######## freq_gate_counter ########
**freq_gate_counter: cells coloured by class**

Scale bar: 50 um.
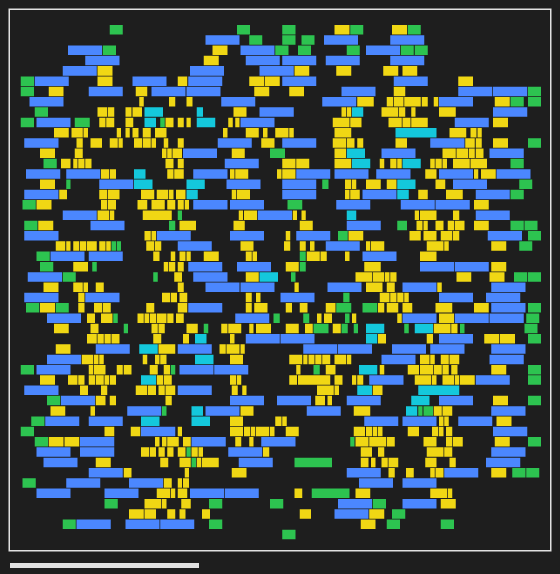
**freq_gate_counter: the metal 1 layer**

Supply wires on this layer in grey.
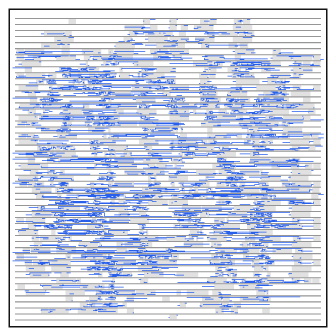
==> src/rtl/freq_gate_pkg.sv <==
// Shared types and default sizing for the frequency-meter gate counter.
package freq_gate_pkg;

   localparam int unsigned DefaultCntW     = 27;
   localparam int unsigned DefaultMaxCount = 99_999_999;
   localparam int unsigned DefaultDigits   = 8;

   typedef enum logic [2:0] {
      StArm,
      StIdle,
      StCount,
      StConvert,
      StDone
   } state_e;

endpackage

==> src/rtl/bin2bcd_seq.sv <==
// Sequential double-dabble converter: one shift-add-3 iteration per cycle,
// CNT_W iterations in total, one-cycle done pulse when bcd holds the result.
module bin2bcd_seq
   import freq_gate_pkg::*;
#(
   parameter int unsigned CNT_W  = DefaultCntW,
   parameter int unsigned DIGITS = DefaultDigits
) (
   input  logic                  sysclk,
   input  logic                  reset,
   input  logic                  start,
   input  logic [CNT_W-1:0]      bin,
   output logic [4*DIGITS-1:0]   bcd,
   output logic                  done
);

   localparam int unsigned IterW = $clog2(CNT_W + 1);

   logic [CNT_W-1:0]    shift_q, shift_d;
   logic [4*DIGITS-1:0] bcd_q, bcd_d, bcd_adj;
   logic [IterW-1:0]    iter_q, iter_d;
   logic                run_q, run_d;

   // Add 3 to every digit of 5 or more ahead of the next shift.
   always_comb begin
      bcd_adj = bcd_q;
      for (int d = 0; d < int'(DIGITS); d++) begin
         if (bcd_q[4*d +: 4] >= 4'd5) begin
            bcd_adj[4*d +: 4] = bcd_q[4*d +: 4] + 4'd3;
         end
      end
   end

   // Iteration control. The first iteration runs in the start cycle (bcd is
   // still zero, so no adjust is needed), leaving CNT_W-1 more to go.
   always_comb begin
      shift_d = shift_q;
      bcd_d   = bcd_q;
      iter_d  = iter_q;
      run_d   = run_q;
      if (!run_q) begin
         if (start) begin
            run_d   = 1'b1;
            iter_d  = IterW'(CNT_W - 1);
            shift_d = bin << 1;
            bcd_d   = {{(4*DIGITS-1){1'b0}}, bin[CNT_W-1]};
         end
      end else if (iter_q != '0) begin
         shift_d = shift_q << 1;
         bcd_d   = {bcd_adj[4*DIGITS-2:0], shift_q[CNT_W-1]};
         iter_d  = iter_q - IterW'(1);
      end else begin
         run_d = 1'b0;
      end
   end

   // Converter state registers.
   always_ff @(posedge sysclk or posedge reset) begin
      if (reset) begin
         shift_q <= '0;
         bcd_q   <= '0;
         iter_q  <= '0;
         run_q   <= 1'b0;
      end else begin
         shift_q <= shift_d;
         bcd_q   <= bcd_d;
         iter_q  <= iter_d;
         run_q   <= run_d;
      end
   end

   assign bcd  = bcd_q;
   assign done = run_q && (iter_q == '0);

endmodule

==> src/rtl/freq_gate_counter.sv <==
// Gate-window frequency counter: counts synchronized sig_in rising edges while
// the gate is high, then converts the count to BCD and reports it with a pulse.
module freq_gate_counter
   import freq_gate_pkg::*;
#(
   parameter int unsigned CNT_W     = DefaultCntW,
   parameter int unsigned MAX_COUNT = DefaultMaxCount,
   parameter int unsigned DIGITS    = DefaultDigits
) (
   input  logic                  sysclk,
   input  logic                  reset,
   input  logic                  gate_in,
   input  logic                  sig_in,
   output logic [CNT_W-1:0]      freq_bin,
   output logic [4*DIGITS-1:0]   freq_bcd,
   output logic                  overflow,
   output logic                  meas_valid,
   output logic                  busy
);

   localparam logic [CNT_W-1:0] MaxCnt = CNT_W'(MAX_COUNT);

   logic gate_meta_q, gate_sync_q, gate_dly_q;
   logic sig_meta_q, sig_sync_q, sig_dly_q;
   logic gate_rise, gate_fall, sig_rise;

   state_e           state_q, state_d;
   logic [1:0]       arm_cnt_q, arm_cnt_d;
   logic [CNT_W-1:0] count_q, count_d;
   logic             ovf_q, ovf_d;
   logic             conv_start, conv_done, latch;
   logic [4*DIGITS-1:0] conv_bcd;

   logic [CNT_W-1:0]    freq_bin_q;
   logic [4*DIGITS-1:0] freq_bcd_q;
   logic                overflow_q, meas_valid_q;

   // Two-flop synchronizers plus a delay stage for edge detection.
   always_ff @(posedge sysclk or posedge reset) begin
      if (reset) begin
         gate_meta_q <= 1'b0;
         gate_sync_q <= 1'b0;
         gate_dly_q  <= 1'b0;
         sig_meta_q  <= 1'b0;
         sig_sync_q  <= 1'b0;
         sig_dly_q   <= 1'b0;
      end else begin
         gate_meta_q <= gate_in;
         gate_sync_q <= gate_meta_q;
         gate_dly_q  <= gate_sync_q;
         sig_meta_q  <= sig_in;
         sig_sync_q  <= sig_meta_q;
         sig_dly_q   <= sig_sync_q;
      end
   end

   assign gate_rise = gate_sync_q & ~gate_dly_q;
   assign gate_fall = ~gate_sync_q & gate_dly_q;
   assign sig_rise  = sig_sync_q & ~sig_dly_q;

   // Measurement FSM and saturating edge counter.
   always_comb begin
      state_d    = state_q;
      arm_cnt_d  = arm_cnt_q;
      count_d    = count_q;
      ovf_d      = ovf_q;
      conv_start = 1'b0;
      latch      = 1'b0;
      unique case (state_q)
         StArm: begin
            // The synchronizer reads its reset value (low) until it has
            // sampled the pin, so let it fill before trusting gate_sync_q.
            if (arm_cnt_q != 2'd3) begin
               arm_cnt_d = arm_cnt_q + 2'd1;
            end else if (!gate_sync_q) begin
               state_d = StIdle;
            end
         end
         StIdle: begin
            if (gate_rise) begin
               count_d = '0;
               ovf_d   = 1'b0;
               state_d = StCount;
            end
         end
         StCount: begin
            if (gate_fall) begin
               conv_start = 1'b1;
               state_d    = StConvert;
            end else if (sig_rise) begin
               if (count_q >= MaxCnt) begin
                  ovf_d = 1'b1;
               end else begin
                  count_d = count_q + CNT_W'(1);
               end
            end
         end
         StConvert: begin
            if (conv_done) begin
               state_d = StDone;
            end
         end
         StDone: begin
            latch   = 1'b1;
            state_d = StIdle;
         end
         default: state_d = StArm;
      endcase
   end

   // FSM and counter registers.
   always_ff @(posedge sysclk or posedge reset) begin
      if (reset) begin
         state_q   <= StArm;
         arm_cnt_q <= '0;
         count_q   <= '0;
         ovf_q     <= 1'b0;
      end else begin
         state_q   <= state_d;
         arm_cnt_q <= arm_cnt_d;
         count_q   <= count_d;
         ovf_q     <= ovf_d;
      end
   end

   bin2bcd_seq #(
      .CNT_W  (CNT_W),
      .DIGITS (DIGITS)
   ) u_bin2bcd (
      .sysclk (sysclk),
      .reset  (reset),
      .start  (conv_start),
      .bin    (count_q),
      .bcd    (conv_bcd),
      .done   (conv_done)
   );

   // Result registers: loaded in DONE, held until the next DONE.
   always_ff @(posedge sysclk or posedge reset) begin
      if (reset) begin
         freq_bin_q   <= '0;
         freq_bcd_q   <= '0;
         overflow_q   <= 1'b0;
         meas_valid_q <= 1'b0;
      end else begin
         meas_valid_q <= latch;
         if (latch) begin
            freq_bin_q <= count_q;
            freq_bcd_q <= conv_bcd;
            overflow_q <= ovf_q;
         end
      end
   end

   assign freq_bin   = freq_bin_q;
   assign freq_bcd   = freq_bcd_q;
   assign overflow   = overflow_q;
   assign meas_valid = meas_valid_q;
   assign busy       = (state_q == StCount) || (state_q == StConvert);

endmodule

==> config.mk <==
export PLATFORM = sky130hd
export DESIGN_NAME = freq_gate_counter
export DESIGN_NICKNAME = d
export VERILOG_FILES = /design/src/rtl/freq_gate_pkg.sv /design/src/rtl/bin2bcd_seq.sv /design/src/rtl/freq_gate_counter.sv
export SDC_FILE = /design/constraint.sdc
export NUM_CORES = 1
export LEC_CHECK = 0
export CELL_PAD_IN_SITES_DETAIL_PLACEMENT = 0
export CELL_PAD_IN_SITES_GLOBAL_PLACEMENT = 1
export CORE_MARGIN = 2
export CORE_UTILIZATION = 40
export CTS_BUF_LIST = sky130_fd_sc_hd__clkbuf_4 sky130_fd_sc_hd__clkbuf_8
export DETAILED_ROUTE_END_ITERATION = 8
export GPL_TIMING_DRIVEN = 0
export PLACE_DENSITY = 0.67
export SLEW_MARGIN = 20
export SYNTH_ARGS = -nofsm -noshare
export SYNTH_HDL_FRONTEND = slang
export SYNTH_HIERARCHICAL = 1
export SYNTH_SLANG_ARGS = --single-unit
==> constraint.sdc <==
create_clock -name sysclk -period 3.8 [get_ports sysclk]
set_input_delay 0.38 -clock sysclk [delete_from_list [all_inputs] [get_ports sysclk]]
set_output_delay 0.38 -clock sysclk [all_outputs]
set_load 0.1 [all_outputs]
==> out/qor.json <==
{
  "worst_setup_path": {
    "worst_r2r_path_depth": 10,
    "timing.critical_path.from_type": "flop"
  },
  "placed_design": {
    "place.port_buffers": 65,
    "dp.cells": 977,
    "finalWeightedCongestion": 0.819,
    "dp_slack_ns": 1.02
  },
  "finish": {
    "finish.cell_count_without_fillers": 1009
  },
  "run_status": {
    "outcome": "finished, final reports clean"
  },
  "clock_network": {
    "cts_root_buf": "clkbuf_8",
    "clk_pin_slew_worst_paths_ns": 0.09,
    "clock_sink_count": 164,
    "post_cts.repair.setup_buffers": 0,
    "cts_made_buffers": 17
  },
  "power": {
    "clock_power_mw": 1.29,
    "power_leader": "registers",
    "comb_power_mw": 1.23,
    "power_switching_share": 0.366,
    "seqPwrFrac": 0.431
  },
  "drt": {
    "final_antenna_net_count": 0,
    "drt_iter0_drc": 409
  },
  "final_timing": {
    "max_slew.worst_pin.slew_ns": 0.981,
    "report.final.hold_viol_count": 0
  },
  "global_route": {
    "groute.usage.overall": 0.182
  },
  "synth": {
    "fp_nets": 699
  },
  "die": {
    "fp.coreArea_mm2": 0.0188
  }
}
## Picture notes: 'cells coloured by class' of freq_gate_counter
[other buffers and delay cells] green | cells: 106
[all other logic] yellow | cells: 473
[clock drivers and dummy loads] cyan | cells: 32
[flip-flops] blue | cells: 164

## Picture notes: 'the metal 1 layer' of freq_gate_counter
share of all routed wire: 46%
main direction: horizontal
wire length on this layer: 8230 um
nets with wire on the layer: 710
longest straight run: 42.3 um

[per-layer routing]
metal | up-vias | part of all wire | GRT usage | wire [um]
li1 | 2627 | - | - | -
met1 | 2745 | 0.46 | 0.235 | 8230
met2 | 122 | 0.49 | 0.311 | 8680
met3 | 19 | 0.035 | 0.0400 | 623
met4 | 0 | 0.013 | 0.0495 | 239
met5 | - | 0 | 0 | 0
[flip-flops by register name, summed over array words and instances (netlist names), 2 cells and up]
register,cells
state_q,3
u_bin2bcd/bcd,32
u_bin2bcd/iter_q,5
freq_bcd,32
u_bin2bcd/shift_q,26
count_q,27
freq_bin,27
arm_cnt_q,2

######## instruction_loader ########
**instruction_loader: clock network drawn from the DEF**

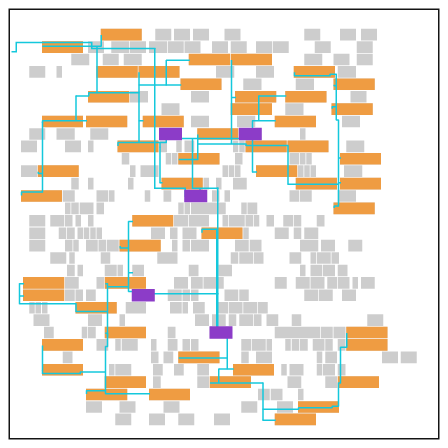
**instruction_loader: drive-strength map**

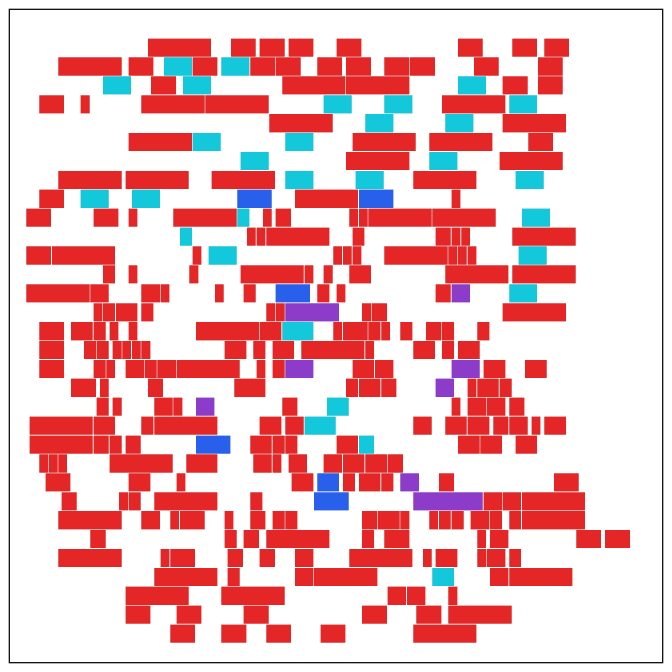
[config.mk]
export PLATFORM = sky130hd
export DESIGN_NAME = instruction_loader
export DESIGN_NICKNAME = d
export VERILOG_FILES = /design/src/rtl/instruction_loader.sv
export SDC_FILE = /design/constraint.sdc
export NUM_CORES = 1
export LEC_CHECK = 0
export ABC_AREA = 0
export ABC_CLOCK_PERIOD_IN_PS = 3470
export CORE_MARGIN = 2
export CORE_UTILIZATION = 35
export CTS_CLUSTER_SIZE = 8
export DETAILED_ROUTE_END_ITERATION = 8
export PLACE_DENSITY = 0.54
export RECOVER_POWER = 100
export SLEW_MARGIN = 20
export SYNTH_ARGS = -nofsm -noshare
export SYNTH_HDL_FRONTEND = slang
export SYNTH_SLANG_ARGS = --single-unit
[constraint.sdc]
create_clock -name clock_in -period 3.47 [get_ports clock_in]
set_input_delay 0.5205 -clock clock_in [delete_from_list [all_inputs] [get_ports clock_in]]
set_output_delay 0.5205 -clock clock_in [all_outputs]
set_load 0.02 [all_outputs]
[src/rtl/instruction_loader.sv]
`default_nettype none
// ============================================================================
// Module     : instruction_loader
// Description: Parses a count-prefixed byte stream and writes packed
//              instruction words to memory, holding the CPU while loading.
//              Optional trailing checksum byte with LOADER_CHECKSUM_EN.
// Revision   : 1.0 - initial release
// ============================================================================
module instruction_loader #(
    parameter int INSTRUCTION_WIDTH = 16,
    parameter int ADDRESS_WIDTH     = 11
) (
    input  logic                         clock_in,
    input  logic                         reset_in,
    input  logic                         start_in,
    input  logic [7:0]                   byte_in,
    input  logic                         byte_valid_in,
    output logic                         byte_ready_out,
    output logic                         write_enable_out,
    output logic [ADDRESS_WIDTH-1:0]     write_address_out,
    output logic [INSTRUCTION_WIDTH-1:0] write_data_out,
    output logic                         cpu_hold_out,
    output logic                         done_out,
    output logic                         error_out
);

    localparam int              c_BYTES     = INSTRUCTION_WIDTH / 8;
    localparam int              c_BCW       = (c_BYTES > 1) ? $clog2(c_BYTES) : 1;
    localparam logic [c_BCW-1:0] c_LAST_BYTE = c_BCW'(c_BYTES - 1);
    localparam logic [16:0]     c_DEPTH     = 17'(1) << ADDRESS_WIDTH;

    typedef enum logic [2:0] {
        S_IDLE     = 3'd0,
        S_COUNT_HI = 3'd1,
        S_COUNT_LO = 3'd2,
        S_DATA     = 3'd3,
        S_WRITE    = 3'd4,
        S_DONE     = 3'd5,
`ifdef LOADER_CHECKSUM_EN
        S_CHECK    = 3'd7,
`endif
        S_ERROR    = 3'd6
    } state_t;

    state_t                         r_state;
    state_t                         w_next;
    logic [15:0]                    r_count;
    logic [c_BCW-1:0]               r_byte_cnt;
    logic [ADDRESS_WIDTH-1:0]       r_addr;
    logic [INSTRUCTION_WIDTH-1:0]   r_data;
    logic                           r_ready, r_we, r_hold, r_done, r_error;
    logic                           w_xfer, w_count_bad, w_last_addr, w_last_byte;
    logic                           w_ready_n, w_hold_n;
    logic [15:0]                    w_count_new;

    assign w_xfer      = byte_valid_in & r_ready;
    assign w_count_new = {r_count[15:8], byte_in};
    assign w_count_bad = (w_count_new == 16'd0) || (17'(w_count_new) > c_DEPTH);
    // 17-bit compare so a full-depth count never aliases with address 0
    assign w_last_addr = (17'(r_addr) == (17'(r_count) - 17'd1));
    assign w_last_byte = (r_byte_cnt == c_LAST_BYTE);

`ifdef LOADER_CHECKSUM_EN
    logic [7:0] r_sum;
    logic [7:0] w_sum_next;
    assign w_sum_next = r_sum + byte_in;
`endif

    always_comb begin
        w_next = r_state;
        case (r_state)
            S_IDLE:     if (start_in) w_next = S_COUNT_HI;
            S_COUNT_HI: if (w_xfer) w_next = S_COUNT_LO;
            S_COUNT_LO: if (w_xfer) w_next = w_count_bad ? S_ERROR : S_DATA;
            S_DATA:     if (w_xfer && w_last_byte) w_next = S_WRITE;
`ifdef LOADER_CHECKSUM_EN
            S_WRITE:    w_next = w_last_addr ? S_CHECK : S_DATA;
            S_CHECK:    if (w_xfer) w_next = (w_sum_next == 8'd0) ? S_DONE : S_ERROR;
`else
            S_WRITE:    w_next = w_last_addr ? S_DONE : S_DATA;
`endif
            S_DONE:     w_next = start_in ? S_COUNT_HI : S_IDLE;
            S_ERROR:    if (start_in) w_next = S_COUNT_HI;
            default:    w_next = S_IDLE;
        endcase
        w_ready_n = (w_next == S_COUNT_HI) || (w_next == S_COUNT_LO) || (w_next == S_DATA);
        w_hold_n  = w_ready_n || (w_next == S_WRITE) || (w_next == S_ERROR);
`ifdef LOADER_CHECKSUM_EN
        if (w_next == S_CHECK) begin
            w_ready_n = 1'b1;
            w_hold_n  = 1'b1;
        end
`endif
    end

    always_ff @(posedge clock_in or posedge reset_in) begin
        if (reset_in) begin
            r_state    <= S_IDLE;
            r_count    <= '0;
            r_byte_cnt <= '0;
            r_addr     <= '0;
            r_data     <= '0;
            r_ready    <= 1'b0;
            r_we       <= 1'b0;
            r_hold     <= 1'b0;
            r_done     <= 1'b0;
            r_error    <= 1'b0;
`ifdef LOADER_CHECKSUM_EN
            r_sum      <= '0;
`endif
        end else begin
            r_state <= w_next;
            r_ready <= w_ready_n;
            r_hold  <= w_hold_n;
            r_we    <= (w_next == S_WRITE);
            r_done  <= (w_next == S_DONE);
            r_error <= (w_next == S_ERROR);
            case (r_state)
                S_IDLE, S_DONE, S_ERROR: begin
                    if (start_in) r_byte_cnt <= '0;
                end
                S_COUNT_HI: if (w_xfer) r_count[15:8] <= byte_in;
                S_COUNT_LO: begin
                    if (w_xfer) begin
                        r_count[7:0] <= byte_in;
                        r_addr       <= '0;
                        r_byte_cnt   <= '0;
                    end
                end
                S_DATA: begin
                    if (w_xfer) begin
                        r_data     <= (r_data << 8) | INSTRUCTION_WIDTH'(byte_in);
                        r_byte_cnt <= w_last_byte ? '0 : r_byte_cnt + 1'b1;
                    end
                end
                S_WRITE: if (!w_last_addr) r_addr <= r_addr + 1'b1;
                default: ;
            endcase
`ifdef LOADER_CHECKSUM_EN
            // Ready is low in IDLE/DONE/ERROR, so a start never collides with an accepted byte
            if ((r_state == S_IDLE || r_state == S_DONE || r_state == S_ERROR) && start_in)
                r_sum <= '0;
            else if (w_xfer)
                r_sum <= w_sum_next;
`endif
        end
    end

    assign byte_ready_out    = r_ready;
    assign write_enable_out  = r_we;
    assign write_address_out = r_addr;
    assign write_data_out    = r_data;
    assign cpu_hold_out      = r_hold;
    assign done_out          = r_done;
    assign error_out         = r_error;

endmodule
`default_nettype wire
==> out/qor.json <==
{
  "synth": {
    "adder_share": 0.00887,
    "post_synthesis_instance_total": 274,
    "ys_cells": 274,
    "post-synth-top-area-fraction": 0.461
  },
  "finish": {
    "numSequentialCells": 52,
    "layout_top_cells": "dfrtp_1, nand2_1, dlygate4sd3_1",
    "final-clk-cell-share": 0.0263
  },
  "clock_network": {
    "cts_root_buf": "clkbuf_8",
    "cts_made_buffers": 5,
    "post_cts_resized": 0,
    "ctsHoldBuffers": 0,
    "post_cts.repair.setup_buffers": 0,
    "clk_latency_ns": 0.31
  },
  "worst_setup_path": {
    "cp_cell_sequence": "inv_1 -> ha_1 -> or3b_2 -> o311ai_1 -> o211ai_1 -> a32oi_1 -> nor4_1 -> buf_4 -> or4b_1 -> a21oi_1",
    "timing.critical_path.from_type": "flop",
    "worst_path_top_cell_family_by_delay": "simple AND/OR/NAND/NOR gates"
  },
  "placed_design": {
    "dp_slack_ns": 0.480,
    "place.port_buffers": 43
  },
  "power": {
    "ir_drop_mv": 0.401
  },
  "final_timing": {
    "final_period_minus_worst_setup_slack_ns": 3.12,
    "worst_slack_setup_final_ns": 0.350
  },
  "die": {
    "floorplan.rows": 32
  },
  "drt": {
    "post_drt_wl_per_cell_um": 15.7,
    "drt_first_pass_iters": 6
  },
  "run_status": {
    "outcome": "finished, final reports clean"
  }
}
## Picture notes: 'clock network drawn from the DEF' of instruction_loader
[cells driving clock nets] purple | count: 5
[clock wires] cyan | length: 676 um
[flip-flops] orange | count: 52
flops lie: all over the die
routed clock nets: 6

## Picture notes: 'drive-strength map' of instruction_loader
[drive 3 to 4] purple | cells: 8 | most used: buf_4
[drive 2] cyan | cells: 30 | most used: mux2_2
[drive 1 or less] red | cells: 276 | most used: dfrtp_1
[drive 6 and up] blue | cells: 6 | most used: clkbuf_8

kinds of logic after synthesis:
logic type               after synthesis
adder cells (fa/ha/maj)                2
flip-flops                            52
XOR/XNOR                              17
multiplexers                          25
buffers and inverters                 23
AND-OR/OR-AND                         51
AND/OR/NAND/NOR                      104
flip-flops by register name (all words and copies together), names as in the netlist:
register	flops
done_out	1
byte_ready_out	1
r_byte_cnt	1
r_count	16
r_state	3
write_address_out	11
write_enable_out	1
cpu_hold_out	1
error_out	1
write_data_out	16

######## shift_add_multiplier ########
==> config.mk <==
export PLATFORM = sky130hd
export DESIGN_NAME = shift_add_multiplier
export DESIGN_NICKNAME = d
export VERILOG_FILES = /design/src/rtl/shift_add_multiplier.sv
export SDC_FILE = /design/constraint.sdc
export NUM_CORES = 1
export LEC_CHECK = 0
export ABC_AREA = 1
export CAP_MARGIN = 10
export CORE_MARGIN = 2
export CORE_UTILIZATION = 55
export CTS_BUF_LIST = sky130_fd_sc_hd__clkbuf_8
export DETAILED_ROUTE_END_ITERATION = 16
export GPL_TIMING_DRIVEN = 0
export HOLD_SLACK_MARGIN = 0.08
export PLACE_DENSITY = 0.83
export SYNTH_ARGS = -nofsm -noshare
export SYNTH_HDL_FRONTEND = slang
export SYNTH_SLANG_ARGS = --single-unit
==> constraint.sdc <==
create_clock -name clk -period 3.5 [get_ports clk]
set_input_delay 0.35 -clock clk [delete_from_list [all_inputs] [get_ports clk]]
set_output_delay 0.35 -clock clk [all_outputs]
set_load 0.01 [all_outputs]
==> src/rtl/shift_add_multiplier.sv <==
// Sequential unsigned shift-and-add multiplier with valid/ready handshakes on operands and product.
// Optional macro SHIFT_ADD_MULTIPLIER_EARLY_TERM_EN: zero operands bypass BUSY and complete in one cycle.
module shift_add_multiplier #(
  parameter int unsigned WIDTH = 4
) (
  input  logic                 clk,
  input  logic                 reset,
  input  logic                 in_valid,
  output logic                 in_ready,
  input  logic [WIDTH-1:0]     a,
  input  logic [WIDTH-1:0]     b,
  output logic                 out_valid,
  input  logic                 out_ready,
  output logic [2*WIDTH-1:0]   product
);

  localparam int unsigned PW    = 2 * WIDTH;
  localparam int unsigned SW    = WIDTH + 1;
  localparam int unsigned CNT_W = (WIDTH > 1) ? $clog2(WIDTH) : 1;

  typedef enum logic [1:0] {
    IDLE = 2'd0,
    BUSY = 2'd1,
    DONE = 2'd2
  } state_t;

  state_t             state, state_next;
  logic [WIDTH-1:0]   mcand, mcand_next;
  logic [WIDTH-1:0]   acc, acc_next;
  logic [WIDTH-1:0]   mq, mq_next;
  logic [CNT_W-1:0]   count, count_next;
  logic [PW-1:0]      product_next;
  logic [SW-1:0]      sum_ext;
  logic [PW-1:0]      step;

  // Adder keeps its carry-out as the top bit, which lands in the acc MSB after the shift.
  always_comb begin
    sum_ext = mq[0] ? (SW'(acc) + SW'(mcand)) : SW'(acc);
    step    = {sum_ext, mq[WIDTH-1:1]};
  end

  always_comb begin
    state_next   = state;
    mcand_next   = mcand;
    acc_next     = acc;
    mq_next      = mq;
    count_next   = count;
    product_next = product;
    case (state)
      IDLE: begin
        if (in_valid) begin
          mcand_next = a;
          mq_next    = b;
          acc_next   = '0;
          count_next = CNT_W'(WIDTH - 1);
          state_next = BUSY;
`ifdef SHIFT_ADD_MULTIPLIER_EARLY_TERM_EN
          if ((a == '0) || (b == '0)) begin
            product_next = '0;
            state_next   = DONE;
          end
`endif
        end
      end
      BUSY: begin
        {acc_next, mq_next} = step;
        if (count == '0) begin
          product_next = step;
          state_next   = DONE;
        end else begin
          count_next = count - CNT_W'(1);
        end
      end
      DONE: begin
        if (out_ready) state_next = IDLE;
      end
      default: state_next = IDLE;
    endcase
  end

  // Handshake flags are registered from the next state so they track it cycle-exactly.
  always_ff @(posedge clk or posedge reset) begin
    if (reset) begin
      state     <= IDLE;
      mcand     <= '0;
      acc       <= '0;
      mq        <= '0;
      count     <= '0;
      product   <= '0;
      in_ready  <= 1'b1;
      out_valid <= 1'b0;
    end else begin
      state     <= state_next;
      mcand     <= mcand_next;
      acc       <= acc_next;
      mq        <= mq_next;
      count     <= count_next;
      product   <= product_next;
      in_ready  <= (state_next == IDLE);
      out_valid <= (state_next == DONE);
    end
  end

endmodule

**shift_add_multiplier: drive-strength map**

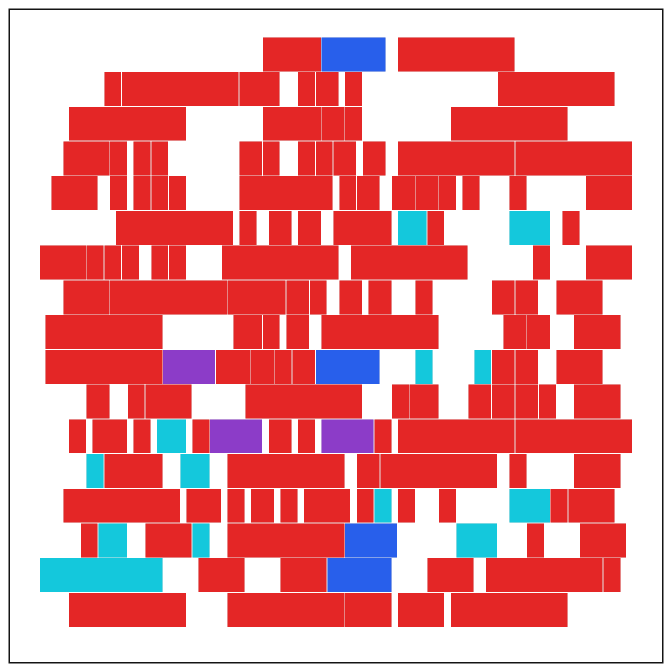
[drive 2] cyan | cells: 13 | most used: inv_2
[drive 3 to 4] purple | cells: 3 | most used: nand2_4
[drive 1 or less] red | cells: 136 | most used: nand2_1
[drive 6 and up] blue | cells: 4 | most used: clkbuf_8

==> out/qor.json <==
{
  "run_status": {
    "outcome": "finished, final reports clean"
  },
  "die": {
    "floorplan.initialDensity": 0.567,
    "boundaryPins": 22
  },
  "finish": {
    "clockBufferCount": 3,
    "seqAreaFraction": 0.432,
    "seqCellArea_um2": 652
  },
  "synth": {
    "post_synth_xor_area_fraction": 0.00719,
    "adder_share": 0.0678,
    "post_synthesis_instance_total": 131,
    "common_cells": "nand2_1, dfrtp_1, inv_1",
    "post_synth_main_logic_family": "simple AND/OR/NAND/NOR gates",
    "edf_count": 0
  },
  "final_timing": {
    "report.final.hold_viol_count": 0,
    "fin_crit_sh": 0.506,
    "final_period_minus_worst_setup_slack_ns": 1.77,
    "grt_setup_unrepaired": "no"
  },
  "power": {
    "cell_internal_pwr_mw": 0.809,
    "comb_power_mw": 0.668,
    "ir_drop_mv": 0.560
  },
  "global_route": {
    "grt.busiest_layer": "met2",
    "via_count_of_the_first_global_routing_pass": 943
  },
  "placed_design": {
    "finalWeightedCongestion": 0.782,
    "dp_slack_ns": 1.74
  },
  "drt": {
    "drc_errors": 0,
    "num_vias": 947,
    "met3_length_um": 107
  },
  "worst_setup_path": {
    "r2r_end": "acc[3]$_DFFE_PP0P_",
    "worst_r2r_path_depth": 6,
    "crit_cells": 6,
    "path_max_fanout": 2,
    "setup.reg_to_reg.worst_slack_ns": 1.73
  },
  "clock_network": {
    "ctsHoldBuffers": 0
  }
}
registers in the layout (all words and copies together) (netlist names):
name       cells
mcand          4
state          2
mq             4
count          2
acc            4
in_ready       1
out_valid      1
product        8
stage by stage:
stage          area [um^2]  cells  hold slack, ns  total power [mW]
3_3_place_gp          1460    180           0.452              1.17
4_1_cts               1510    184           0.478              1.38
3_5_place_dp          1460    180           0.466              1.21
6_report              1510    184           0.474              1.36
2_1_floorplan         1220    131           0.389             0.986
5_1_grt               1510    184           0.501              1.49

######## multicycle_control_fsm ########
==> config.mk <==
export PLATFORM = sky130hd
export DESIGN_NAME = multicycle_control_fsm
export DESIGN_NICKNAME = d
export VERILOG_FILES = /design/src/rtl/mc_control_pkg.sv /design/src/rtl/mc_output_decode.sv /design/src/rtl/multicycle_control_fsm.sv
export SDC_FILE = /design/constraint.sdc
export NUM_CORES = 1
export LEC_CHECK = 0
export CAP_MARGIN = 20
export CORE_AREA = 2 2 83 45
export CTS_BUF_LIST = sky130_fd_sc_hd__clkbuf_4 sky130_fd_sc_hd__clkbuf_8
export DETAILED_ROUTE_END_ITERATION = 16
export DIE_AREA = 0 0 85 47
export GPL_ROUTABILITY_DRIVEN = 0
export GPL_TIMING_DRIVEN = 0
export PLACE_DENSITY_LB_ADDON = 0.05
export SETUP_SLACK_MARGIN = 0.02
export SYNTH_ARGS = -nofsm -noshare
export SYNTH_HDL_FRONTEND = slang
export SYNTH_SLANG_ARGS = --single-unit
export TNS_END_PERCENT = 30
==> constraint.sdc <==
create_clock -name clock -period 1.64 [get_ports clock]
set_input_delay 0.328 -clock clock [delete_from_list [all_inputs] [get_ports clock]]
set_output_delay 0.328 -clock clock [all_outputs]
set_load 0.1 [all_outputs]
==> src/rtl/mc_control_pkg.sv <==
// Shared types and encodings for the multicycle MIPS control FSM.
// Optional MC_PERF_CNT_EN adds cycle and instruction counters to the top.
package mc_control_pkg;

  typedef enum logic [3:0] {
    FETCH    = 4'd0,
    DECODE   = 4'd1,
    MEMADR   = 4'd2,
    MEMRD    = 4'd3,
    MEMWB    = 4'd4,
    MEMWR    = 4'd5,
    RTYPE_EX = 4'd6,
    ALU_WB   = 4'd7,
    ADDI_EX  = 4'd8,
    ADDI_WB  = 4'd9,
    BRANCH   = 4'd10,
    JUMP     = 4'd11,
    JAL      = 4'd12,
    JR       = 4'd13
  } mc_state_t;

  localparam logic [5:0] OP_RTYPE = 6'h00;
  localparam logic [5:0] OP_J     = 6'h02;
  localparam logic [5:0] OP_JAL   = 6'h03;
  localparam logic [5:0] OP_BEQ   = 6'h04;
  localparam logic [5:0] OP_ADDI  = 6'h08;
  localparam logic [5:0] OP_LW    = 6'h23;
  localparam logic [5:0] OP_SW    = 6'h2B;

  localparam logic [5:0] FN_JR    = 6'h08;
  localparam logic [5:0] FN_ADD   = 6'h20;
  localparam logic [5:0] FN_SUB   = 6'h22;
  localparam logic [5:0] FN_AND   = 6'h24;
  localparam logic [5:0] FN_OR    = 6'h25;
  localparam logic [5:0] FN_SLT   = 6'h2A;

  localparam logic [1:0] WA_RT  = 2'd0;
  localparam logic [1:0] WA_RD  = 2'd1;
  localparam logic [1:0] WA_R31 = 2'd2;

  localparam logic       ALUA_PC = 1'b0;
  localparam logic       ALUA_RS = 1'b1;

  localparam logic [1:0] ALUB_RT      = 2'd0;
  localparam logic [1:0] ALUB_FOUR    = 2'd1;
  localparam logic [1:0] ALUB_IMM     = 2'd2;
  localparam logic [1:0] ALUB_IMM_SH2 = 2'd3;

  localparam logic [1:0] RES_ALUOUT  = 2'd0;
  localparam logic [1:0] RES_MEMDATA = 2'd1;
  localparam logic [1:0] RES_PC      = 2'd2;

  localparam logic [1:0] PC_ALU    = 2'd0;
  localparam logic [1:0] PC_ALUOUT = 2'd1;
  localparam logic [1:0] PC_JUMP   = 2'd2;
  localparam logic [1:0] PC_RS     = 2'd3;

  localparam logic [1:0] ALU_ADD   = 2'b00;
  localparam logic [1:0] ALU_SUB   = 2'b01;
  localparam logic [1:0] ALU_FUNCT = 2'b10;

  typedef struct packed {
    logic       mem_req;
    logic       iord;
    logic       dmem_we;
    logic       ir_we;
    logic       pc_we;
    logic       rf_we;
    logic [1:0] sel_wa;
    logic       sel_alu_a;
    logic [1:0] sel_alu_b;
    logic [1:0] sel_result;
    logic [1:0] sel_pc;
    logic [1:0] alu_op;
  } mc_ctrl_t;

  function automatic logic is_mem_state(input mc_state_t s);
    return (s == FETCH) || (s == MEMRD) || (s == MEMWR);
  endfunction

  // R-type functs the datapath ALU can execute (jr is handled separately).
  function automatic logic rtype_funct_ok(input logic [5:0] f);
    return (f == FN_ADD) || (f == FN_SUB) || (f == FN_AND) ||
           (f == FN_OR)  || (f == FN_SLT);
  endfunction

endpackage

==> src/rtl/mc_output_decode.sv <==
// Combinational state -> control-word decode; only FETCH and BRANCH
// look at the mem_ready / zero inputs.
module mc_output_decode
  import mc_control_pkg::*;
(
  input  mc_state_t state,
  input  logic      mem_ready,
  input  logic      zero,
  output mc_ctrl_t  ctrl
);

  always_comb begin
    ctrl = '0;
    case (state)
      FETCH: begin
        ctrl.mem_req   = 1'b1;
        ctrl.iord      = 1'b0;
        ctrl.sel_alu_a = ALUA_PC;
        ctrl.sel_alu_b = ALUB_FOUR;
        ctrl.alu_op    = ALU_ADD;
        ctrl.sel_pc    = PC_ALU;
        ctrl.ir_we     = mem_ready;
        ctrl.pc_we     = mem_ready;
      end
      DECODE: begin
        ctrl.sel_alu_a = ALUA_PC;
        ctrl.sel_alu_b = ALUB_IMM_SH2;
        ctrl.alu_op    = ALU_ADD;
      end
      MEMADR, ADDI_EX: begin
        ctrl.sel_alu_a = ALUA_RS;
        ctrl.sel_alu_b = ALUB_IMM;
        ctrl.alu_op    = ALU_ADD;
      end
      MEMRD: begin
        ctrl.mem_req = 1'b1;
        ctrl.iord    = 1'b1;
      end
      MEMWB: begin
        ctrl.rf_we      = 1'b1;
        ctrl.sel_wa     = WA_RT;
        ctrl.sel_result = RES_MEMDATA;
      end
      MEMWR: begin
        ctrl.mem_req = 1'b1;
        ctrl.iord    = 1'b1;
        ctrl.dmem_we = 1'b1;
      end
      RTYPE_EX: begin
        ctrl.sel_alu_a = ALUA_RS;
        ctrl.sel_alu_b = ALUB_RT;
        ctrl.alu_op    = ALU_FUNCT;
      end
      ALU_WB: begin
        ctrl.rf_we      = 1'b1;
        ctrl.sel_wa     = WA_RD;
        ctrl.sel_result = RES_ALUOUT;
      end
      ADDI_WB: begin
        ctrl.rf_we      = 1'b1;
        ctrl.sel_wa     = WA_RT;
        ctrl.sel_result = RES_ALUOUT;
      end
      BRANCH: begin
        ctrl.sel_alu_a = ALUA_RS;
        ctrl.sel_alu_b = ALUB_RT;
        ctrl.alu_op    = ALU_SUB;
        ctrl.sel_pc    = PC_ALUOUT;
        ctrl.pc_we     = zero;
      end
      JUMP: begin
        ctrl.pc_we  = 1'b1;
        ctrl.sel_pc = PC_JUMP;
      end
      JAL: begin
        // PC already holds PC+4, so the link value is the current PC.
        ctrl.rf_we      = 1'b1;
        ctrl.sel_wa     = WA_R31;
        ctrl.sel_result = RES_PC;
        ctrl.pc_we      = 1'b1;
        ctrl.sel_pc     = PC_JUMP;
      end
      JR: begin
        ctrl.pc_we  = 1'b1;
        ctrl.sel_pc = PC_RS;
      end
      default: ctrl = '0;
    endcase
  end

endmodule

==> src/rtl/multicycle_control_fsm.sv <==
// Multicycle MIPS sequencing controller: state register, next-state logic,
// memory timeout and (with MC_PERF_CNT_EN) performance counters.
module multicycle_control_fsm
  import mc_control_pkg::*;
#(
  parameter int unsigned FETCH_TIMEOUT = 0
) (
  input  logic       clock,
  input  logic       reset,
  input  logic [5:0] opcode,
  input  logic [5:0] funct,
  input  logic       zero,
  input  logic       mem_ready,
  output logic       mem_req,
  output logic       iord,
  output logic       dmem_we,
  output logic       ir_we,
  output logic       pc_we,
  output logic       rf_we,
  output logic [1:0] sel_wa,
  output logic       sel_alu_a,
  output logic [1:0] sel_alu_b,
  output logic [1:0] sel_result,
  output logic [1:0] sel_pc,
  output logic [1:0] alu_op,
  output logic [3:0] state,
  output logic       illegal
`ifdef MC_PERF_CNT_EN
  ,
  output logic [31:0] perf_cycles,
  output logic [31:0] perf_instrs
`endif
);

  mc_state_t state_reg;
  mc_state_t state_next;
  mc_ctrl_t  ctrl;
  logic      illegal_decode;
  logic      timeout_hit;

  mc_output_decode u_decode (
    .state     (state_reg),
    .mem_ready (mem_ready),
    .zero      (zero),
    .ctrl      (ctrl)
  );

  always_comb begin
    state_next     = state_reg;
    illegal_decode = 1'b0;
    case (state_reg)
      FETCH:  if (mem_ready) state_next = DECODE;
      DECODE: begin
        case (opcode)
          OP_LW, OP_SW: state_next = MEMADR;
          OP_ADDI:      state_next = ADDI_EX;
          OP_BEQ:       state_next = BRANCH;
          OP_J:         state_next = JUMP;
          OP_JAL:       state_next = JAL;
          OP_RTYPE: begin
            if (funct == FN_JR)             state_next = JR;
            else if (rtype_funct_ok(funct)) state_next = RTYPE_EX;
            else begin
              state_next     = FETCH;
              illegal_decode = 1'b1;
            end
          end
          default: begin
            state_next     = FETCH;
            illegal_decode = 1'b1;
          end
        endcase
      end
      MEMADR:   state_next = (opcode == OP_LW) ? MEMRD : MEMWR;
      MEMRD:    if (mem_ready) state_next = MEMWB;
      MEMWR:    if (mem_ready) state_next = FETCH;
      RTYPE_EX: state_next = ALU_WB;
      ADDI_EX:  state_next = ADDI_WB;
      default:  state_next = FETCH;
    endcase
    if (timeout_hit) state_next = FETCH;
  end

  always_ff @(posedge clock) begin
    if (reset) state_reg <= FETCH;
    else       state_reg <= state_next;
  end

  generate
    if (FETCH_TIMEOUT > 0) begin : g_timeout
      localparam int CW = (FETCH_TIMEOUT > 1) ? $clog2(FETCH_TIMEOUT) : 1;
      logic [CW-1:0] wait_count_reg;

      // A same-cycle mem_ready takes priority over the limit.
      assign timeout_hit = is_mem_state(state_reg) && !mem_ready &&
                           (wait_count_reg == CW'(FETCH_TIMEOUT - 1));

      always_ff @(posedge clock) begin
        if (reset || timeout_hit || (state_next != state_reg))
          wait_count_reg <= '0;
        else if (is_mem_state(state_reg) && !mem_ready)
          wait_count_reg <= wait_count_reg + 1'b1;
      end
    end else begin : g_no_timeout
      assign timeout_hit = 1'b0;
    end
  endgenerate

  // Everything is forced low while reset is asserted.
  assign mem_req    = !reset && ctrl.mem_req && !timeout_hit;
  assign dmem_we    = !reset && ctrl.dmem_we && !timeout_hit;
  assign iord       = !reset && ctrl.iord;
  assign ir_we      = !reset && ctrl.ir_we;
  assign pc_we      = !reset && ctrl.pc_we;
  assign rf_we      = !reset && ctrl.rf_we;
  assign sel_wa     = reset ? 2'd0 : ctrl.sel_wa;
  assign sel_alu_a  = !reset && ctrl.sel_alu_a;
  assign sel_alu_b  = reset ? 2'd0 : ctrl.sel_alu_b;
  assign sel_result = reset ? 2'd0 : ctrl.sel_result;
  assign sel_pc     = reset ? 2'd0 : ctrl.sel_pc;
  assign alu_op     = reset ? 2'd0 : ctrl.alu_op;
  assign illegal    = !reset && (illegal_decode || timeout_hit);
  assign state      = state_reg;

`ifdef MC_PERF_CNT_EN
  logic [31:0] perf_cycles_reg;
  logic [31:0] perf_instrs_reg;

  always_ff @(posedge clock) begin
    if (reset) begin
      perf_cycles_reg <= '0;
      perf_instrs_reg <= '0;
    end else begin
      perf_cycles_reg <= perf_cycles_reg + 32'd1;
      if (state_reg == FETCH && state_next == DECODE)
        perf_instrs_reg <= perf_instrs_reg + 32'd1;
    end
  end

  assign perf_cycles = perf_cycles_reg;
  assign perf_instrs = perf_instrs_reg;
`endif

endmodule

==> out/qor.json <==
{
  "run_status": {
    "outcome": "finished, violations left",
    "violations": "setup timing"
  },
  "worst_setup_path": {
    "cp.arrival_ns": 1.57,
    "setup.worst_path.end_class": "primary output",
    "timing.critical_path.from_type": "flop"
  },
  "placed_design": {
    "place.port_buffers": 36,
    "hpwl_mm": 2.46
  },
  "die": {
    "fp.coreArea_mm2": 0.00328,
    "die-height_um": 47
  },
  "synth": {
    "ys_cells": 124,
    "postSynthRegisterBits": 4
  },
  "final_timing": {
    "max_slew.worst_pin.slew_ns": 0.957,
    "timing.clock.skew_ns": 0.00393,
    "slew_headroom": 0.364,
    "hold_slack_ns": 0.525,
    "finalSetupViolations": 18,
    "worst_slack_setup_final_ns": -0.257
  },
  "drt": {
    "met3_length_um": 282,
    "route.met2.wl_mm": 1.66,
    "met1_layer_wirelength_in_the_final_routing_mm": 1.88,
    "drc_errors": 0
  },
  "finish": {
    "top_area_cell_class": "combinational gates",
    "layout_top_cells": "buf_4, buf_12, nor2_1",
    "antennaDiodeCount": 0,
    "seqCellArea_um2": 95.1,
    "largest_reg_flops": 4,
    "area_share_of_buffers_outside_the_clock_network": 0.419
  },
  "power": {
    "clock_power_share": 0.289,
    "ir_drop_mv": 0.398,
    "power_leader": "combinational cells"
  },
  "global_route": {
    "global_route.usage.met2": 0.245
  },
  "clock_network": {
    "cts-htree-levels": 1,
    "clk_pin_slew_worst_paths_ns": 0.03
  },
  "min_path": {
    "holdCritPathClass": "in -> reg",
    "min_delay_path_depth": 3
  }
}
path summary, 6_finish.rpt:
check,start,to,slack (ns)
worst max-delay path,state[1]$_SDFFE_PP0P_,sel_wa[1],-0.26
worst max register to register,state[1]$_SDFFE_PP0P_,state[0]$_SDFFE_PP0P_,-0.05
worst min register to register,state[2]$_SDFFE_PP0P_,state[3]$_SDFFE_PP0P_,0.80
worst min-delay path,opcode[3],state[2]$_SDFFE_PP0P_,0.53
critical path: stages, from the launching register on:
cell       delay, ns
dfxtp_4         0.37
clkbuf_16       0.16
or3_4           0.41
nor2_4          0.14
buf_6           0.11
buf_12          0.16
**multicycle_control_fsm: clock nets**

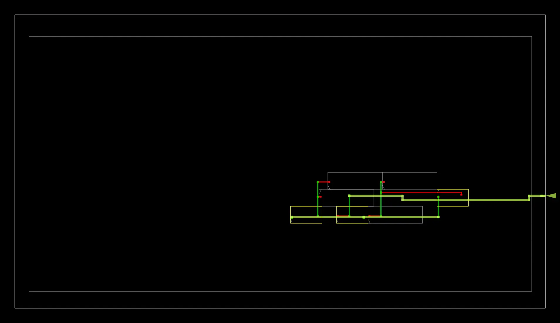
clock latency at the later pin of the worst-skew pair: 0.22 ns
registers: 4


######## tx_serializer ########
--- config.mk ---
export PLATFORM = sky130hd
export DESIGN_NAME = tx_serializer
export DESIGN_NICKNAME = d
export VERILOG_FILES = /design/src/rtl/tx_serializer.sv
export SDC_FILE = /design/constraint.sdc
export NUM_CORES = 1
export LEC_CHECK = 0
export CAP_MARGIN = 25
export CORE_AREA = 3 3 84 86
export CTS_CLUSTER_DIAMETER = 150
export DETAILED_ROUTE_END_ITERATION = 10
export DIE_AREA = 0 0 87 89
export PLACE_DENSITY_LB_ADDON = 0.25
export SLEW_MARGIN = 20
export SYNTH_ARGS = -nofsm -noshare
export SYNTH_HDL_FRONTEND = slang
export SYNTH_SLANG_ARGS = --single-unit
--- constraint.sdc ---
create_clock -name clk -period 7.1 [get_ports clk]
set_input_delay 1.065 -clock clk [delete_from_list [all_inputs] [get_ports clk]]
set_output_delay 1.065 -clock clk [all_outputs]
set_load 0.01 [all_outputs]
--- src/rtl/tx_serializer.sv ---
// Serializes a captured payload of 1..DATA_W/8 bytes to a byte-wide UART port,
// either as raw bytes or as uppercase ASCII hex characters.
module tx_serializer #(
    parameter int DATA_W     = 32,
    parameter int BIG_ENDIAN = 0
) (
    input  logic              clk,
    input  logic              rstn,
    input  logic [DATA_W-1:0] dout_tx,
    input  logic [1:0]        type_tx,
    input  logic              hex_tx,
    input  logic              req_tx,
    input  logic              rdy_tx,
    output logic              vld_tx,
    output logic [7:0]        d_tx,
    output logic              ack_tx,
    output logic              busy_tx
);

    localparam int NB = DATA_W / 8;
    localparam int CW = $clog2(2 * NB + 1);

    typedef enum logic [1:0] {IDLE, SEND, ACK, HOLD} state_t;

    state_t            state_q, state_d;
    logic [DATA_W-1:0] data_q, data_d;
    logic              hex_q, hex_d;
    logic [CW-1:0]     nbytes_q, nbytes_d;
    logic [CW-1:0]     nchar_q, nchar_d;
    logic [CW-1:0]     cnt_q, cnt_d;
    logic              vld_q, vld_d;
    logic [7:0]        dtx_q, dtx_d;
    logic              ack_q, ack_d;
    logic              busy_q, busy_d;

    // Size decode is done in int width so the clamp happens before truncation.
    function automatic logic [CW-1:0] size_bytes(input logic [1:0] t);
        int unsigned n;
        case (t)
            2'b00:   n = 1;
            2'b01:   n = 2;
            2'b10:   n = 4;
            default: n = NB;
        endcase
        if (n > NB) n = NB;
        return CW'(n);
    endfunction

    function automatic logic [7:0] char_at(input logic [DATA_W-1:0] data,
                                           input logic              hex,
                                           input logic [CW-1:0]     nbytes,
                                           input logic [CW-1:0]     idx);
        logic [CW-1:0] b;
        logic [7:0]    byte_v;
        logic [3:0]    nib;
        if (hex) begin
            b      = nbytes - CW'(1) - (idx >> 1);
            byte_v = 8'(data >> {b, 3'b000});
            nib    = idx[0] ? byte_v[3:0] : byte_v[7:4];
            return (nib < 4'd10) ? (8'h30 + {4'h0, nib}) : (8'h37 + {4'h0, nib});
        end
        b = (BIG_ENDIAN != 0) ? (nbytes - CW'(1) - idx) : idx;
        return 8'(data >> {b, 3'b000});
    endfunction

    // The first character is computed from the capture values so vld_tx can
    // rise in the very first SEND cycle while all outputs stay registered.
    always_comb begin
        state_d  = state_q;
        data_d   = data_q;
        hex_d    = hex_q;
        nbytes_d = nbytes_q;
        nchar_d  = nchar_q;
        cnt_d    = cnt_q;
        vld_d    = vld_q;
        dtx_d    = dtx_q;
        ack_d    = 1'b0;
        unique case (state_q)
            IDLE: begin
                if (req_tx) begin
                    data_d   = dout_tx;
                    hex_d    = hex_tx;
                    nbytes_d = size_bytes(type_tx);
                    nchar_d  = hex_tx ? (nbytes_d << 1) : nbytes_d;
                    cnt_d    = nchar_d;
                    vld_d    = 1'b1;
                    dtx_d    = char_at(data_d, hex_d, nbytes_d, '0);
                    state_d  = SEND;
                end
            end
            SEND: begin
                if (rdy_tx) begin
                    if (cnt_q == CW'(1)) begin
                        cnt_d   = '0;
                        vld_d   = 1'b0;
                        ack_d   = 1'b1;
                        state_d = ACK;
                    end else begin
                        cnt_d = cnt_q - CW'(1);
                        dtx_d = char_at(data_q, hex_q, nbytes_q, nchar_q - cnt_d);
                    end
                end
            end
            ACK: state_d = HOLD;
            HOLD: begin
                if (!req_tx) state_d = IDLE;
            end
        endcase
        busy_d = (state_d != IDLE);
    end

    always_ff @(posedge clk) begin
        if (!rstn) begin
            state_q  <= IDLE;
            data_q   <= '0;
            hex_q    <= 1'b0;
            nbytes_q <= '0;
            nchar_q  <= '0;
            cnt_q    <= '0;
            vld_q    <= 1'b0;
            dtx_q    <= '0;
            ack_q    <= 1'b0;
            busy_q   <= 1'b0;
        end else begin
            state_q  <= state_d;
            data_q   <= data_d;
            hex_q    <= hex_d;
            nbytes_q <= nbytes_d;
            nchar_q  <= nchar_d;
            cnt_q    <= cnt_d;
            vld_q    <= vld_d;
            dtx_q    <= dtx_d;
            ack_q    <= ack_d;
            busy_q   <= busy_d;
        end
    end

    assign vld_tx  = vld_q;
    assign d_tx    = dtx_q;
    assign ack_tx  = ack_q;
    assign busy_tx = busy_q;

endmodule

**tx_serializer: clock nets**

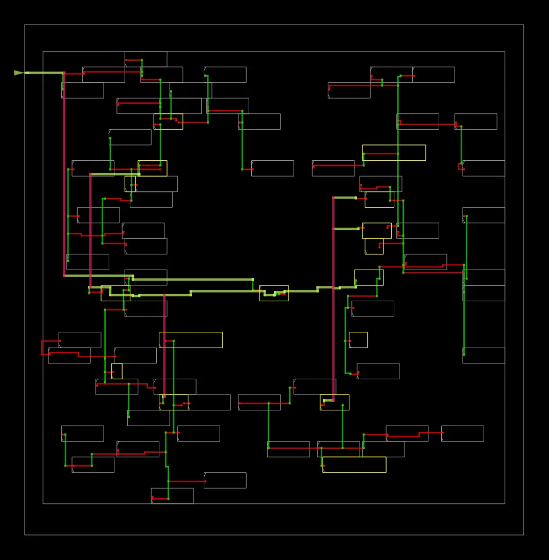
clock buffer count from CTS: 9
clock tree skew after final layout: 0.00690 ns
clock tree sinks: 57
registers: 57

==> out/qor.json <==
{
  "power": {
    "clock_power_share": 0.342,
    "comb_power_mw": 0.356,
    "ir_drop_mv": 0.152,
    "combPwrFrac": 0.325
  },
  "min_path": {
    "min_delay_path_depth": 2
  },
  "synth": {
    "top_area_cell": "dfxtp_1",
    "common_cells": "nand2_1, dfxtp_1, a21boi_0",
    "ys_cells": 397,
    "post-synth-top-area-fraction": 0.327,
    "post_synth_main_logic_family": "AND-OR/OR-AND gates",
    "synth_dominant_cell_count": "nand2_1"
  },
  "global_route": {
    "grt_first_pass_wirelength_mm": 14.5,
    "globalRouteMet3Util": 0.0498,
    "grt_overflow_total": 0
  },
  "finish": {
    "logic_area_mm2": 0.00217,
    "finish.cell_count_without_fillers": 515,
    "post_route_cells_drive_above_1_share": 0.103,
    "lay_top_count": "nand2_1",
    "seqAreaFraction": 0.270,
    "top_area_cell_class": "combinational gates"
  },
  "drt": {
    "detail_route.wirelength_mm": 8.72,
    "route.met2.wl_mm": 4.17,
    "num_vias": 3038
  },
  "worst_setup_path": {
    "timing.critical_path.from_type": "flop",
    "setup.worst_path.end_class": "flop",
    "worst-setup-path-type": "reg -> reg"
  },
  "run_status": {
    "outcome": "finished, final reports clean"
  },
  "final_timing": {
    "grt_setup_unrepaired": "no"
  }
}
stage by stage:
step	worst slack [ns]	power, mW	hold WS [ns]	area (um^2)
3_3_place_gp	2.88	0.714	0.460	3980
5_1_grt	2.42	1.15	0.508	4220
4_1_cts	2.72	1.09	0.485	4220
3_5_place_dp	2.75	0.724	0.475	3980
2_1_floorplan	3.37	0.633	0.448	3480
6_report	2.69	1.09	0.483	4220
flip-flops by register name, indices dropped and copies added, names as in the netlist:
name	cells
vld_tx	1
busy_tx	1
hex_q	1
nchar_q	4
nbytes_q	3
d_tx	8
ack_tx	1
cnt_q	4
data_q	32
state_q	2

######## counter_mem_uart_tx_flat ########
**counter_mem_uart_tx_flat: cells coloured by class**

Scale bar: 20 um.
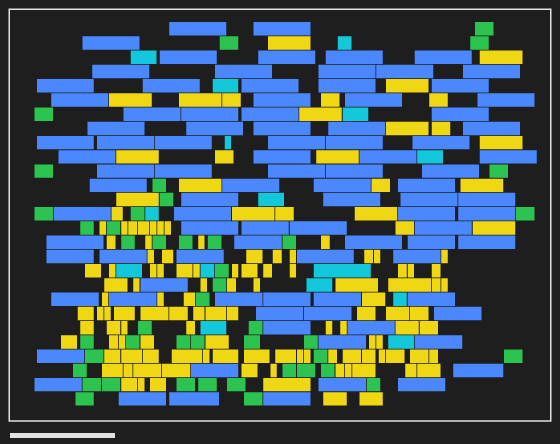
**counter_mem_uart_tx_flat: clock network drawn from the DEF**

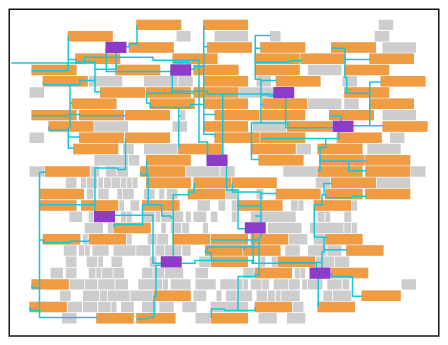
===== config.mk =====
export PLATFORM = sky130hd
export DESIGN_NAME = counter_mem_uart_tx_flat
export DESIGN_NICKNAME = d
export VERILOG_FILES = /design/src/rtl/counter_mem_uart_tx_if.sv /design/src/rtl/counter_mem_uart_tx.sv /design/src/flat_wrapper.sv
export SDC_FILE = /design/constraint.sdc
export NUM_CORES = 1
export LEC_CHECK = 0
export CAP_MARGIN = 20
export CORE_ASPECT_RATIO = 0.75
export CORE_MARGIN = 2
export CORE_UTILIZATION = 53
export CTS_CLUSTER_SIZE = 20
export DETAILED_ROUTE_END_ITERATION = 16
export PLACE_DENSITY = 0.75
export SYNTH_ARGS = -nofsm -noshare
export SYNTH_HDL_FRONTEND = slang
export SYNTH_SLANG_ARGS = --single-unit

===== constraint.sdc =====
create_clock -name i_clk -period 2.27 [get_ports i_clk]
set_clock_uncertainty 0.05 [all_clocks]
set_input_delay 0.454 -clock i_clk [delete_from_list [all_inputs] [get_ports i_clk]]
set_output_delay 0.454 -clock i_clk [all_outputs]
set_load 0.01 [all_outputs]

===== src/rtl/counter_mem_uart_tx_if.sv =====
// Bus bundle between the counter/memory source and the UART transmit stage.
interface counter_mem_uart_tx_if #(
    parameter int unsigned DATA_W = 8,
    parameter int unsigned DEPTH  = 8
);
    localparam int unsigned CNT_W = $clog2(DEPTH) + 1;

    logic              enable;
    logic [DATA_W-1:0] i_data;
    logic              o_tx;
    logic              o_busy;
    logic              o_full;
    logic              o_empty;
    logic [CNT_W-1:0]  o_count;
    logic              o_overflow;

    // Source side: drives write strobe and data, observes status and line.
    modport master (
        output enable, i_data,
        input  o_tx, o_busy, o_full, o_empty, o_count, o_overflow
    );

    // Transmitter side.
    modport slave (
        input  enable, i_data,
        output o_tx, o_busy, o_full, o_empty, o_count, o_overflow
    );
endinterface


===== src/rtl/counter_mem_uart_tx.sv =====
// Captures source words into a FIFO and sends them as 8N1 UART frames, LSB first.
module counter_mem_uart_tx #(
    parameter int unsigned DATA_W       = 8,
    parameter int unsigned DEPTH        = 8,
    parameter int unsigned CLKS_PER_BIT = 4
) (
    input  logic                  i_clk,
    input  logic                  i_rst_n,
    counter_mem_uart_tx_if.slave  bus
);
    localparam int unsigned PTR_W  = $clog2(DEPTH);
    localparam int unsigned CNT_W  = $clog2(DEPTH) + 1;
    localparam int unsigned BAUD_W = $clog2(CLKS_PER_BIT);
    localparam int unsigned BIT_W  = $clog2(DATA_W);

    typedef enum logic [1:0] {IDLE, START, DATA, STOP} state_t;

    logic [DATA_W-1:0] mem [DEPTH];
    logic [PTR_W-1:0]  wr_ptr, rd_ptr;
    logic [CNT_W-1:0]  count, count_n;
    logic              full, empty, overflow;
    logic              push, pop;
    logic [DATA_W-1:0] shreg;
    logic              tx, busy;

    state_t            state, state_n;
    logic [BAUD_W-1:0] baud, baud_n;
    logic [BIT_W-1:0]  bit_idx, bit_idx_n;
    logic              baud_last;

    assign push      = bus.enable && !full;
    assign baud_last = (baud == BAUD_W'(CLKS_PER_BIT - 1));

    // Storage array; pointers are reset, contents need not be.
    always_ff @(posedge i_clk) begin
        if (push) mem[wr_ptr] <= bus.i_data;
    end

    // Next occupancy from this cycle's push/pop pair.
    always_comb begin
        count_n = count;
        case ({push, pop})
            2'b10:   count_n = count + CNT_W'(1);
            2'b01:   count_n = count - CNT_W'(1);
            default: count_n = count;
        endcase
    end

    // FIFO pointers, occupancy flags and sticky overflow.
    always_ff @(posedge i_clk or negedge i_rst_n) begin
        if (!i_rst_n) begin
            wr_ptr   <= '0;
            rd_ptr   <= '0;
            count    <= '0;
            full     <= 1'b0;
            empty    <= 1'b1;
            overflow <= 1'b0;
        end else begin
            if (push) wr_ptr <= wr_ptr + PTR_W'(1);
            if (pop)  rd_ptr <= rd_ptr + PTR_W'(1);
            if (bus.enable && full) overflow <= 1'b1;
            count <= count_n;
            full  <= (count_n == CNT_W'(DEPTH));
            empty <= (count_n == '0);
        end
    end

    // TX state register with baud and bit counters.
    always_ff @(posedge i_clk or negedge i_rst_n) begin
        if (!i_rst_n) begin
            state   <= IDLE;
            baud    <= '0;
            bit_idx <= '0;
        end else begin
            state   <= state_n;
            baud    <= baud_n;
            bit_idx <= bit_idx_n;
        end
    end

    // TX next-state logic; baud counter clears on every state change.
    always_comb begin
        state_n   = state;
        baud_n    = baud + BAUD_W'(1);
        bit_idx_n = bit_idx;
        pop       = 1'b0;
        case (state)
            IDLE: begin
                baud_n    = '0;
                bit_idx_n = '0;
                if (!empty) begin
                    pop     = 1'b1;
                    state_n = START;
                end
            end
            START: begin
                if (baud_last) begin
                    baud_n  = '0;
                    state_n = DATA;
                end
            end
            DATA: begin
                if (baud_last) begin
                    baud_n = '0;
                    if (bit_idx == BIT_W'(DATA_W - 1)) begin
                        bit_idx_n = '0;
                        state_n   = STOP;
                    end else begin
                        bit_idx_n = bit_idx + BIT_W'(1);
                    end
                end
            end
            STOP: begin
                if (baud_last) begin
                    baud_n  = '0;
                    state_n = IDLE;
                end
            end
            default: begin
                state_n = IDLE;
                baud_n  = '0;
            end
        endcase
    end

    // Shift register holds the word being framed; loaded on pop.
    always_ff @(posedge i_clk or negedge i_rst_n) begin
        if (!i_rst_n) shreg <= '0;
        else if (pop) shreg <= mem[rd_ptr];
    end

    // Registered line and busy, one cycle behind the state so o_tx never glitches.
    always_ff @(posedge i_clk or negedge i_rst_n) begin
        if (!i_rst_n) begin
            tx   <= 1'b1;
            busy <= 1'b0;
        end else begin
            busy <= (state != IDLE);
            case (state)
                START:   tx <= 1'b0;
                DATA:    tx <= shreg[bit_idx];
                default: tx <= 1'b1;
            endcase
        end
    end

    assign bus.o_tx       = tx;
    assign bus.o_busy     = busy;
    assign bus.o_full     = full;
    assign bus.o_empty    = empty;
    assign bus.o_count    = count;
    assign bus.o_overflow = overflow;
endmodule

===== src/flat_wrapper.sv =====
// flat-port wrapper written by rule: the top's interface ports become plain ports
module counter_mem_uart_tx_flat 
#(
    parameter int unsigned DATA_W       = 8,
    parameter int unsigned DEPTH        = 8,
    parameter int unsigned CLKS_PER_BIT = 4
)
  (i_clk, i_rst_n, bus_enable, bus_i_data, bus_o_tx, bus_o_busy, bus_o_full, bus_o_empty, bus_o_count, bus_o_overflow);
  counter_mem_uart_tx_if #(.DATA_W(DATA_W), .DEPTH(DEPTH)) bus_i ();
  input  logic i_clk;
  input  logic i_rst_n;
  input wire logic [$bits(bus_i.enable)-1:0] bus_enable;
  input wire logic [$bits(bus_i.i_data)-1:0] bus_i_data;
  output wire logic [$bits(bus_i.o_tx)-1:0] bus_o_tx;
  output wire logic [$bits(bus_i.o_busy)-1:0] bus_o_busy;
  output wire logic [$bits(bus_i.o_full)-1:0] bus_o_full;
  output wire logic [$bits(bus_i.o_empty)-1:0] bus_o_empty;
  output wire logic [$bits(bus_i.o_count)-1:0] bus_o_count;
  output wire logic [$bits(bus_i.o_overflow)-1:0] bus_o_overflow;
  assign bus_i.enable = bus_enable;
  assign bus_i.i_data = bus_i_data;
  assign bus_o_tx = bus_i.o_tx;
  assign bus_o_busy = bus_i.o_busy;
  assign bus_o_full = bus_i.o_full;
  assign bus_o_empty = bus_i.o_empty;
  assign bus_o_count = bus_i.o_count;
  assign bus_o_overflow = bus_i.o_overflow;
  counter_mem_uart_tx #(.DATA_W(DATA_W), .DEPTH(DEPTH), .CLKS_PER_BIT(CLKS_PER_BIT)) u_core (.i_clk(i_clk), .i_rst_n(i_rst_n), .bus(bus_i));
endmodule

==> out/qor.json <==
{
  "run_status": {
    "outcome": "finished, violations left",
    "violations": "setup timing"
  },
  "final_timing": {
    "worst_slack_setup_final_ns": -0.0288,
    "finalSetupViolations": 2
  },
  "synth": {
    "synthArstFlopShare": 0.319,
    "synth_compound_gate_area_share": 0.0365
  },
  "clock_network": {
    "clock_sink_count": 94,
    "cts-htree-levels": 3,
    "clk_pin_slew_worst_paths_ns": 0.09,
    "clk_latency_ns": 0.36
  },
  "power": {
    "power_switching_share": 0.328,
    "power_leader": "registers",
    "power_mw": 5.93,
    "seqPwrFrac": 0.435,
    "p_leak_nw": 1.71
  },
  "global_route": {
    "grt_first_pass_wirelength_mm": 10.7,
    "grt_max_degree": 31
  },
  "finish": {
    "post_route_cells_drive_above_1_share": 0.271,
    "area.share.combinational": 0.263,
    "final.signal_inverter_count": 6
  },
  "die": {
    "die-height_um": 78.4,
    "tap_cells": 101,
    "boundaryPins": 20
  },
  "worst_setup_path": {
    "worst-setup-path-type": "reg -> reg"
  },
  "min_path": {
    "hold_path.startpoint": "u_core.baud[0]$_DFF_PN0_"
  },
  "placed_design": {
    "hpwl_mm": 4.28,
    "dp.cells": 369
  },
  "drt": {
    "met1_layer_wirelength_in_the_final_routing_mm": 3.25,
    "num_vias": 2082
  }
}
## Picture notes: 'cells coloured by class' of counter_mem_uart_tx_flat
[all other logic] yellow | cells: 131
[clock drivers and dummy loads] cyan | cells: 15
[flip-flops] blue | cells: 94
[other buffers and delay cells] green | cells: 44

## Picture notes: 'clock network drawn from the DEF' of counter_mem_uart_tx_flat
[flip-flops] orange | count: 94
[clock wires] cyan | length: 1020 um
[cells driving clock nets] purple | count: 9
routed clock nets: 10
flops lie: all over the die

==> synth_stat cells (all sizes together) (3+ instances only) <==
cell	number	area [um^2]
inv	6	22.5
buf	5	32.5
nand2	25	93.8
mux2i	11	110
nor2b	4	32.5
a32o	3	30.0
a21oi	3	18.8
nor3	4	20.0
nand2b	3	18.8
clkbuf	5	18.8
ha	12	150
edfxtp	64	1920
nor2	10	37.5
o21ai	9	45.0
dfrtp	28	701
mux4	18	405
xnor2	5	43.8

######## wb_port_arbiter ########
[config.mk]
export PLATFORM = sky130hd
export DESIGN_NAME = wb_port_arbiter
export DESIGN_NICKNAME = d
export VERILOG_FILES = /design/src/rtl/wb_port_arbiter.sv
export SDC_FILE = /design/constraint.sdc
export NUM_CORES = 1
export LEC_CHECK = 0
export ABC_AREA = 1
export ABC_CLOCK_PERIOD_IN_PS = 3800
export CORE_UTILIZATION = 39
export CTS_CLUSTER_SIZE = 16
export DETAILED_ROUTE_END_ITERATION = 10
export GPL_ROUTABILITY_DRIVEN = 1
export PLACE_DENSITY = 0.84
export SLEW_MARGIN = 20
export SYNTH_ARGS = -nofsm -noshare
export SYNTH_HDL_FRONTEND = slang
export SYNTH_SLANG_ARGS = --single-unit
[constraint.sdc]
create_clock -name clk -period 3.8 [get_ports clk]
set_input_delay 0.95 -clock clk [delete_from_list [all_inputs] [get_ports clk]]
set_output_delay 0.95 -clock clk [all_outputs]
set_load 0.01 [all_outputs]
[src/rtl/wb_port_arbiter.sv]
// wb_port_arbiter
// Shares the single register-file write port between the in-order WB stage
// and an out-of-band long-latency unit. The pipeline always wins; a late
// result parks in a one-entry buffer and is written on the next free slot.
// If the pipeline keeps the port busy for STARVE_LIMIT consecutive cycles
// while the buffer is full, the pipeline is frozen for one cycle to drain it.
//
// Optional feature macro: WBARB_BYPASS_EN
//   defined   -> a long-latency result arriving on an idle port is written
//                in the same cycle without being buffered.
//   undefined -> every accepted rd!=0 result goes through the buffer.
module wb_port_arbiter #(
  parameter int XLEN         = 32,
  parameter int STARVE_LIMIT = 4   // legal range 1..15
) (
  input  logic            clk,
  input  logic            rst_n,
  input  logic            pipe_we_i,
  input  logic [4:0]      pipe_rd_i,
  input  logic [XLEN-1:0] pipe_data_i,
  input  logic            lu_valid_i,
  input  logic [4:0]      lu_rd_i,
  input  logic [XLEN-1:0] lu_data_i,
  output logic            lu_ready_o,
  output logic            rf_we_o,
  output logic [4:0]      rf_waddr_o,
  output logic [XLEN-1:0] rf_wdata_o,
  output logic            stall_o,
  output logic            hold_valid_o,
  output logic [4:0]      hold_rd_o,
  output logic [XLEN-1:0] hold_data_o
);

  typedef enum logic [1:0] {
    IDLE  = 2'd0,
    HOLD  = 2'd1,
    FORCE = 2'd2
  } state_t;

  // Blocked-cycle count at which the next HOLD cycle becomes FORCE.
  localparam logic [3:0] LIM_M1 = 4'(STARVE_LIMIT - 1);

  state_t          state, state_nxt;
  logic [3:0]      cnt;
  logic [4:0]      buf_rd;
  logic [XLEN-1:0] buf_data;
  logic            capture;

  logic pipe_wr;  // pipeline has a real (rd!=0) write
  logic lu_wr;    // long-latency unit offers a real (rd!=0) result

  assign pipe_wr = pipe_we_i  && (pipe_rd_i != 5'd0);
  assign lu_wr   = lu_valid_i && (lu_rd_i   != 5'd0);

  // State, starvation counter and holding buffer registers.
  always_ff @(posedge clk or negedge rst_n) begin
    if (!rst_n) begin
      state    <= IDLE;
      cnt      <= 4'd0;
      buf_rd   <= 5'd0;
      buf_data <= '0;
    end else begin
      state <= state_nxt;
      // Counter runs only while staying in HOLD; any entry/exit clears it.
      if (state == HOLD && state_nxt == HOLD) begin
        if (cnt != 4'hF) cnt <= cnt + 4'd1;
      end else begin
        cnt <= 4'd0;
      end
      if (capture) begin
        buf_rd   <= lu_rd_i;
        buf_data <= lu_data_i;
      end
    end
  end

  // Next-state logic and buffer capture decision.
  always_comb begin
    state_nxt = state;
    capture   = 1'b0;
    case (state)
      IDLE: begin
        // rd=0 results are handshaken but dropped here.
        if (lu_wr) begin
`ifdef WBARB_BYPASS_EN
          // Free port: result goes straight to the register file.
          if (pipe_we_i) begin
            capture   = 1'b1;
            state_nxt = HOLD;
          end
`else
          capture   = 1'b1;
          state_nxt = HOLD;
`endif
        end
      end
      HOLD: begin
        if (pipe_we_i) begin
          if (cnt == LIM_M1) state_nxt = FORCE;
        end else begin
          state_nxt = IDLE;
        end
      end
      FORCE:   state_nxt = IDLE;
      default: state_nxt = IDLE;
    endcase
  end

  // Port mux, stall and handshake outputs; address/data read zero when idle.
  always_comb begin
    rf_we_o      = 1'b0;
    rf_waddr_o   = 5'd0;
    rf_wdata_o   = '0;
    stall_o      = 1'b0;
    lu_ready_o   = (state == IDLE);
    hold_valid_o = (state == HOLD) || (state == FORCE);
    hold_rd_o    = buf_rd;
    hold_data_o  = buf_data;
    case (state)
      IDLE: begin
        if (pipe_wr) begin
          rf_we_o    = 1'b1;
          rf_waddr_o = pipe_rd_i;
          rf_wdata_o = pipe_data_i;
        end
`ifdef WBARB_BYPASS_EN
        else if (!pipe_we_i && lu_wr) begin
          rf_we_o    = 1'b1;
          rf_waddr_o = lu_rd_i;
          rf_wdata_o = lu_data_i;
        end
`endif
      end
      HOLD: begin
        if (pipe_we_i) begin
          if (pipe_wr) begin
            rf_we_o    = 1'b1;
            rf_waddr_o = pipe_rd_i;
            rf_wdata_o = pipe_data_i;
          end
        end else begin
          rf_we_o    = 1'b1;
          rf_waddr_o = buf_rd;
          rf_wdata_o = buf_data;
        end
      end
      FORCE: begin
        // MEM/WB is frozen, so the suppressed pipe write retries next cycle.
        stall_o    = 1'b1;
        rf_we_o    = 1'b1;
        rf_waddr_o = buf_rd;
        rf_wdata_o = buf_data;
      end
      default: ;
    endcase
  end

endmodule

**wb_port_arbiter: the metal 1 layer**

Supply wires on this layer in grey.
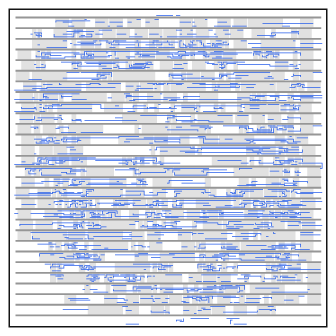
share of all routed wire: 40%
longest straight run: 34.5 um
wire length on this layer: 3320 um

**wb_port_arbiter: clock network drawn from the DEF**

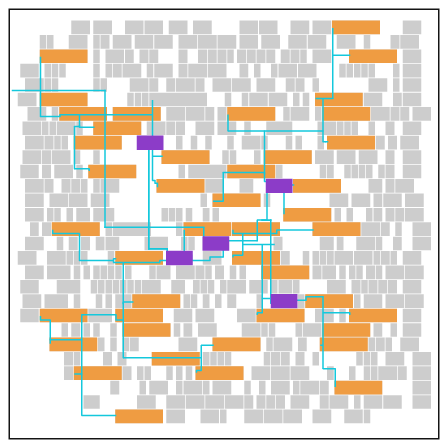
[clock wires] cyan | length: 511 um
[cells driving clock nets] purple | count: 5
[flip-flops] orange | count: 43
routed clock nets: 6

==> out/qor.json <==
{
  "clock_network": {
    "cts-htree-levels": 2,
    "cts_max_path_buffers": 2,
    "cts_root_buf": "clkbuf_8",
    "cts_made_buffers": 5,
    "tritoncts": "built"
  },
  "finish": {
    "antennaDiodeCount": 0,
    "finalInstanceArea_mm2": 0.00417,
    "finish.cell_count_without_fillers": 573
  },
  "final_timing": {
    "max_freq_mhz": 268,
    "slew_headroom": 0.359,
    "worst_slack_setup_final_ns": 0.0674,
    "report.final.hold_viol_count": 0,
    "hold_slack_ns": 0.506
  },
  "power": {
    "p_leak_nw": 1.95,
    "power_density_mw_per_mm2": 703,
    "power.net_switching_mw": 1.12,
    "comb_power_mw": 1.73
  },
  "synth": {
    "syn_avg_cell_area_um2": 7.02,
    "top_area_cell": "dfrtp_1",
    "seq_area_frac_synth": 0.444,
    "common_cells": "nand2_1, dfrtp_1, a21oi_1",
    "synth_compound_gate_area_share": 0.0909,
    "synth_area_mm2": 0.00242,
    "post_synth_xor_area_fraction": 0.00723,
    "post_synth_and_or_nand_nor_area_fraction": 0.358,
    "postSynth.topFlopCell": "dfrtp_1"
  },
  "die": {
    "floorplan.die_area_mm2": 0.00653,
    "die_w_um": 80.8,
    "die-height_um": 80.8
  },
  "global_route": {
    "grt_max_degree": 44
  },
  "placed_design": {
    "place.port_buffers": 155,
    "dp.cells": 565,
    "finalWeightedCongestion": 0.930
  },
  "worst_setup_path": {
    "timing.rr.start": "state[1]$_DFF_PN0_",
    "endpoint": "rf_waddr_o[2]",
    "crit_path_top_delay_cell": "clkdlybuf4s50_1",
    "critical-path-max-stage-delay_ns": 0.54,
    "timing.critical_path.from_type": "input pin"
  },
  "drt": {
    "final_antenna_net_count": 0
  },
  "run_status": {
    "outcome": "finished, final reports clean"
  },
  "min_path": {
    "min_delay_path_depth": 2,
    "holdCritPathClass": "reg -> reg"
  },
  "run": {
    "maxCapViolations": 0,
    "warning_count": 29
  }
}
routing by layer:
metal	vias up	GRT usage	wire length [um]
met4	0	0.0786	123
met5	-	0	0
li1	1397	-	-
met2	132	0.461	4230
met3	14	0.0528	688
met1	1328	0.311	3320
state kept, by name, indices dropped and copies added (netlist names):
signal,cells
hold_rd_o,5
state,2
hold_data_o,32
cnt,4
area by class of cell:
type	instances	area [um^2]
repair buffers	165	1650
flip-flops and latches	43	1080
fillers	522	1790
clock inverters	2	35.0
clock buffers	6	82.6
well taps	75	93.8
inverters	17	63.8
multi-input cells	265	1170

######## exe_iter ########
**exe_iter: drive-strength map**

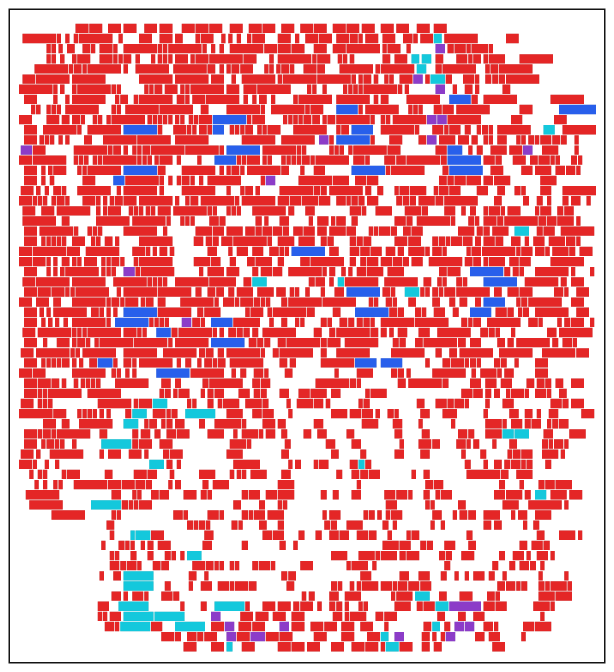
**exe_iter: the metal 1 layer**

Supply wires on this layer in grey.
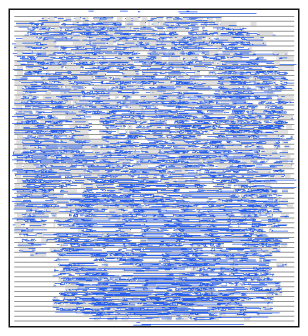
$ cat src/rtl/exe_iter.sv
// exe_iter: execute stage with registered EX/MEM outputs and an iterative
// unsigned multiply / divide / remainder unit.
//
// Ports:
//   clk, rst            clock, asynchronous active-high reset
//   exei_valid/ready    input handshake (accept = valid & ready)
//   exei_flush          synchronous abort of in-flight op and output
//   exei_instr/pc/...   operation, operands and sidebands from decode
//   exei_md_op          00 ALU op, 01 MUL, 10 DIVU, 11 REMU
//   exeo_valid          registered outputs carry a completed op
//   exeo_busy           iterative op in progress
//   exeo_*              registered result and sidebands to memory stage
module exe_iter #(
  parameter int WIDTH         = 16,
  parameter int REG_ADDR_W    = 4,
  parameter int ENABLE_MULDIV = 1
) (
  input  logic                  clk,
  input  logic                  rst,
  input  logic                  exei_valid,
  output logic                  exei_ready,
  input  logic                  exei_flush,
  input  logic [WIDTH-1:0]      exei_instr,
  input  logic [WIDTH-1:0]      exei_pc,
  input  logic [7:0]            exei_alu_opcode,
  input  logic [1:0]            exei_md_op,
  input  logic [WIDTH-1:0]      exei_op1,
  input  logic [WIDTH-1:0]      exei_op2,
  input  logic [REG_ADDR_W-1:0] exei_wreg_addr,
  input  logic [WIDTH-1:0]      exei_write_to_mem_data,
  input  logic [1:0]            exei_rwe,
  input  logic                  exei_branch,
  output logic                  exeo_valid,
  output logic                  exeo_busy,
  output logic [WIDTH-1:0]      exeo_instr,
  output logic [WIDTH-1:0]      exeo_pc,
  output logic [WIDTH-1:0]      exeo_result,
  output logic [WIDTH-1:0]      exeo_write_to_mem_data,
  output logic [REG_ADDR_W-1:0] exeo_wreg_addr,
  output logic [1:0]            exeo_rwe,
  output logic                  exeo_branch
);

  localparam int SH_W  = $clog2(WIDTH);
  localparam int CNT_W = $clog2(WIDTH) + 1;

  localparam logic [7:0] ALU_OPCODE_NOP               = 8'h00;
  localparam logic [7:0] ALU_OPCODE_ADD               = 8'h01;
  localparam logic [7:0] ALU_OPCODE_SUB               = 8'h02;
  localparam logic [7:0] ALU_OPCODE_AND               = 8'h03;
  localparam logic [7:0] ALU_OPCODE_OR                = 8'h04;
  localparam logic [7:0] ALU_OPCODE_NOT               = 8'h05;
  localparam logic [7:0] ALU_OPCODE_CMP               = 8'h06;
  localparam logic [7:0] ALU_OPCODE_SHIFT_LEFT        = 8'h07;
  localparam logic [7:0] ALU_OPCODE_SHIFT_RIGHT_LOGIC = 8'h08;
  localparam logic [7:0] ALU_OPCODE_SHIFT_RIGHT_ARITH = 8'h09;

  typedef enum logic {IDLE, BUSY} state_t;

  state_t               state, state_next;
  logic [CNT_W-1:0]     cnt;
  logic                 accept, is_md, last_iter;
  logic [SH_W-1:0]      shamt;
  logic [WIDTH-1:0]     single_result;

  // iterative unit: a_q = multiplicand / shifting dividend (quotient),
  // b_q = multiplier / divisor, acc_q = product / partial remainder
  logic [1:0]           md_op_q;
  logic [WIDTH-1:0]     a_q, b_q, acc_q;
  logic [WIDTH-1:0]     a_nx, b_nx, acc_nx, md_result;
  logic [WIDTH:0]       shifted;
  logic [WIDTH-1:0]     diff;
  logic                 borrow;

  // sidebands captured at accept of an iterative op
  logic [WIDTH-1:0]     cap_instr, cap_pc, cap_wdata;
  logic [REG_ADDR_W-1:0] cap_wreg;
  logic [1:0]           cap_rwe, rwe_q;
  logic                 cap_branch, branch_q;

  assign exei_ready = (state == IDLE) && !exei_flush;
  assign accept     = exei_valid && exei_ready;
  assign is_md      = (ENABLE_MULDIV != 0) && (exei_md_op != 2'b00);
  assign last_iter  = (state == BUSY) && (cnt == CNT_W'(1));
  assign exeo_busy  = (state == BUSY);
  assign exeo_rwe    = exeo_valid ? rwe_q : '0;
  assign exeo_branch = exeo_valid & branch_q;
  assign shamt      = exei_op2[SH_W-1:0];

  always_ff @(posedge clk or posedge rst) begin
    if (rst) state <= IDLE;
    else     state <= state_next;
  end

  always_comb begin
    state_next = state;
    if (exei_flush) begin
      state_next = IDLE;
    end else begin
      case (state)
        IDLE:    if (accept && is_md) state_next = BUSY;
        BUSY:    if (last_iter)       state_next = IDLE;
        default: state_next = IDLE;
      endcase
    end
  end

  always_comb begin
    single_result = WIDTH'(8'hFE);
    case (exei_alu_opcode)
      ALU_OPCODE_NOP:               single_result = '0;
      ALU_OPCODE_ADD:               single_result = exei_op1 + exei_op2;
      ALU_OPCODE_SUB:               single_result = exei_op1 - exei_op2;
      ALU_OPCODE_AND:               single_result = exei_op1 & exei_op2;
      ALU_OPCODE_OR:                single_result = exei_op1 | exei_op2;
      ALU_OPCODE_NOT:               single_result = ~exei_op1;
      ALU_OPCODE_CMP:               single_result = (exei_op1 == exei_op2) ? '0 : WIDTH'(1);
      ALU_OPCODE_SHIFT_LEFT:        single_result = exei_op1 << shamt;
      ALU_OPCODE_SHIFT_RIGHT_LOGIC: single_result = exei_op1 >> shamt;
      ALU_OPCODE_SHIFT_RIGHT_ARITH: single_result = $signed(exei_op1) >>> shamt;
      default:                      single_result = WIDTH'(8'hFE);
    endcase
    // only reached with md_op != 0 when the mul/div unit is absent
    if (exei_md_op != 2'b00) single_result = WIDTH'(8'hFE);
  end

  always_comb begin
    // restoring division step: shift in next dividend bit, subtract if it fits.
    // With divisor 0 every step fits, giving all-ones quotient and rem = op1.
    shifted = {acc_q, a_q[WIDTH-1]};
    borrow  = shifted < {1'b0, b_q};
    diff    = shifted[WIDTH-1:0] - b_q;
    a_nx    = a_q;
    b_nx    = b_q;
    acc_nx  = acc_q;
    if (md_op_q == 2'b01) begin
      acc_nx = acc_q + (b_q[0] ? a_q : '0);
      a_nx   = a_q << 1;
      b_nx   = b_q >> 1;
    end else begin
      acc_nx = borrow ? shifted[WIDTH-1:0] : diff;
      a_nx   = {a_q[WIDTH-2:0], ~borrow};
    end
    md_result = (md_op_q == 2'b10) ? a_nx : acc_nx;
  end

  always_ff @(posedge clk or posedge rst) begin
    if (rst) begin
      cnt                    <= '0;
      md_op_q                <= '0;
      a_q                    <= '0;
      b_q                    <= '0;
      acc_q                  <= '0;
      cap_instr              <= '0;
      cap_pc                 <= '0;
      cap_wdata              <= '0;
      cap_wreg               <= '0;
      cap_rwe                <= '0;
      cap_branch             <= 1'b0;
      exeo_valid             <= 1'b0;
      exeo_instr             <= '0;
      exeo_pc                <= '0;
      exeo_result            <= '0;
      exeo_write_to_mem_data <= '0;
      exeo_wreg_addr         <= '0;
      rwe_q                  <= '0;
      branch_q               <= 1'b0;
    end else if (exei_flush) begin
      cnt        <= '0;
      exeo_valid <= 1'b0;
    end else if (accept && is_md) begin
      cnt        <= CNT_W'(WIDTH);
      md_op_q    <= exei_md_op;
      a_q        <= exei_op1;
      b_q        <= exei_op2;
      acc_q      <= '0;
      cap_instr  <= exei_instr;
      cap_pc     <= exei_pc;
      cap_wdata  <= exei_write_to_mem_data;
      cap_wreg   <= exei_wreg_addr;
      cap_rwe    <= exei_rwe;
      cap_branch <= exei_branch;
      exeo_valid <= 1'b0;
    end else if (accept) begin
      exeo_valid             <= 1'b1;
      exeo_result            <= single_result;
      exeo_instr             <= exei_instr;
      exeo_pc                <= exei_pc;
      exeo_write_to_mem_data <= exei_write_to_mem_data;
      exeo_wreg_addr         <= exei_wreg_addr;
      rwe_q                  <= exei_rwe;
      branch_q               <= exei_branch;
    end else if (state == BUSY) begin
      cnt        <= cnt - CNT_W'(1);
      a_q        <= a_nx;
      b_q        <= b_nx;
      acc_q      <= acc_nx;
      exeo_valid <= last_iter;
      if (last_iter) begin
        exeo_result            <= md_result;
        exeo_instr             <= cap_instr;
        exeo_pc                <= cap_pc;
        exeo_write_to_mem_data <= cap_wdata;
        exeo_wreg_addr         <= cap_wreg;
        rwe_q                  <= cap_rwe;
        branch_q               <= cap_branch;
      end
    end else begin
      exeo_valid <= 1'b0;
    end
  end

endmodule

$ cat config.mk
export PLATFORM = sky130hd
export DESIGN_NAME = exe_iter
export DESIGN_NICKNAME = d
export VERILOG_FILES = /design/src/rtl/exe_iter.sv
export SDC_FILE = /design/constraint.sdc
export NUM_CORES = 1
export LEC_CHECK = 0
export CAP_MARGIN = 20
export CORE_ASPECT_RATIO = 1.1
export CORE_MARGIN = 2
export CORE_UTILIZATION = 50
export DETAILED_ROUTE_END_ITERATION = 10
export PLACE_DENSITY = 0.82
export SYNTH_ARGS = -nofsm -noshare
export SYNTH_HDL_FRONTEND = slang
export SYNTH_SLANG_ARGS = --single-unit
$ cat constraint.sdc
create_clock -name clk -period 8.6 [get_ports clk]
set_clock_uncertainty 0.1 [all_clocks]
set_input_delay 0.86 -clock clk [delete_from_list [all_inputs] [get_ports clk]]
set_output_delay 0.86 -clock clk [all_outputs]
set_load 0.02 [all_outputs]
==> out/qor.json <==
{
  "final_timing": {
    "final_period_minus_worst_setup_slack_ns": 5.06
  },
  "synth": {
    "synth.area.mux_share": 0.0459,
    "post_synth_and_or_nand_nor_area_fraction": 0.214
  },
  "run_status": {
    "outcome": "finished, final reports clean"
  },
  "run": {
    "maxCapViolations": 0
  },
  "finish": {
    "antennaDiodeCount": 0,
    "finalInstanceArea_mm2": 0.0159,
    "finish.cell_count_without_fillers": 2148,
    "final.signal_inverter_count": 72
  },
  "worst_setup_path": {
    "r2r_end": "exeo_result[1]$_DFFE_PP0P_",
    "cp.arrival_ns": 5.25,
    "worst-setup-path-type": "in -> reg",
    "setup.worst_path.end_class": "flop"
  },
  "placed_design": {
    "place.port_buffers": 174
  },
  "min_path": {
    "hold_path.startpoint": "cap_instr[6]$_DFFE_PP0P_"
  }
}
Notes on 'drive-strength map' of exe_iter above:
[drive 3 to 4] purple | cells: 22 | most used: buf_4
[drive 6 and up] blue | cells: 32 | most used: clkbuf_16
[drive 1 or less] red | cells: 1704 | most used: nand2_1
[drive 2] cyan | cells: 38 | most used: mux4_2

Notes on 'the metal 1 layer' of exe_iter above:
main direction: horizontal
nets with wire on the layer: 1805

per-layer routing:
metal / global-route usage / vias to the layer above / wire length (um)
met5: 0 / - / 0
met2: 0.538 / 629 / 21800
met1: 0.463 / 6524 / 20000
met4: 0.146 / 0 / 2150
met3: 0.0641 / 110 / 4020
li1: - / 6155 / -
report_power, final:
group | internal [mW] | switching (mW) | leakage (nW)
registers | 1.10 | 0.214 | 2.19
logic | 0.703 | 0.950 | 4.57
clock network | 0.408 | 0.425 | 0.305
total | 2.21 | 1.59 | 7.06

######## expand_a_collector_flat ########
$ cat config.mk
export PLATFORM = sky130hd
export DESIGN_NAME = expand_a_collector_flat
export DESIGN_NICKNAME = d
export VERILOG_FILES = /design/src/rtl/expand_a_collector_pkg.sv /design/src/rtl/expand_a_collector_if.sv /design/src/rtl/expand_a_collector_addr_gen.sv /design/src/rtl/expand_a_collector.sv /design/src/flat_wrapper.sv
export SDC_FILE = /design/constraint.sdc
export NUM_CORES = 1
export LEC_CHECK = 0
export CAP_MARGIN = 10
export CORE_AREA = 2 2 231 233
export DETAILED_ROUTE_END_ITERATION = 6
export DIE_AREA = 0 0 233 235
export PLACE_DENSITY = 0.48
export SYNTH_ARGS = -nofsm -noshare
export SYNTH_HDL_FRONTEND = slang
export SYNTH_SLANG_ARGS = --single-unit
$ cat constraint.sdc
create_clock -name clk -period 2.73 [get_ports clk]
set_clock_uncertainty 0.1 [all_clocks]
set_input_delay 0.546 -clock clk [delete_from_list [all_inputs] [get_ports clk]]
set_output_delay 0.546 -clock clk [all_outputs]
set_load 0.005 [all_outputs]
$ cat src/rtl/expand_a_collector_pkg.sv
// Shared constants and FSM state encoding for the A-matrix expansion path.
package dilithium_pkg;
    localparam int N      = 256;
    localparam int Q      = 8380417;
    localparam int COEF_W = 24;
    localparam int K_DEF  = 4;
    localparam int L_DEF  = 4;

    typedef enum logic [2:0] {
        S_IDLE,
        S_KICK,
        S_COLLECT,
        S_WAIT_DONE,
        S_NEXT,
        S_FIN
    } state_t;
endpackage

$ cat src/rtl/expand_a_collector_if.sv
// Sampler handshake plus A-matrix RAM write port, seen from the collector.
interface expand_a_collector_if #(
    parameter int COEF_W = dilithium_pkg::COEF_W,
    parameter int ADDR_W = 12
);
    logic              start_rej;
    logic [255:0]      rho_out;
    logic [7:0]        i_out;
    logic [7:0]        j_out;
    logic              done_rej;
    logic [COEF_W-1:0] z_in;
    logic              z_valid;
    logic              wr_en;
    logic [ADDR_W-1:0] wr_addr;
    logic [COEF_W-1:0] wr_data;

    modport master (
        output start_rej, rho_out, i_out, j_out, wr_en, wr_addr, wr_data,
        input  done_rej, z_in, z_valid
    );

    modport slave (
        input  start_rej, rho_out, i_out, j_out, wr_en, wr_addr, wr_data,
        output done_rej, z_in, z_valid
    );
endinterface

$ cat src/rtl/expand_a_collector_addr_gen.sv
// Element (i, j) and coefficient counters, wrap logic and RAM write register.
module expand_a_addr_gen #(
    parameter int K      = 4,
    parameter int L      = 4,
    parameter int N      = 256,
    parameter int COEF_W = 24,
    parameter int ADDR_W = 12,
    localparam int CNT_W = $clog2(N + 1)
) (
    input  logic              clk,
    input  logic              rst_n,
    input  logic              clr,
    input  logic              accept,
    input  logic              advance,
    input  logic [COEF_W-1:0] z_in,
    output logic [7:0]        i_q,
    output logic [7:0]        j_q,
    output logic [CNT_W-1:0]  cnt,
    output logic              last_coef,
    output logic              last_elem,
    output logic              wr_en,
    output logic [ADDR_W-1:0] wr_addr,
    output logic [COEF_W-1:0] wr_data
);
    logic [ADDR_W-1:0] addr;

    assign last_coef = (cnt == CNT_W'(N - 1));
    assign last_elem = (i_q == 8'(K - 1)) && (j_q == 8'(L - 1));
    assign addr      = (ADDR_W'(i_q) * ADDR_W'(L) + ADDR_W'(j_q)) * ADDR_W'(N)
                     + ADDR_W'(cnt);

    // Counter update and one-cycle-delayed write of each accepted coefficient.
    always_ff @(posedge clk) begin
        if (!rst_n) begin
            i_q     <= '0;
            j_q     <= '0;
            cnt     <= '0;
            wr_en   <= 1'b0;
            wr_addr <= '0;
            wr_data <= '0;
        end else begin
            wr_en <= accept;
            if (accept) begin
                wr_addr <= addr;
                wr_data <= z_in;
            end
            if (clr) begin
                i_q <= '0;
                j_q <= '0;
                cnt <= '0;
            end else if (advance) begin
                cnt <= '0;
                if (last_elem) begin
                    // Park at (0,0) so the counters never leave the matrix.
                    i_q <= '0;
                    j_q <= '0;
                end else if (j_q == 8'(L - 1)) begin
                    j_q <= '0;
                    i_q <= i_q + 8'd1;
                end else begin
                    j_q <= j_q + 8'd1;
                end
            end else if (accept) begin
                cnt <= cnt + CNT_W'(1);
            end
        end
    end
endmodule

$ cat src/rtl/expand_a_collector.sv
// A-matrix expansion controller: sequences one sampler run per (i, j) element
// and stores exactly N coefficients per run.
// Optional: EXPAND_A_RANGE_CHECK_EN adds a z_in >= Q check that sets err.
module expand_a_collector #(
    parameter int K      = dilithium_pkg::K_DEF,
    parameter int L      = dilithium_pkg::L_DEF,
    parameter int N      = dilithium_pkg::N,
    parameter int COEF_W = dilithium_pkg::COEF_W,
    parameter int ADDR_W = 12
`ifdef EXPAND_A_RANGE_CHECK_EN
    , parameter int Q    = dilithium_pkg::Q
`endif
) (
    input  logic         clk,
    input  logic         rst_n,
    input  logic         start,
    input  logic [255:0] rho_in,
    output logic         busy,
    output logic         done,
    output logic         err,
    expand_a_collector_if.master bus
);
    import dilithium_pkg::*;

    localparam int CNT_W = $clog2(N + 1);

    state_t           state, state_d;
    logic             busy_d, done_d, err_d, start_rej_q, start_rej_d;
    logic             clr, accept, advance, last_coef, last_elem;
    logic [CNT_W-1:0] cnt;
    logic [255:0]     rho_q;

    expand_a_addr_gen #(
        .K(K), .L(L), .N(N), .COEF_W(COEF_W), .ADDR_W(ADDR_W)
    ) u_addr (
        .clk       (clk),
        .rst_n     (rst_n),
        .clr       (clr),
        .accept    (accept),
        .advance   (advance),
        .z_in      (bus.z_in),
        .i_q       (bus.i_out),
        .j_q       (bus.j_out),
        .cnt       (cnt),
        .last_coef (last_coef),
        .last_elem (last_elem),
        .wr_en     (bus.wr_en),
        .wr_addr   (bus.wr_addr),
        .wr_data   (bus.wr_data)
    );

    assign bus.start_rej = start_rej_q;
    assign bus.rho_out   = rho_q;

    // State and registered status outputs; seed captured on accepted start.
    always_ff @(posedge clk) begin
        if (!rst_n) begin
            state       <= S_IDLE;
            busy        <= 1'b0;
            done        <= 1'b0;
            err         <= 1'b0;
            start_rej_q <= 1'b0;
            rho_q       <= '0;
        end else begin
            state       <= state_d;
            busy        <= busy_d;
            done        <= done_d;
            err         <= err_d;
            start_rej_q <= start_rej_d;
            if (clr) rho_q <= rho_in;
        end
    end

    // Next state, counter controls and next values of the status outputs.
    always_comb begin
        state_d     = state;
        busy_d      = busy;
        done_d      = 1'b0;
        err_d       = err;
        start_rej_d = 1'b0;
        clr         = 1'b0;
        accept      = 1'b0;
        advance     = 1'b0;
        case (state)
            S_IDLE: begin
                if (start) begin
                    clr     = 1'b1;
                    err_d   = 1'b0;
                    busy_d  = 1'b1;
                    state_d = S_KICK;
                end
            end
            S_KICK: begin
                start_rej_d = 1'b1;
                state_d     = S_COLLECT;
            end
            S_COLLECT: begin
                accept = bus.z_valid && (cnt < CNT_W'(N));
                if (bus.done_rej) begin
                    // A final coefficient arriving with done_rej completes the run.
                    if (!(accept && last_coef)) err_d = 1'b1;
                    state_d = S_NEXT;
                end else if (accept && last_coef) begin
                    state_d = S_WAIT_DONE;
                end
            end
            S_WAIT_DONE: begin
                if (bus.done_rej) state_d = S_NEXT;
            end
            S_NEXT: begin
                advance = 1'b1;
                if (last_elem) begin
                    state_d = S_FIN;
                    done_d  = 1'b1;
                    busy_d  = 1'b0;
                end else begin
                    state_d = S_KICK;
                end
            end
            S_FIN:   state_d = S_IDLE;
            default: state_d = S_IDLE;
        endcase
`ifdef EXPAND_A_RANGE_CHECK_EN
        if (accept && (bus.z_in >= COEF_W'(Q))) err_d = 1'b1;
`endif
    end
endmodule
$ cat src/flat_wrapper.sv
// flat-port wrapper written by rule: the top's interface ports become plain ports
module expand_a_collector_flat import dilithium_pkg::*;
#(
    parameter int K      = dilithium_pkg::K_DEF,
    parameter int L      = dilithium_pkg::L_DEF,
    parameter int N      = dilithium_pkg::N,
    parameter int COEF_W = dilithium_pkg::COEF_W,
    parameter int ADDR_W = 12

)
  (clk, rst_n, start, rho_in, busy, done, err, bus_start_rej, bus_rho_out, bus_i_out, bus_j_out, bus_wr_en, bus_wr_addr, bus_wr_data, bus_done_rej, bus_z_in, bus_z_valid);
  expand_a_collector_if #(.COEF_W(COEF_W), .ADDR_W(ADDR_W)) bus_i ();
  input  logic clk;
  input  logic rst_n;
  input  logic start;
  input  logic [255:0] rho_in;
  output logic busy;
  output logic done;
  output logic err;
  output wire logic [$bits(bus_i.start_rej)-1:0] bus_start_rej;
  output wire logic [$bits(bus_i.rho_out)-1:0] bus_rho_out;
  output wire logic [$bits(bus_i.i_out)-1:0] bus_i_out;
  output wire logic [$bits(bus_i.j_out)-1:0] bus_j_out;
  output wire logic [$bits(bus_i.wr_en)-1:0] bus_wr_en;
  output wire logic [$bits(bus_i.wr_addr)-1:0] bus_wr_addr;
  output wire logic [$bits(bus_i.wr_data)-1:0] bus_wr_data;
  input wire logic [$bits(bus_i.done_rej)-1:0] bus_done_rej;
  input wire logic [$bits(bus_i.z_in)-1:0] bus_z_in;
  input wire logic [$bits(bus_i.z_valid)-1:0] bus_z_valid;
  assign bus_start_rej = bus_i.start_rej;
  assign bus_rho_out = bus_i.rho_out;
  assign bus_i_out = bus_i.i_out;
  assign bus_j_out = bus_i.j_out;
  assign bus_wr_en = bus_i.wr_en;
  assign bus_wr_addr = bus_i.wr_addr;
  assign bus_wr_data = bus_i.wr_data;
  assign bus_i.done_rej = bus_done_rej;
  assign bus_i.z_in = bus_z_in;
  assign bus_i.z_valid = bus_z_valid;
  expand_a_collector #(.K(K), .L(L), .N(N), .COEF_W(COEF_W), .ADDR_W(ADDR_W)) u_core (.clk(clk), .rst_n(rst_n), .start(start), .rho_in(rho_in), .busy(busy), .done(done), .err(err), .bus(bus_i));
endmodule
==> out/qor.json <==
{
  "placed_design": {
    "total_cell_area_at_the_placement_stage_mm2": 0.0185,
    "dp_slack_ns": 0.447,
    "finalWeightedCongestion": 0.848
  },
  "run_status": {
    "outcome": "finished, final reports clean"
  },
  "finish": {
    "antennaDiodeCount": 4,
    "lay_top_count": "clkdlybuf4s50_1",
    "seqCellArea_mm2": 0.00651,
    "area.share.combinational": 0.232,
    "postLayoutCoreUtil": 0.379,
    "area_growth_pct": 71.6
  },
  "final_timing": {
    "finalSetupViolations": 0,
    "worst_slack_setup_final_ns": 0.458,
    "grt_setup_unrepaired": "no",
    "fin_crit_sh": 0.832
  },
  "synth": {
    "fp_nets": 1736,
    "postSynthRegisterBits": 325,
    "yosys_warnings": 0,
    "edf_count": 0
  },
  "clock_network": {
    "post_cts.repair.setup_buffers": 0,
    "cts-htree-levels": 2
  },
  "worst_setup_path": {
    "r2r_end": "u_core.u_addr.i_q[0]$_SDFFE_PP0P_",
    "critical_path_buf_inv_count": 1,
    "cp.arrival_ns": 1.63,
    "setup.worst_path.end_class": "primary output"
  },
  "drt": {
    "vias_per_cell": 4.24,
    "met1_layer_wirelength_in_the_final_routing_mm": 18.2
  },
  "die": {
    "floorplan.die_area_mm2": 0.0548,
    "fp.coreArea_mm2": 0.0522
  },
  "global_route": {
    "grt_max_degree": 84
  },
  "power": {
    "power_mw": 14.3,
    "pwr.group.sequential_mw": 5.58
  },
  "run": {
    "warning_count": 26
  }
}
-- cells by family (layout without fill, tap and decap cells) --
| logic type | count (synthesis) | count (layout) | synth area share |
|---|---|---|---|
| simple gates | 670 | 670 | 0.233 |
| flops | 325 | 325 | 0.564 |
| compound gates | 311 | 311 | 0.138 |
| buf+inv | 107 | 707 | 0.0392 |
| xor+xnor | 22 | 22 | 0.0167 |
| fa+ha+maj | 7 | 7 | 0.00759 |
| mux | 2 | 2 | 0.00173 |
| other cells | 0 | 4 | 0 |
**expand_a_collector_flat: clock nets**

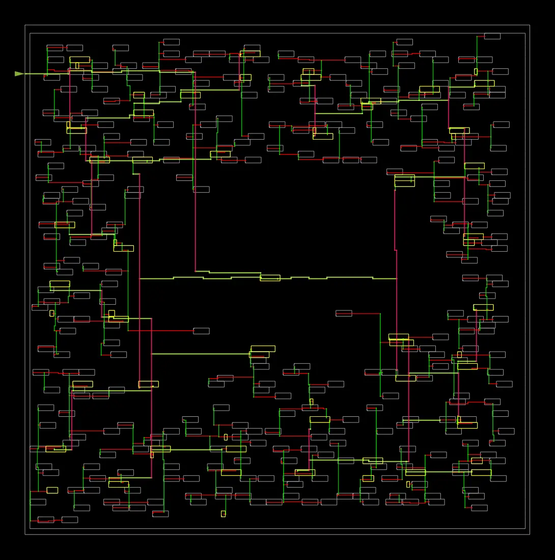
registers: 325
layout clock buffer count: 59
clock buffer count from CTS: 40
clock latency at the later pin of the worst-skew pair: 0.53 ns
clock distribution power: 5.17 mW

**expand_a_collector_flat: cells coloured by class**

Scale bar: 50 um.
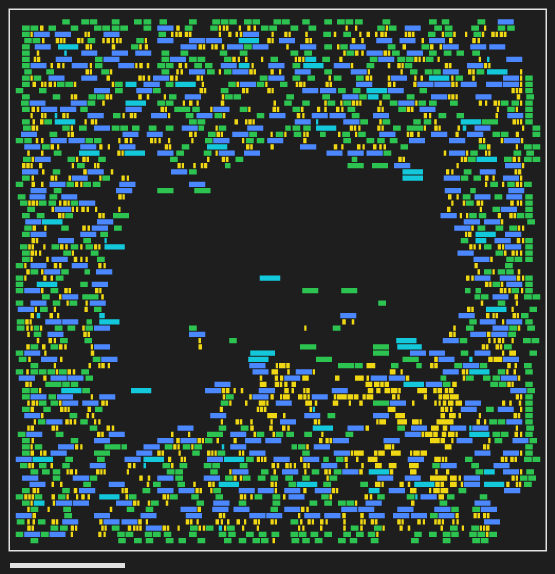
[clock drivers and dummy loads] cyan | cells: 66
[other buffers and delay cells] green | cells: 636
[all other logic] yellow | cells: 1017
[flip-flops] blue | cells: 325


######## uart_tx_fifo_param ########
[src/rtl/uart_tx_fifo_param.sv]
// UART transmitter with a word FIFO: start bit, LSB-first data, optional parity, 1 or 2 stop bits.
// Frame configuration and bit period are captured when a word is popped.
module uart_tx_fifo_param #(
  parameter int unsigned DATA_W     = 8,
  parameter int unsigned PRESCALE_W = 16,
  parameter int unsigned FIFO_DEPTH = 4
) (
  input  logic                  clk,
  input  logic                  rst,
  input  logic [DATA_W-1:0]     p_data,
  input  logic                  data_valid,
  output logic                  ready,
  input  logic                  par_en,
  input  logic                  par_type,
  input  logic                  stop2,
  input  logic [PRESCALE_W-1:0] prescale,
  output logic                  tx_out,
  output logic                  busy,
  output logic                  overflow
);

  localparam int unsigned AW = $clog2(FIFO_DEPTH);
  localparam int unsigned CW = AW + 1;
  localparam int unsigned IW = 4;

  typedef enum logic [2:0] {IDLE, START, DATA, PARITY, STOP} state_t;

  state_t                  state, state_n;
  logic [DATA_W-1:0]       mem [FIFO_DEPTH];
  logic [AW-1:0]           wr_ptr, rd_ptr;
  logic [CW-1:0]           count, count_n;
  logic                    push, pop;
  logic [DATA_W-1:0]       sh, sh_n;
  logic [PRESCALE_W-1:0]   per, per_n, cnt, cnt_n;
  logic [IW-1:0]           idx, idx_n;
  logic                    par_en_q, par_en_n, par_bit_q, par_bit_n, stop2_q, stop2_n;
  logic                    tx_n;

  assign push    = data_valid && ready;
  assign count_n = count + CW'(push) - CW'(pop);

  // FIFO storage needs no reset; occupancy is tracked by count
  always_ff @(posedge clk) begin
    if (push) mem[wr_ptr] <= p_data;
  end

  always_ff @(posedge clk or negedge rst) begin
    if (!rst) begin
      state     <= IDLE;
      wr_ptr    <= '0;
      rd_ptr    <= '0;
      count     <= '0;
      sh        <= '0;
      per       <= '0;
      cnt       <= '0;
      idx       <= '0;
      par_en_q  <= 1'b0;
      par_bit_q <= 1'b0;
      stop2_q   <= 1'b0;
      tx_out    <= 1'b1;
      busy      <= 1'b0;
      ready     <= 1'b1;
      overflow  <= 1'b0;
    end else begin
      state     <= state_n;
      if (push) wr_ptr <= wr_ptr + AW'(1);
      if (pop)  rd_ptr <= rd_ptr + AW'(1);
      count     <= count_n;
      sh        <= sh_n;
      per       <= per_n;
      cnt       <= cnt_n;
      idx       <= idx_n;
      par_en_q  <= par_en_n;
      par_bit_q <= par_bit_n;
      stop2_q   <= stop2_n;
      tx_out    <= tx_n;
      busy      <= (state_n != IDLE) || (count_n != '0);
      ready     <= (count_n != CW'(FIFO_DEPTH));
      overflow  <= data_valid && !ready;
    end
  end

  // Next-state and datapath; each bit ends when the down-counter reaches zero
  always_comb begin
    logic load;
    state_n   = state;
    sh_n      = sh;
    per_n     = per;
    cnt_n     = cnt;
    idx_n     = idx;
    par_en_n  = par_en_q;
    par_bit_n = par_bit_q;
    stop2_n   = stop2_q;
    tx_n      = tx_out;
    pop       = 1'b0;
    load      = 1'b0;

    if (state != IDLE && cnt != '0) cnt_n = cnt - PRESCALE_W'(1);

    case (state)
      IDLE: begin
        tx_n = 1'b1;
        if (count != '0) load = 1'b1;
      end
      START: if (cnt == '0) begin
        state_n = DATA;
        tx_n    = sh[0];
        idx_n   = '0;
        cnt_n   = per - PRESCALE_W'(1);
      end
      DATA: if (cnt == '0) begin
        cnt_n = per - PRESCALE_W'(1);
        if (idx == IW'(DATA_W - 1)) begin
          idx_n = '0;
          if (par_en_q) begin
            state_n = PARITY;
            tx_n    = par_bit_q;
          end else begin
            state_n = STOP;
            tx_n    = 1'b1;
          end
        end else begin
          idx_n = idx + IW'(1);
          sh_n  = sh >> 1;
          tx_n  = sh[1];
        end
      end
      PARITY: if (cnt == '0) begin
        state_n = STOP;
        tx_n    = 1'b1;
        idx_n   = '0;
        cnt_n   = per - PRESCALE_W'(1);
      end
      STOP: if (cnt == '0) begin
        if (stop2_q && idx == '0) begin
          idx_n = IW'(1);
          cnt_n = per - PRESCALE_W'(1);
        end else if (count != '0) begin
          load = 1'b1;
        end else begin
          state_n = IDLE;
          tx_n    = 1'b1;
        end
      end
      default: state_n = IDLE;
    endcase

    // Pop the head word and capture the frame configuration with it
    if (load) begin
      pop       = 1'b1;
      state_n   = START;
      tx_n      = 1'b0;
      sh_n      = mem[rd_ptr];
      per_n     = (prescale == '0) ? PRESCALE_W'(1) : prescale;
      cnt_n     = per_n - PRESCALE_W'(1);
      idx_n     = '0;
      par_en_n  = par_en;
      par_bit_n = (^mem[rd_ptr]) ^ par_type;
      stop2_n   = stop2;
    end
  end

endmodule

[config.mk]
export PLATFORM = sky130hd
export DESIGN_NAME = uart_tx_fifo_param
export DESIGN_NICKNAME = d
export VERILOG_FILES = /design/src/rtl/uart_tx_fifo_param.sv
export SDC_FILE = /design/constraint.sdc
export NUM_CORES = 1
export LEC_CHECK = 0
export CORE_MARGIN = 1
export CORE_UTILIZATION = 60
export DETAILED_ROUTE_END_ITERATION = 10
export PLACE_DENSITY = 0.84
export RECOVER_POWER = 50
export SLEW_MARGIN = 10
export SYNTH_ARGS = -nofsm -noshare
export SYNTH_HDL_FRONTEND = slang
export SYNTH_SLANG_ARGS = --single-unit
[constraint.sdc]
create_clock -name clk -period 4.2 [get_ports clk]
set_input_delay 1.05 -clock clk [delete_from_list [all_inputs] [get_ports clk]]
set_output_delay 1.05 -clock clk [all_outputs]
set_load 0.05 [all_outputs]
**uart_tx_fifo_param: clock nets**

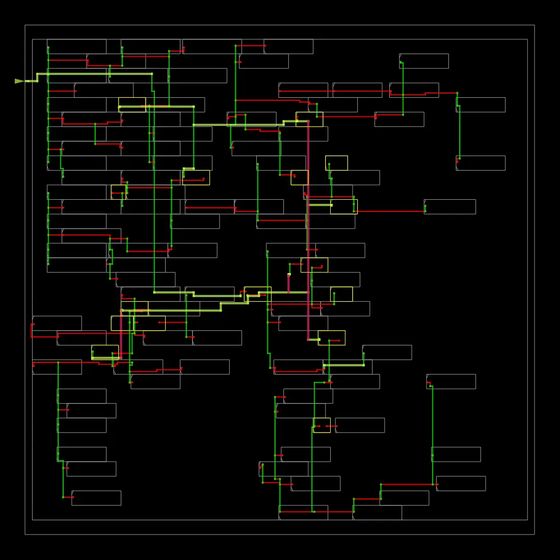
clock buffer count from CTS: 9
layout clock buffer count: 9
clock tree sinks: 93

**uart_tx_fifo_param: the metal 1 layer**

Supply wires on this layer in grey.
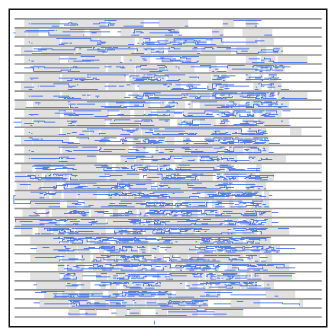
wire length on this layer: 4930 um
longest straight run: 26.7 um

==> out/qor.json <==
{
  "run_status": {
    "outcome": "finished, violations left",
    "violations": "capacitance limit, slew limit"
  },
  "synth": {
    "common_cells": "dfrtp_1, edfxtp_1, xnor2_1",
    "synth.area.mux_share": 0.0964,
    "top_area_cell": "dfrtp_1",
    "post_synthesis_instance_total": 452,
    "synthArstFlopShare": 0.656,
    "edf_count": 32
  },
  "power": {
    "clock_power_mw": 0.590,
    "seqPwrFrac": 0.504
  },
  "final_timing": {
    "final_period_minus_worst_setup_slack_ns": 3.83,
    "hold_slack_ns": 0.518,
    "final_max_slew_viol_count": 41
  },
  "run": {
    "maxCapViolations": 1
  },
  "placed_design": {
    "place.port_buffers": 33
  },
  "worst_setup_path": {
    "crit_cells": 14,
    "timing.rr.start": "cnt[0]$_DFF_PN0_",
    "endpoint": "busy$_DFF_PN0_"
  },
  "clock_network": {
    "cts_max_path_buffers": 2,
    "clk_pin_slew_worst_paths_ns": 0.11,
    "post_cts_resized": 0
  },
  "drt": {
    "num_vias": 3865,
    "detail_route.wirelength_mm": 11.5
  },
  "finish": {
    "layout.nets": 523
  },
  "die": {
    "floorplan.initialDensity": 0.627
  }
}
sequential cells by signal, indices dropped and copies added (netlist names), 2 cells and up:
signal,cells
wr_ptr,2
cnt,16
mem,32
per,16
state,3
count,3
sh,8
rd_ptr,2
idx,4
routing by layer:
layer	vias up	GRT usage	routed length, um
met5	-	0	0
met4	0	0.0909	140
met3	26	0.0678	876
met2	174	0.434	5550
met1	1877	0.378	4930
li1	1788	-	-
layout make-up:
type	count	area, um^2
clock buffers	9	124
well taps	105	131
fillers	567	2510
flip-flops and latches	93	2490
inverters	12	45.0
repair buffers	40	373
multi-input cells	326	2550
clock inverters	7	75.1

######## mips_cpu_muldiv ########
[config.mk]
export PLATFORM = sky130hd
export DESIGN_NAME = mips_cpu_muldiv
export DESIGN_NICKNAME = d
export VERILOG_FILES = /design/src/rtl/mips_cpu_muldiv.sv
export SDC_FILE = /design/constraint.sdc
export NUM_CORES = 1
export LEC_CHECK = 0
export ABC_AREA = 1
export CAP_MARGIN = 15
export CORE_ASPECT_RATIO = 0.5
export CORE_MARGIN = 4
export CORE_UTILIZATION = 40
export DETAILED_ROUTE_END_ITERATION = 10
export GPL_ROUTABILITY_DRIVEN = 0
export MAX_ROUTING_LAYER = met4
export PLACE_DENSITY = 0.6
export SETUP_SLACK_MARGIN = 0.15
export SYNTH_ARGS = -nofsm -noshare
export SYNTH_HDL_FRONTEND = slang
export SYNTH_SLANG_ARGS = --single-unit
export TNS_END_PERCENT = 10
[constraint.sdc]
create_clock -name clk -period 8.2 [get_ports clk]
set_input_delay 1.64 -clock clk [delete_from_list [all_inputs] [get_ports clk]]
set_output_delay 1.64 -clock clk [all_outputs]
set_load 0.01 [all_outputs]
[src/rtl/mips_cpu_muldiv.sv]
// Multi-cycle MULT/MULTU/DIV/DIVU unit with HI/LO registers for the execute stage.
// Shift-add multiply and restoring divide, one iteration per cycle, sign fix-up at the end.
//
// state  | meaning
// S_IDLE | waiting for start; mthi/mtlo writes accepted
// S_MUL  | shift-add multiply iterations
// S_DIV  | restoring shift-subtract divide iterations
// S_FIX  | sign correction, HI/LO write, done pulse
module mips_cpu_muldiv #(
  parameter int WIDTH = 32
) (
  input  logic             clk,
  input  logic             reset,
  input  logic             start,
  input  logic [1:0]       op,
  input  logic [WIDTH-1:0] rs_content,
  input  logic [WIDTH-1:0] rt_content,
  input  logic             mthi,
  input  logic             mtlo,
  output logic             busy,
  output logic             done,
  output logic             div_by_zero,
  output logic [WIDTH-1:0] hi,
  output logic [WIDTH-1:0] lo
);

  localparam int CW = $clog2(WIDTH);

  typedef enum logic [1:0] {S_IDLE, S_MUL, S_DIV, S_FIX} state_t;

  state_t             r_state;
  logic [CW-1:0]      r_cnt;
  logic [WIDTH-1:0]   r_a;
  logic [2*WIDTH-1:0] r_acc;
  logic [WIDTH-1:0]   r_rs_raw;
  logic               r_is_div;
  logic               r_neg_q;
  logic               r_neg_r;
  logic               r_dbz;
  logic               r_busy;
  logic               r_done;
  logic               r_dbz_out;
  logic [WIDTH-1:0]   r_hi;
  logic [WIDTH-1:0]   r_lo;

  logic               w_rs_neg;
  logic               w_rt_neg;
  logic [WIDTH-1:0]   w_rs_abs;
  logic [WIDTH-1:0]   w_rt_abs;
  logic [WIDTH:0]     w_mul_sum;
  logic [WIDTH:0]     w_rem_sh;
  logic               w_q_bit;
  logic [WIDTH-1:0]   w_rem_sub;
  logic [WIDTH-1:0]   w_rem_nxt;
  logic [2*WIDTH-1:0] w_prod_neg;
  logic [WIDTH-1:0]   w_quo;
  logic [WIDTH-1:0]   w_rem;

  assign w_rs_neg = op[0] & rs_content[WIDTH-1];
  assign w_rt_neg = op[0] & rt_content[WIDTH-1];
  assign w_rs_abs = w_rs_neg ? -rs_content : rs_content;
  assign w_rt_abs = w_rt_neg ? -rt_content : rt_content;

  // Multiply: acc = {partial product, remaining multiplier bits}
  assign w_mul_sum = {1'b0, r_acc[2*WIDTH-1:WIDTH]} + (r_acc[0] ? {1'b0, r_a} : '0);

  // Divide: acc = {partial remainder, dividend bits / quotient bits}
  assign w_rem_sh  = {r_acc[2*WIDTH-1:WIDTH], r_acc[WIDTH-1]};
  assign w_q_bit   = (w_rem_sh >= {1'b0, r_a});
  assign w_rem_sub = w_rem_sh[WIDTH-1:0] - r_a;
  assign w_rem_nxt = w_q_bit ? w_rem_sub : w_rem_sh[WIDTH-1:0];

  assign w_prod_neg = -r_acc;
  assign w_quo      = r_acc[WIDTH-1:0];
  assign w_rem      = r_acc[2*WIDTH-1:WIDTH];

  always_ff @(posedge clk or posedge reset) begin
    if (reset) begin
      r_state   <= S_IDLE;
      r_cnt     <= '0;
      r_a       <= '0;
      r_acc     <= '0;
      r_rs_raw  <= '0;
      r_is_div  <= 1'b0;
      r_neg_q   <= 1'b0;
      r_neg_r   <= 1'b0;
      r_dbz     <= 1'b0;
      r_busy    <= 1'b0;
      r_done    <= 1'b0;
      r_dbz_out <= 1'b0;
      r_hi      <= '0;
      r_lo      <= '0;
    end else begin
      r_done    <= 1'b0;
      r_dbz_out <= 1'b0;
      case (r_state)
        S_IDLE: begin
          if (start) begin
            r_a      <= op[1] ? w_rt_abs : w_rs_abs;
            r_acc    <= {{WIDTH{1'b0}}, (op[1] ? w_rs_abs : w_rt_abs)};
            r_rs_raw <= rs_content;
            r_is_div <= op[1];
            r_neg_q  <= w_rs_neg ^ w_rt_neg;
            r_neg_r  <= w_rs_neg;
            r_dbz    <= op[1] & (rt_content == '0);
            r_cnt    <= CW'(WIDTH - 1);
            r_busy   <= 1'b1;
            r_state  <= op[1] ? S_DIV : S_MUL;
          end else begin
            if (mthi) r_hi <= rs_content;
            if (mtlo) r_lo <= rs_content;
          end
        end
        S_MUL: begin
          r_acc <= {w_mul_sum, r_acc[WIDTH-1:1]};
          r_cnt <= r_cnt - 1'b1;
          if (r_cnt == '0) r_state <= S_FIX;
        end
        S_DIV: begin
          r_acc <= {w_rem_nxt, r_acc[WIDTH-2:0], w_q_bit};
          r_cnt <= r_cnt - 1'b1;
          if (r_cnt == '0) r_state <= S_FIX;
        end
        S_FIX: begin
          if (!r_is_div) begin
            {r_hi, r_lo} <= r_neg_q ? w_prod_neg : r_acc;
          end else if (r_dbz) begin
            // Divide by zero reports the raw dividend, not its magnitude
            r_hi <= r_rs_raw;
            r_lo <= '1;
          end else begin
            r_hi <= r_neg_r ? -w_rem : w_rem;
            r_lo <= r_neg_q ? -w_quo : w_quo;
          end
          r_done    <= 1'b1;
          r_dbz_out <= r_dbz;
          r_busy    <= 1'b0;
          r_state   <= S_IDLE;
        end
        default: r_state <= S_IDLE;
      endcase
    end
  end

  assign busy        = r_busy;
  assign done        = r_done;
  assign div_by_zero = r_dbz_out;
  assign hi          = r_hi;
  assign lo          = r_lo;

endmodule

**mips_cpu_muldiv: cells coloured by class**

Scale bar: 100 um.
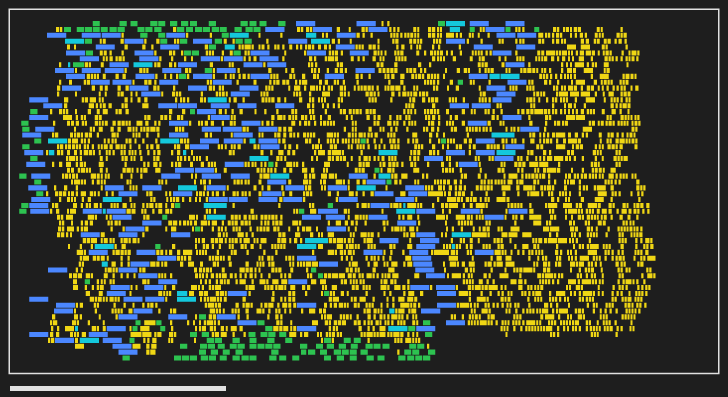
[flip-flops] blue | cells: 206
[other buffers and delay cells] green | cells: 164
[clock drivers and dummy loads] cyan | cells: 43
[all other logic] yellow | cells: 3231

==> out/qor.json <==
{
  "run_status": {
    "outcome": "finished, final reports clean"
  },
  "drt": {
    "vias_per_cell": 5.73,
    "drt_first_pass_iters": 9,
    "route.top_layer_used": "met4",
    "post_drt_wl_per_cell_um": 22.3,
    "num_vias": 24848
  },
  "finish": {
    "antennaDiodeCount": 0,
    "numSequentialCells": 206,
    "logic_area_mm2": 0.0131
  },
  "clock_network": {
    "cts_made_buffers": 24,
    "post_cts.repair.setup_buffers": 0
  },
  "global_route": {
    "grt_max_degree": 109,
    "groute.usage.overall": 0.349,
    "initial_antenna_violation_count": 1
  },
  "synth": {
    "synth_area_mm2": 0.0205,
    "yosys_warnings": 0,
    "synthTopCellsByArea": "dfrtp_1, nand2_1, nor2_1, nand3_1, inv_1",
    "postSynthRegisterBits": 206
  },
  "worst_setup_path": {
    "critical-path-max-stage-delay_ns": 0.91,
    "setup.reg_to_reg.worst_slack_ns": 4.50,
    "critical_path.most_common_cell": "nand2_1"
  },
  "die": {
    "die-height_um": 168
  },
  "final_timing": {
    "grt_setup_unrepaired": "no",
    "slew_headroom": 0.277
  }
}
==> per-stage QoR <==
stage                     worst slack [ns]  hold WS, ns  cells  power (mW)
final                                 4.03        0.485   4334        9.73
after global routing                  3.79        0.490   4334        10.4
after CTS                             4.21        0.484   4333        9.48
after detailed placement              3.62        0.473   4290        8.28
after global placement                3.68        0.471   4290        8.24
after floorplan                      0.936        0.448   3568        6.00
==> where the power goes <==
group | internal [mW] | switching (mW) | total (mW)
Combinational | 2.00 | 4.47 | 6.48
Clock | 0.679 | 0.502 | 1.18
Sequential | 1.50 | 0.576 | 2.07


==> gallery <==
Cells coloured by class.
Plate I
Scale bar: 20 um.
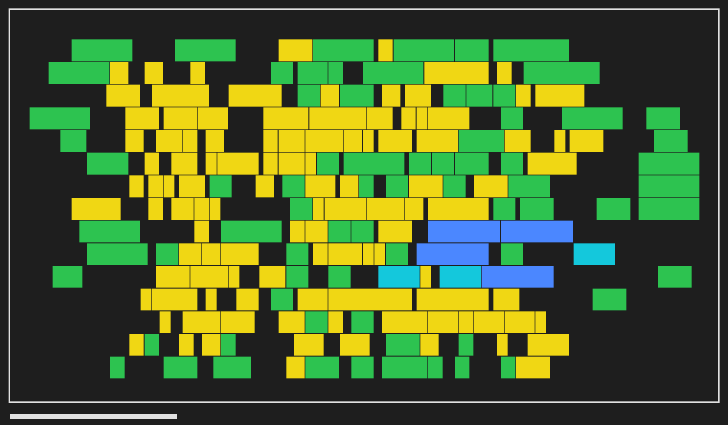
Plate II
Scale bar: 20 um.
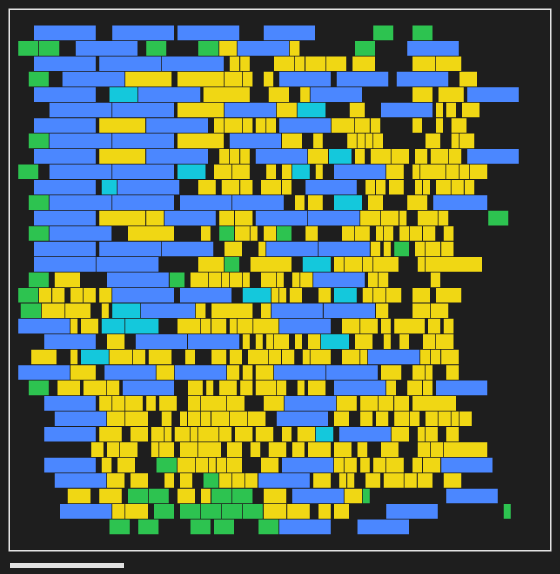
Plate III
Scale bar: 20 um.
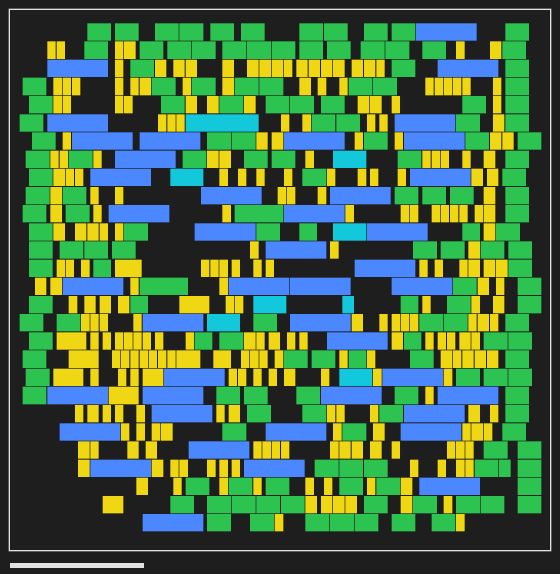
Plate IV
Scale bar: 20 um.
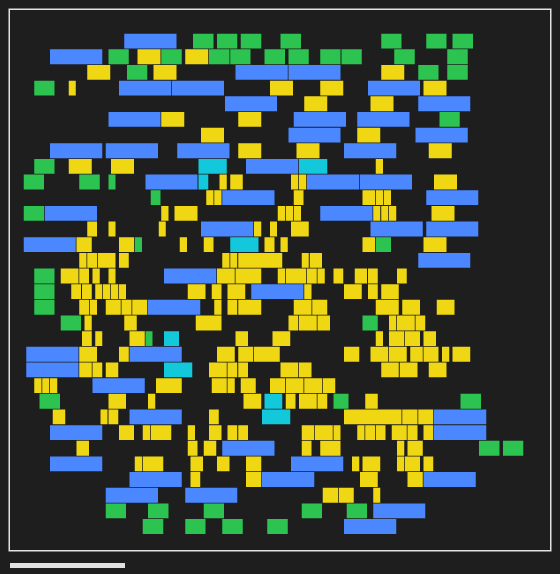
Plate V
Scale bar: 50 um.
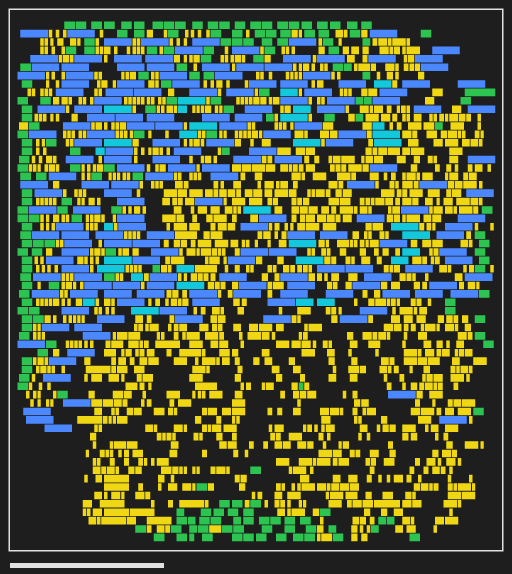
Plate VI
Scale bar: 20 um.
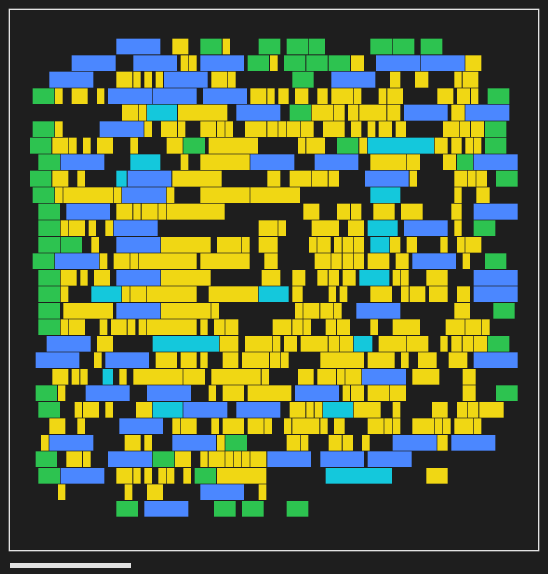
| picture | from |
|---|---|
| Plate V | exe_iter |
| Plate III | wb_port_arbiter |
| Plate VI | tx_serializer |
| Plate II | uart_tx_fifo_param |
| Plate IV | instruction_loader |
| Plate I | multicycle_control_fsm |

Key to Plate III:
[all other logic] yellow | cells: 282
[clock drivers and dummy loads] cyan | cells: 8
[flip-flops] blue | cells: 43
[other buffers and delay cells] green | cells: 165


==> screenshots <==
The metal 1 layer.
Supply wires on this layer in grey.
image #1
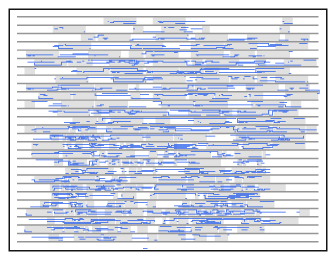
image #2
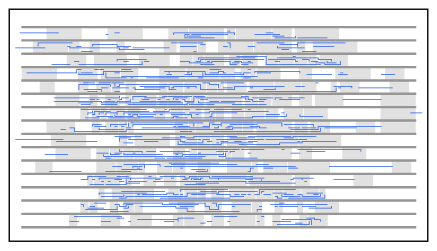
image #3
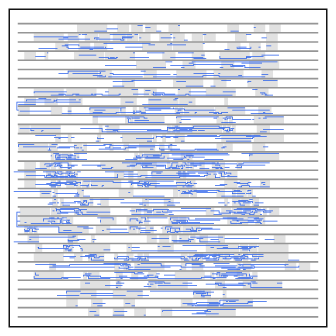
image #4
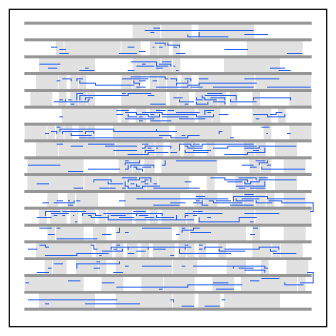
image #5
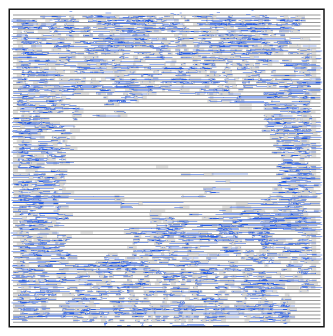
image #6
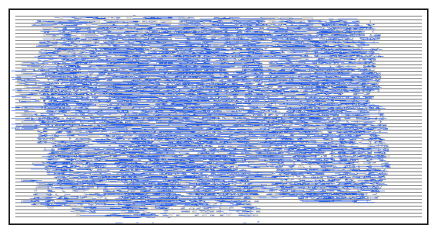
| from | picture |
|---|---|
| expand_a_collector_flat | image #5 |
| multicycle_control_fsm | image #2 |
| shift_add_multiplier | image #4 |
| instruction_loader | image #3 |
| counter_mem_uart_tx_flat | image #1 |
| mips_cpu_muldiv | image #6 |

Key to image #2:
wire length on this layer: 1880 um
share of all routed wire: 49%

Power figures rest on the tool's default switching activity, not on a simulated workload.
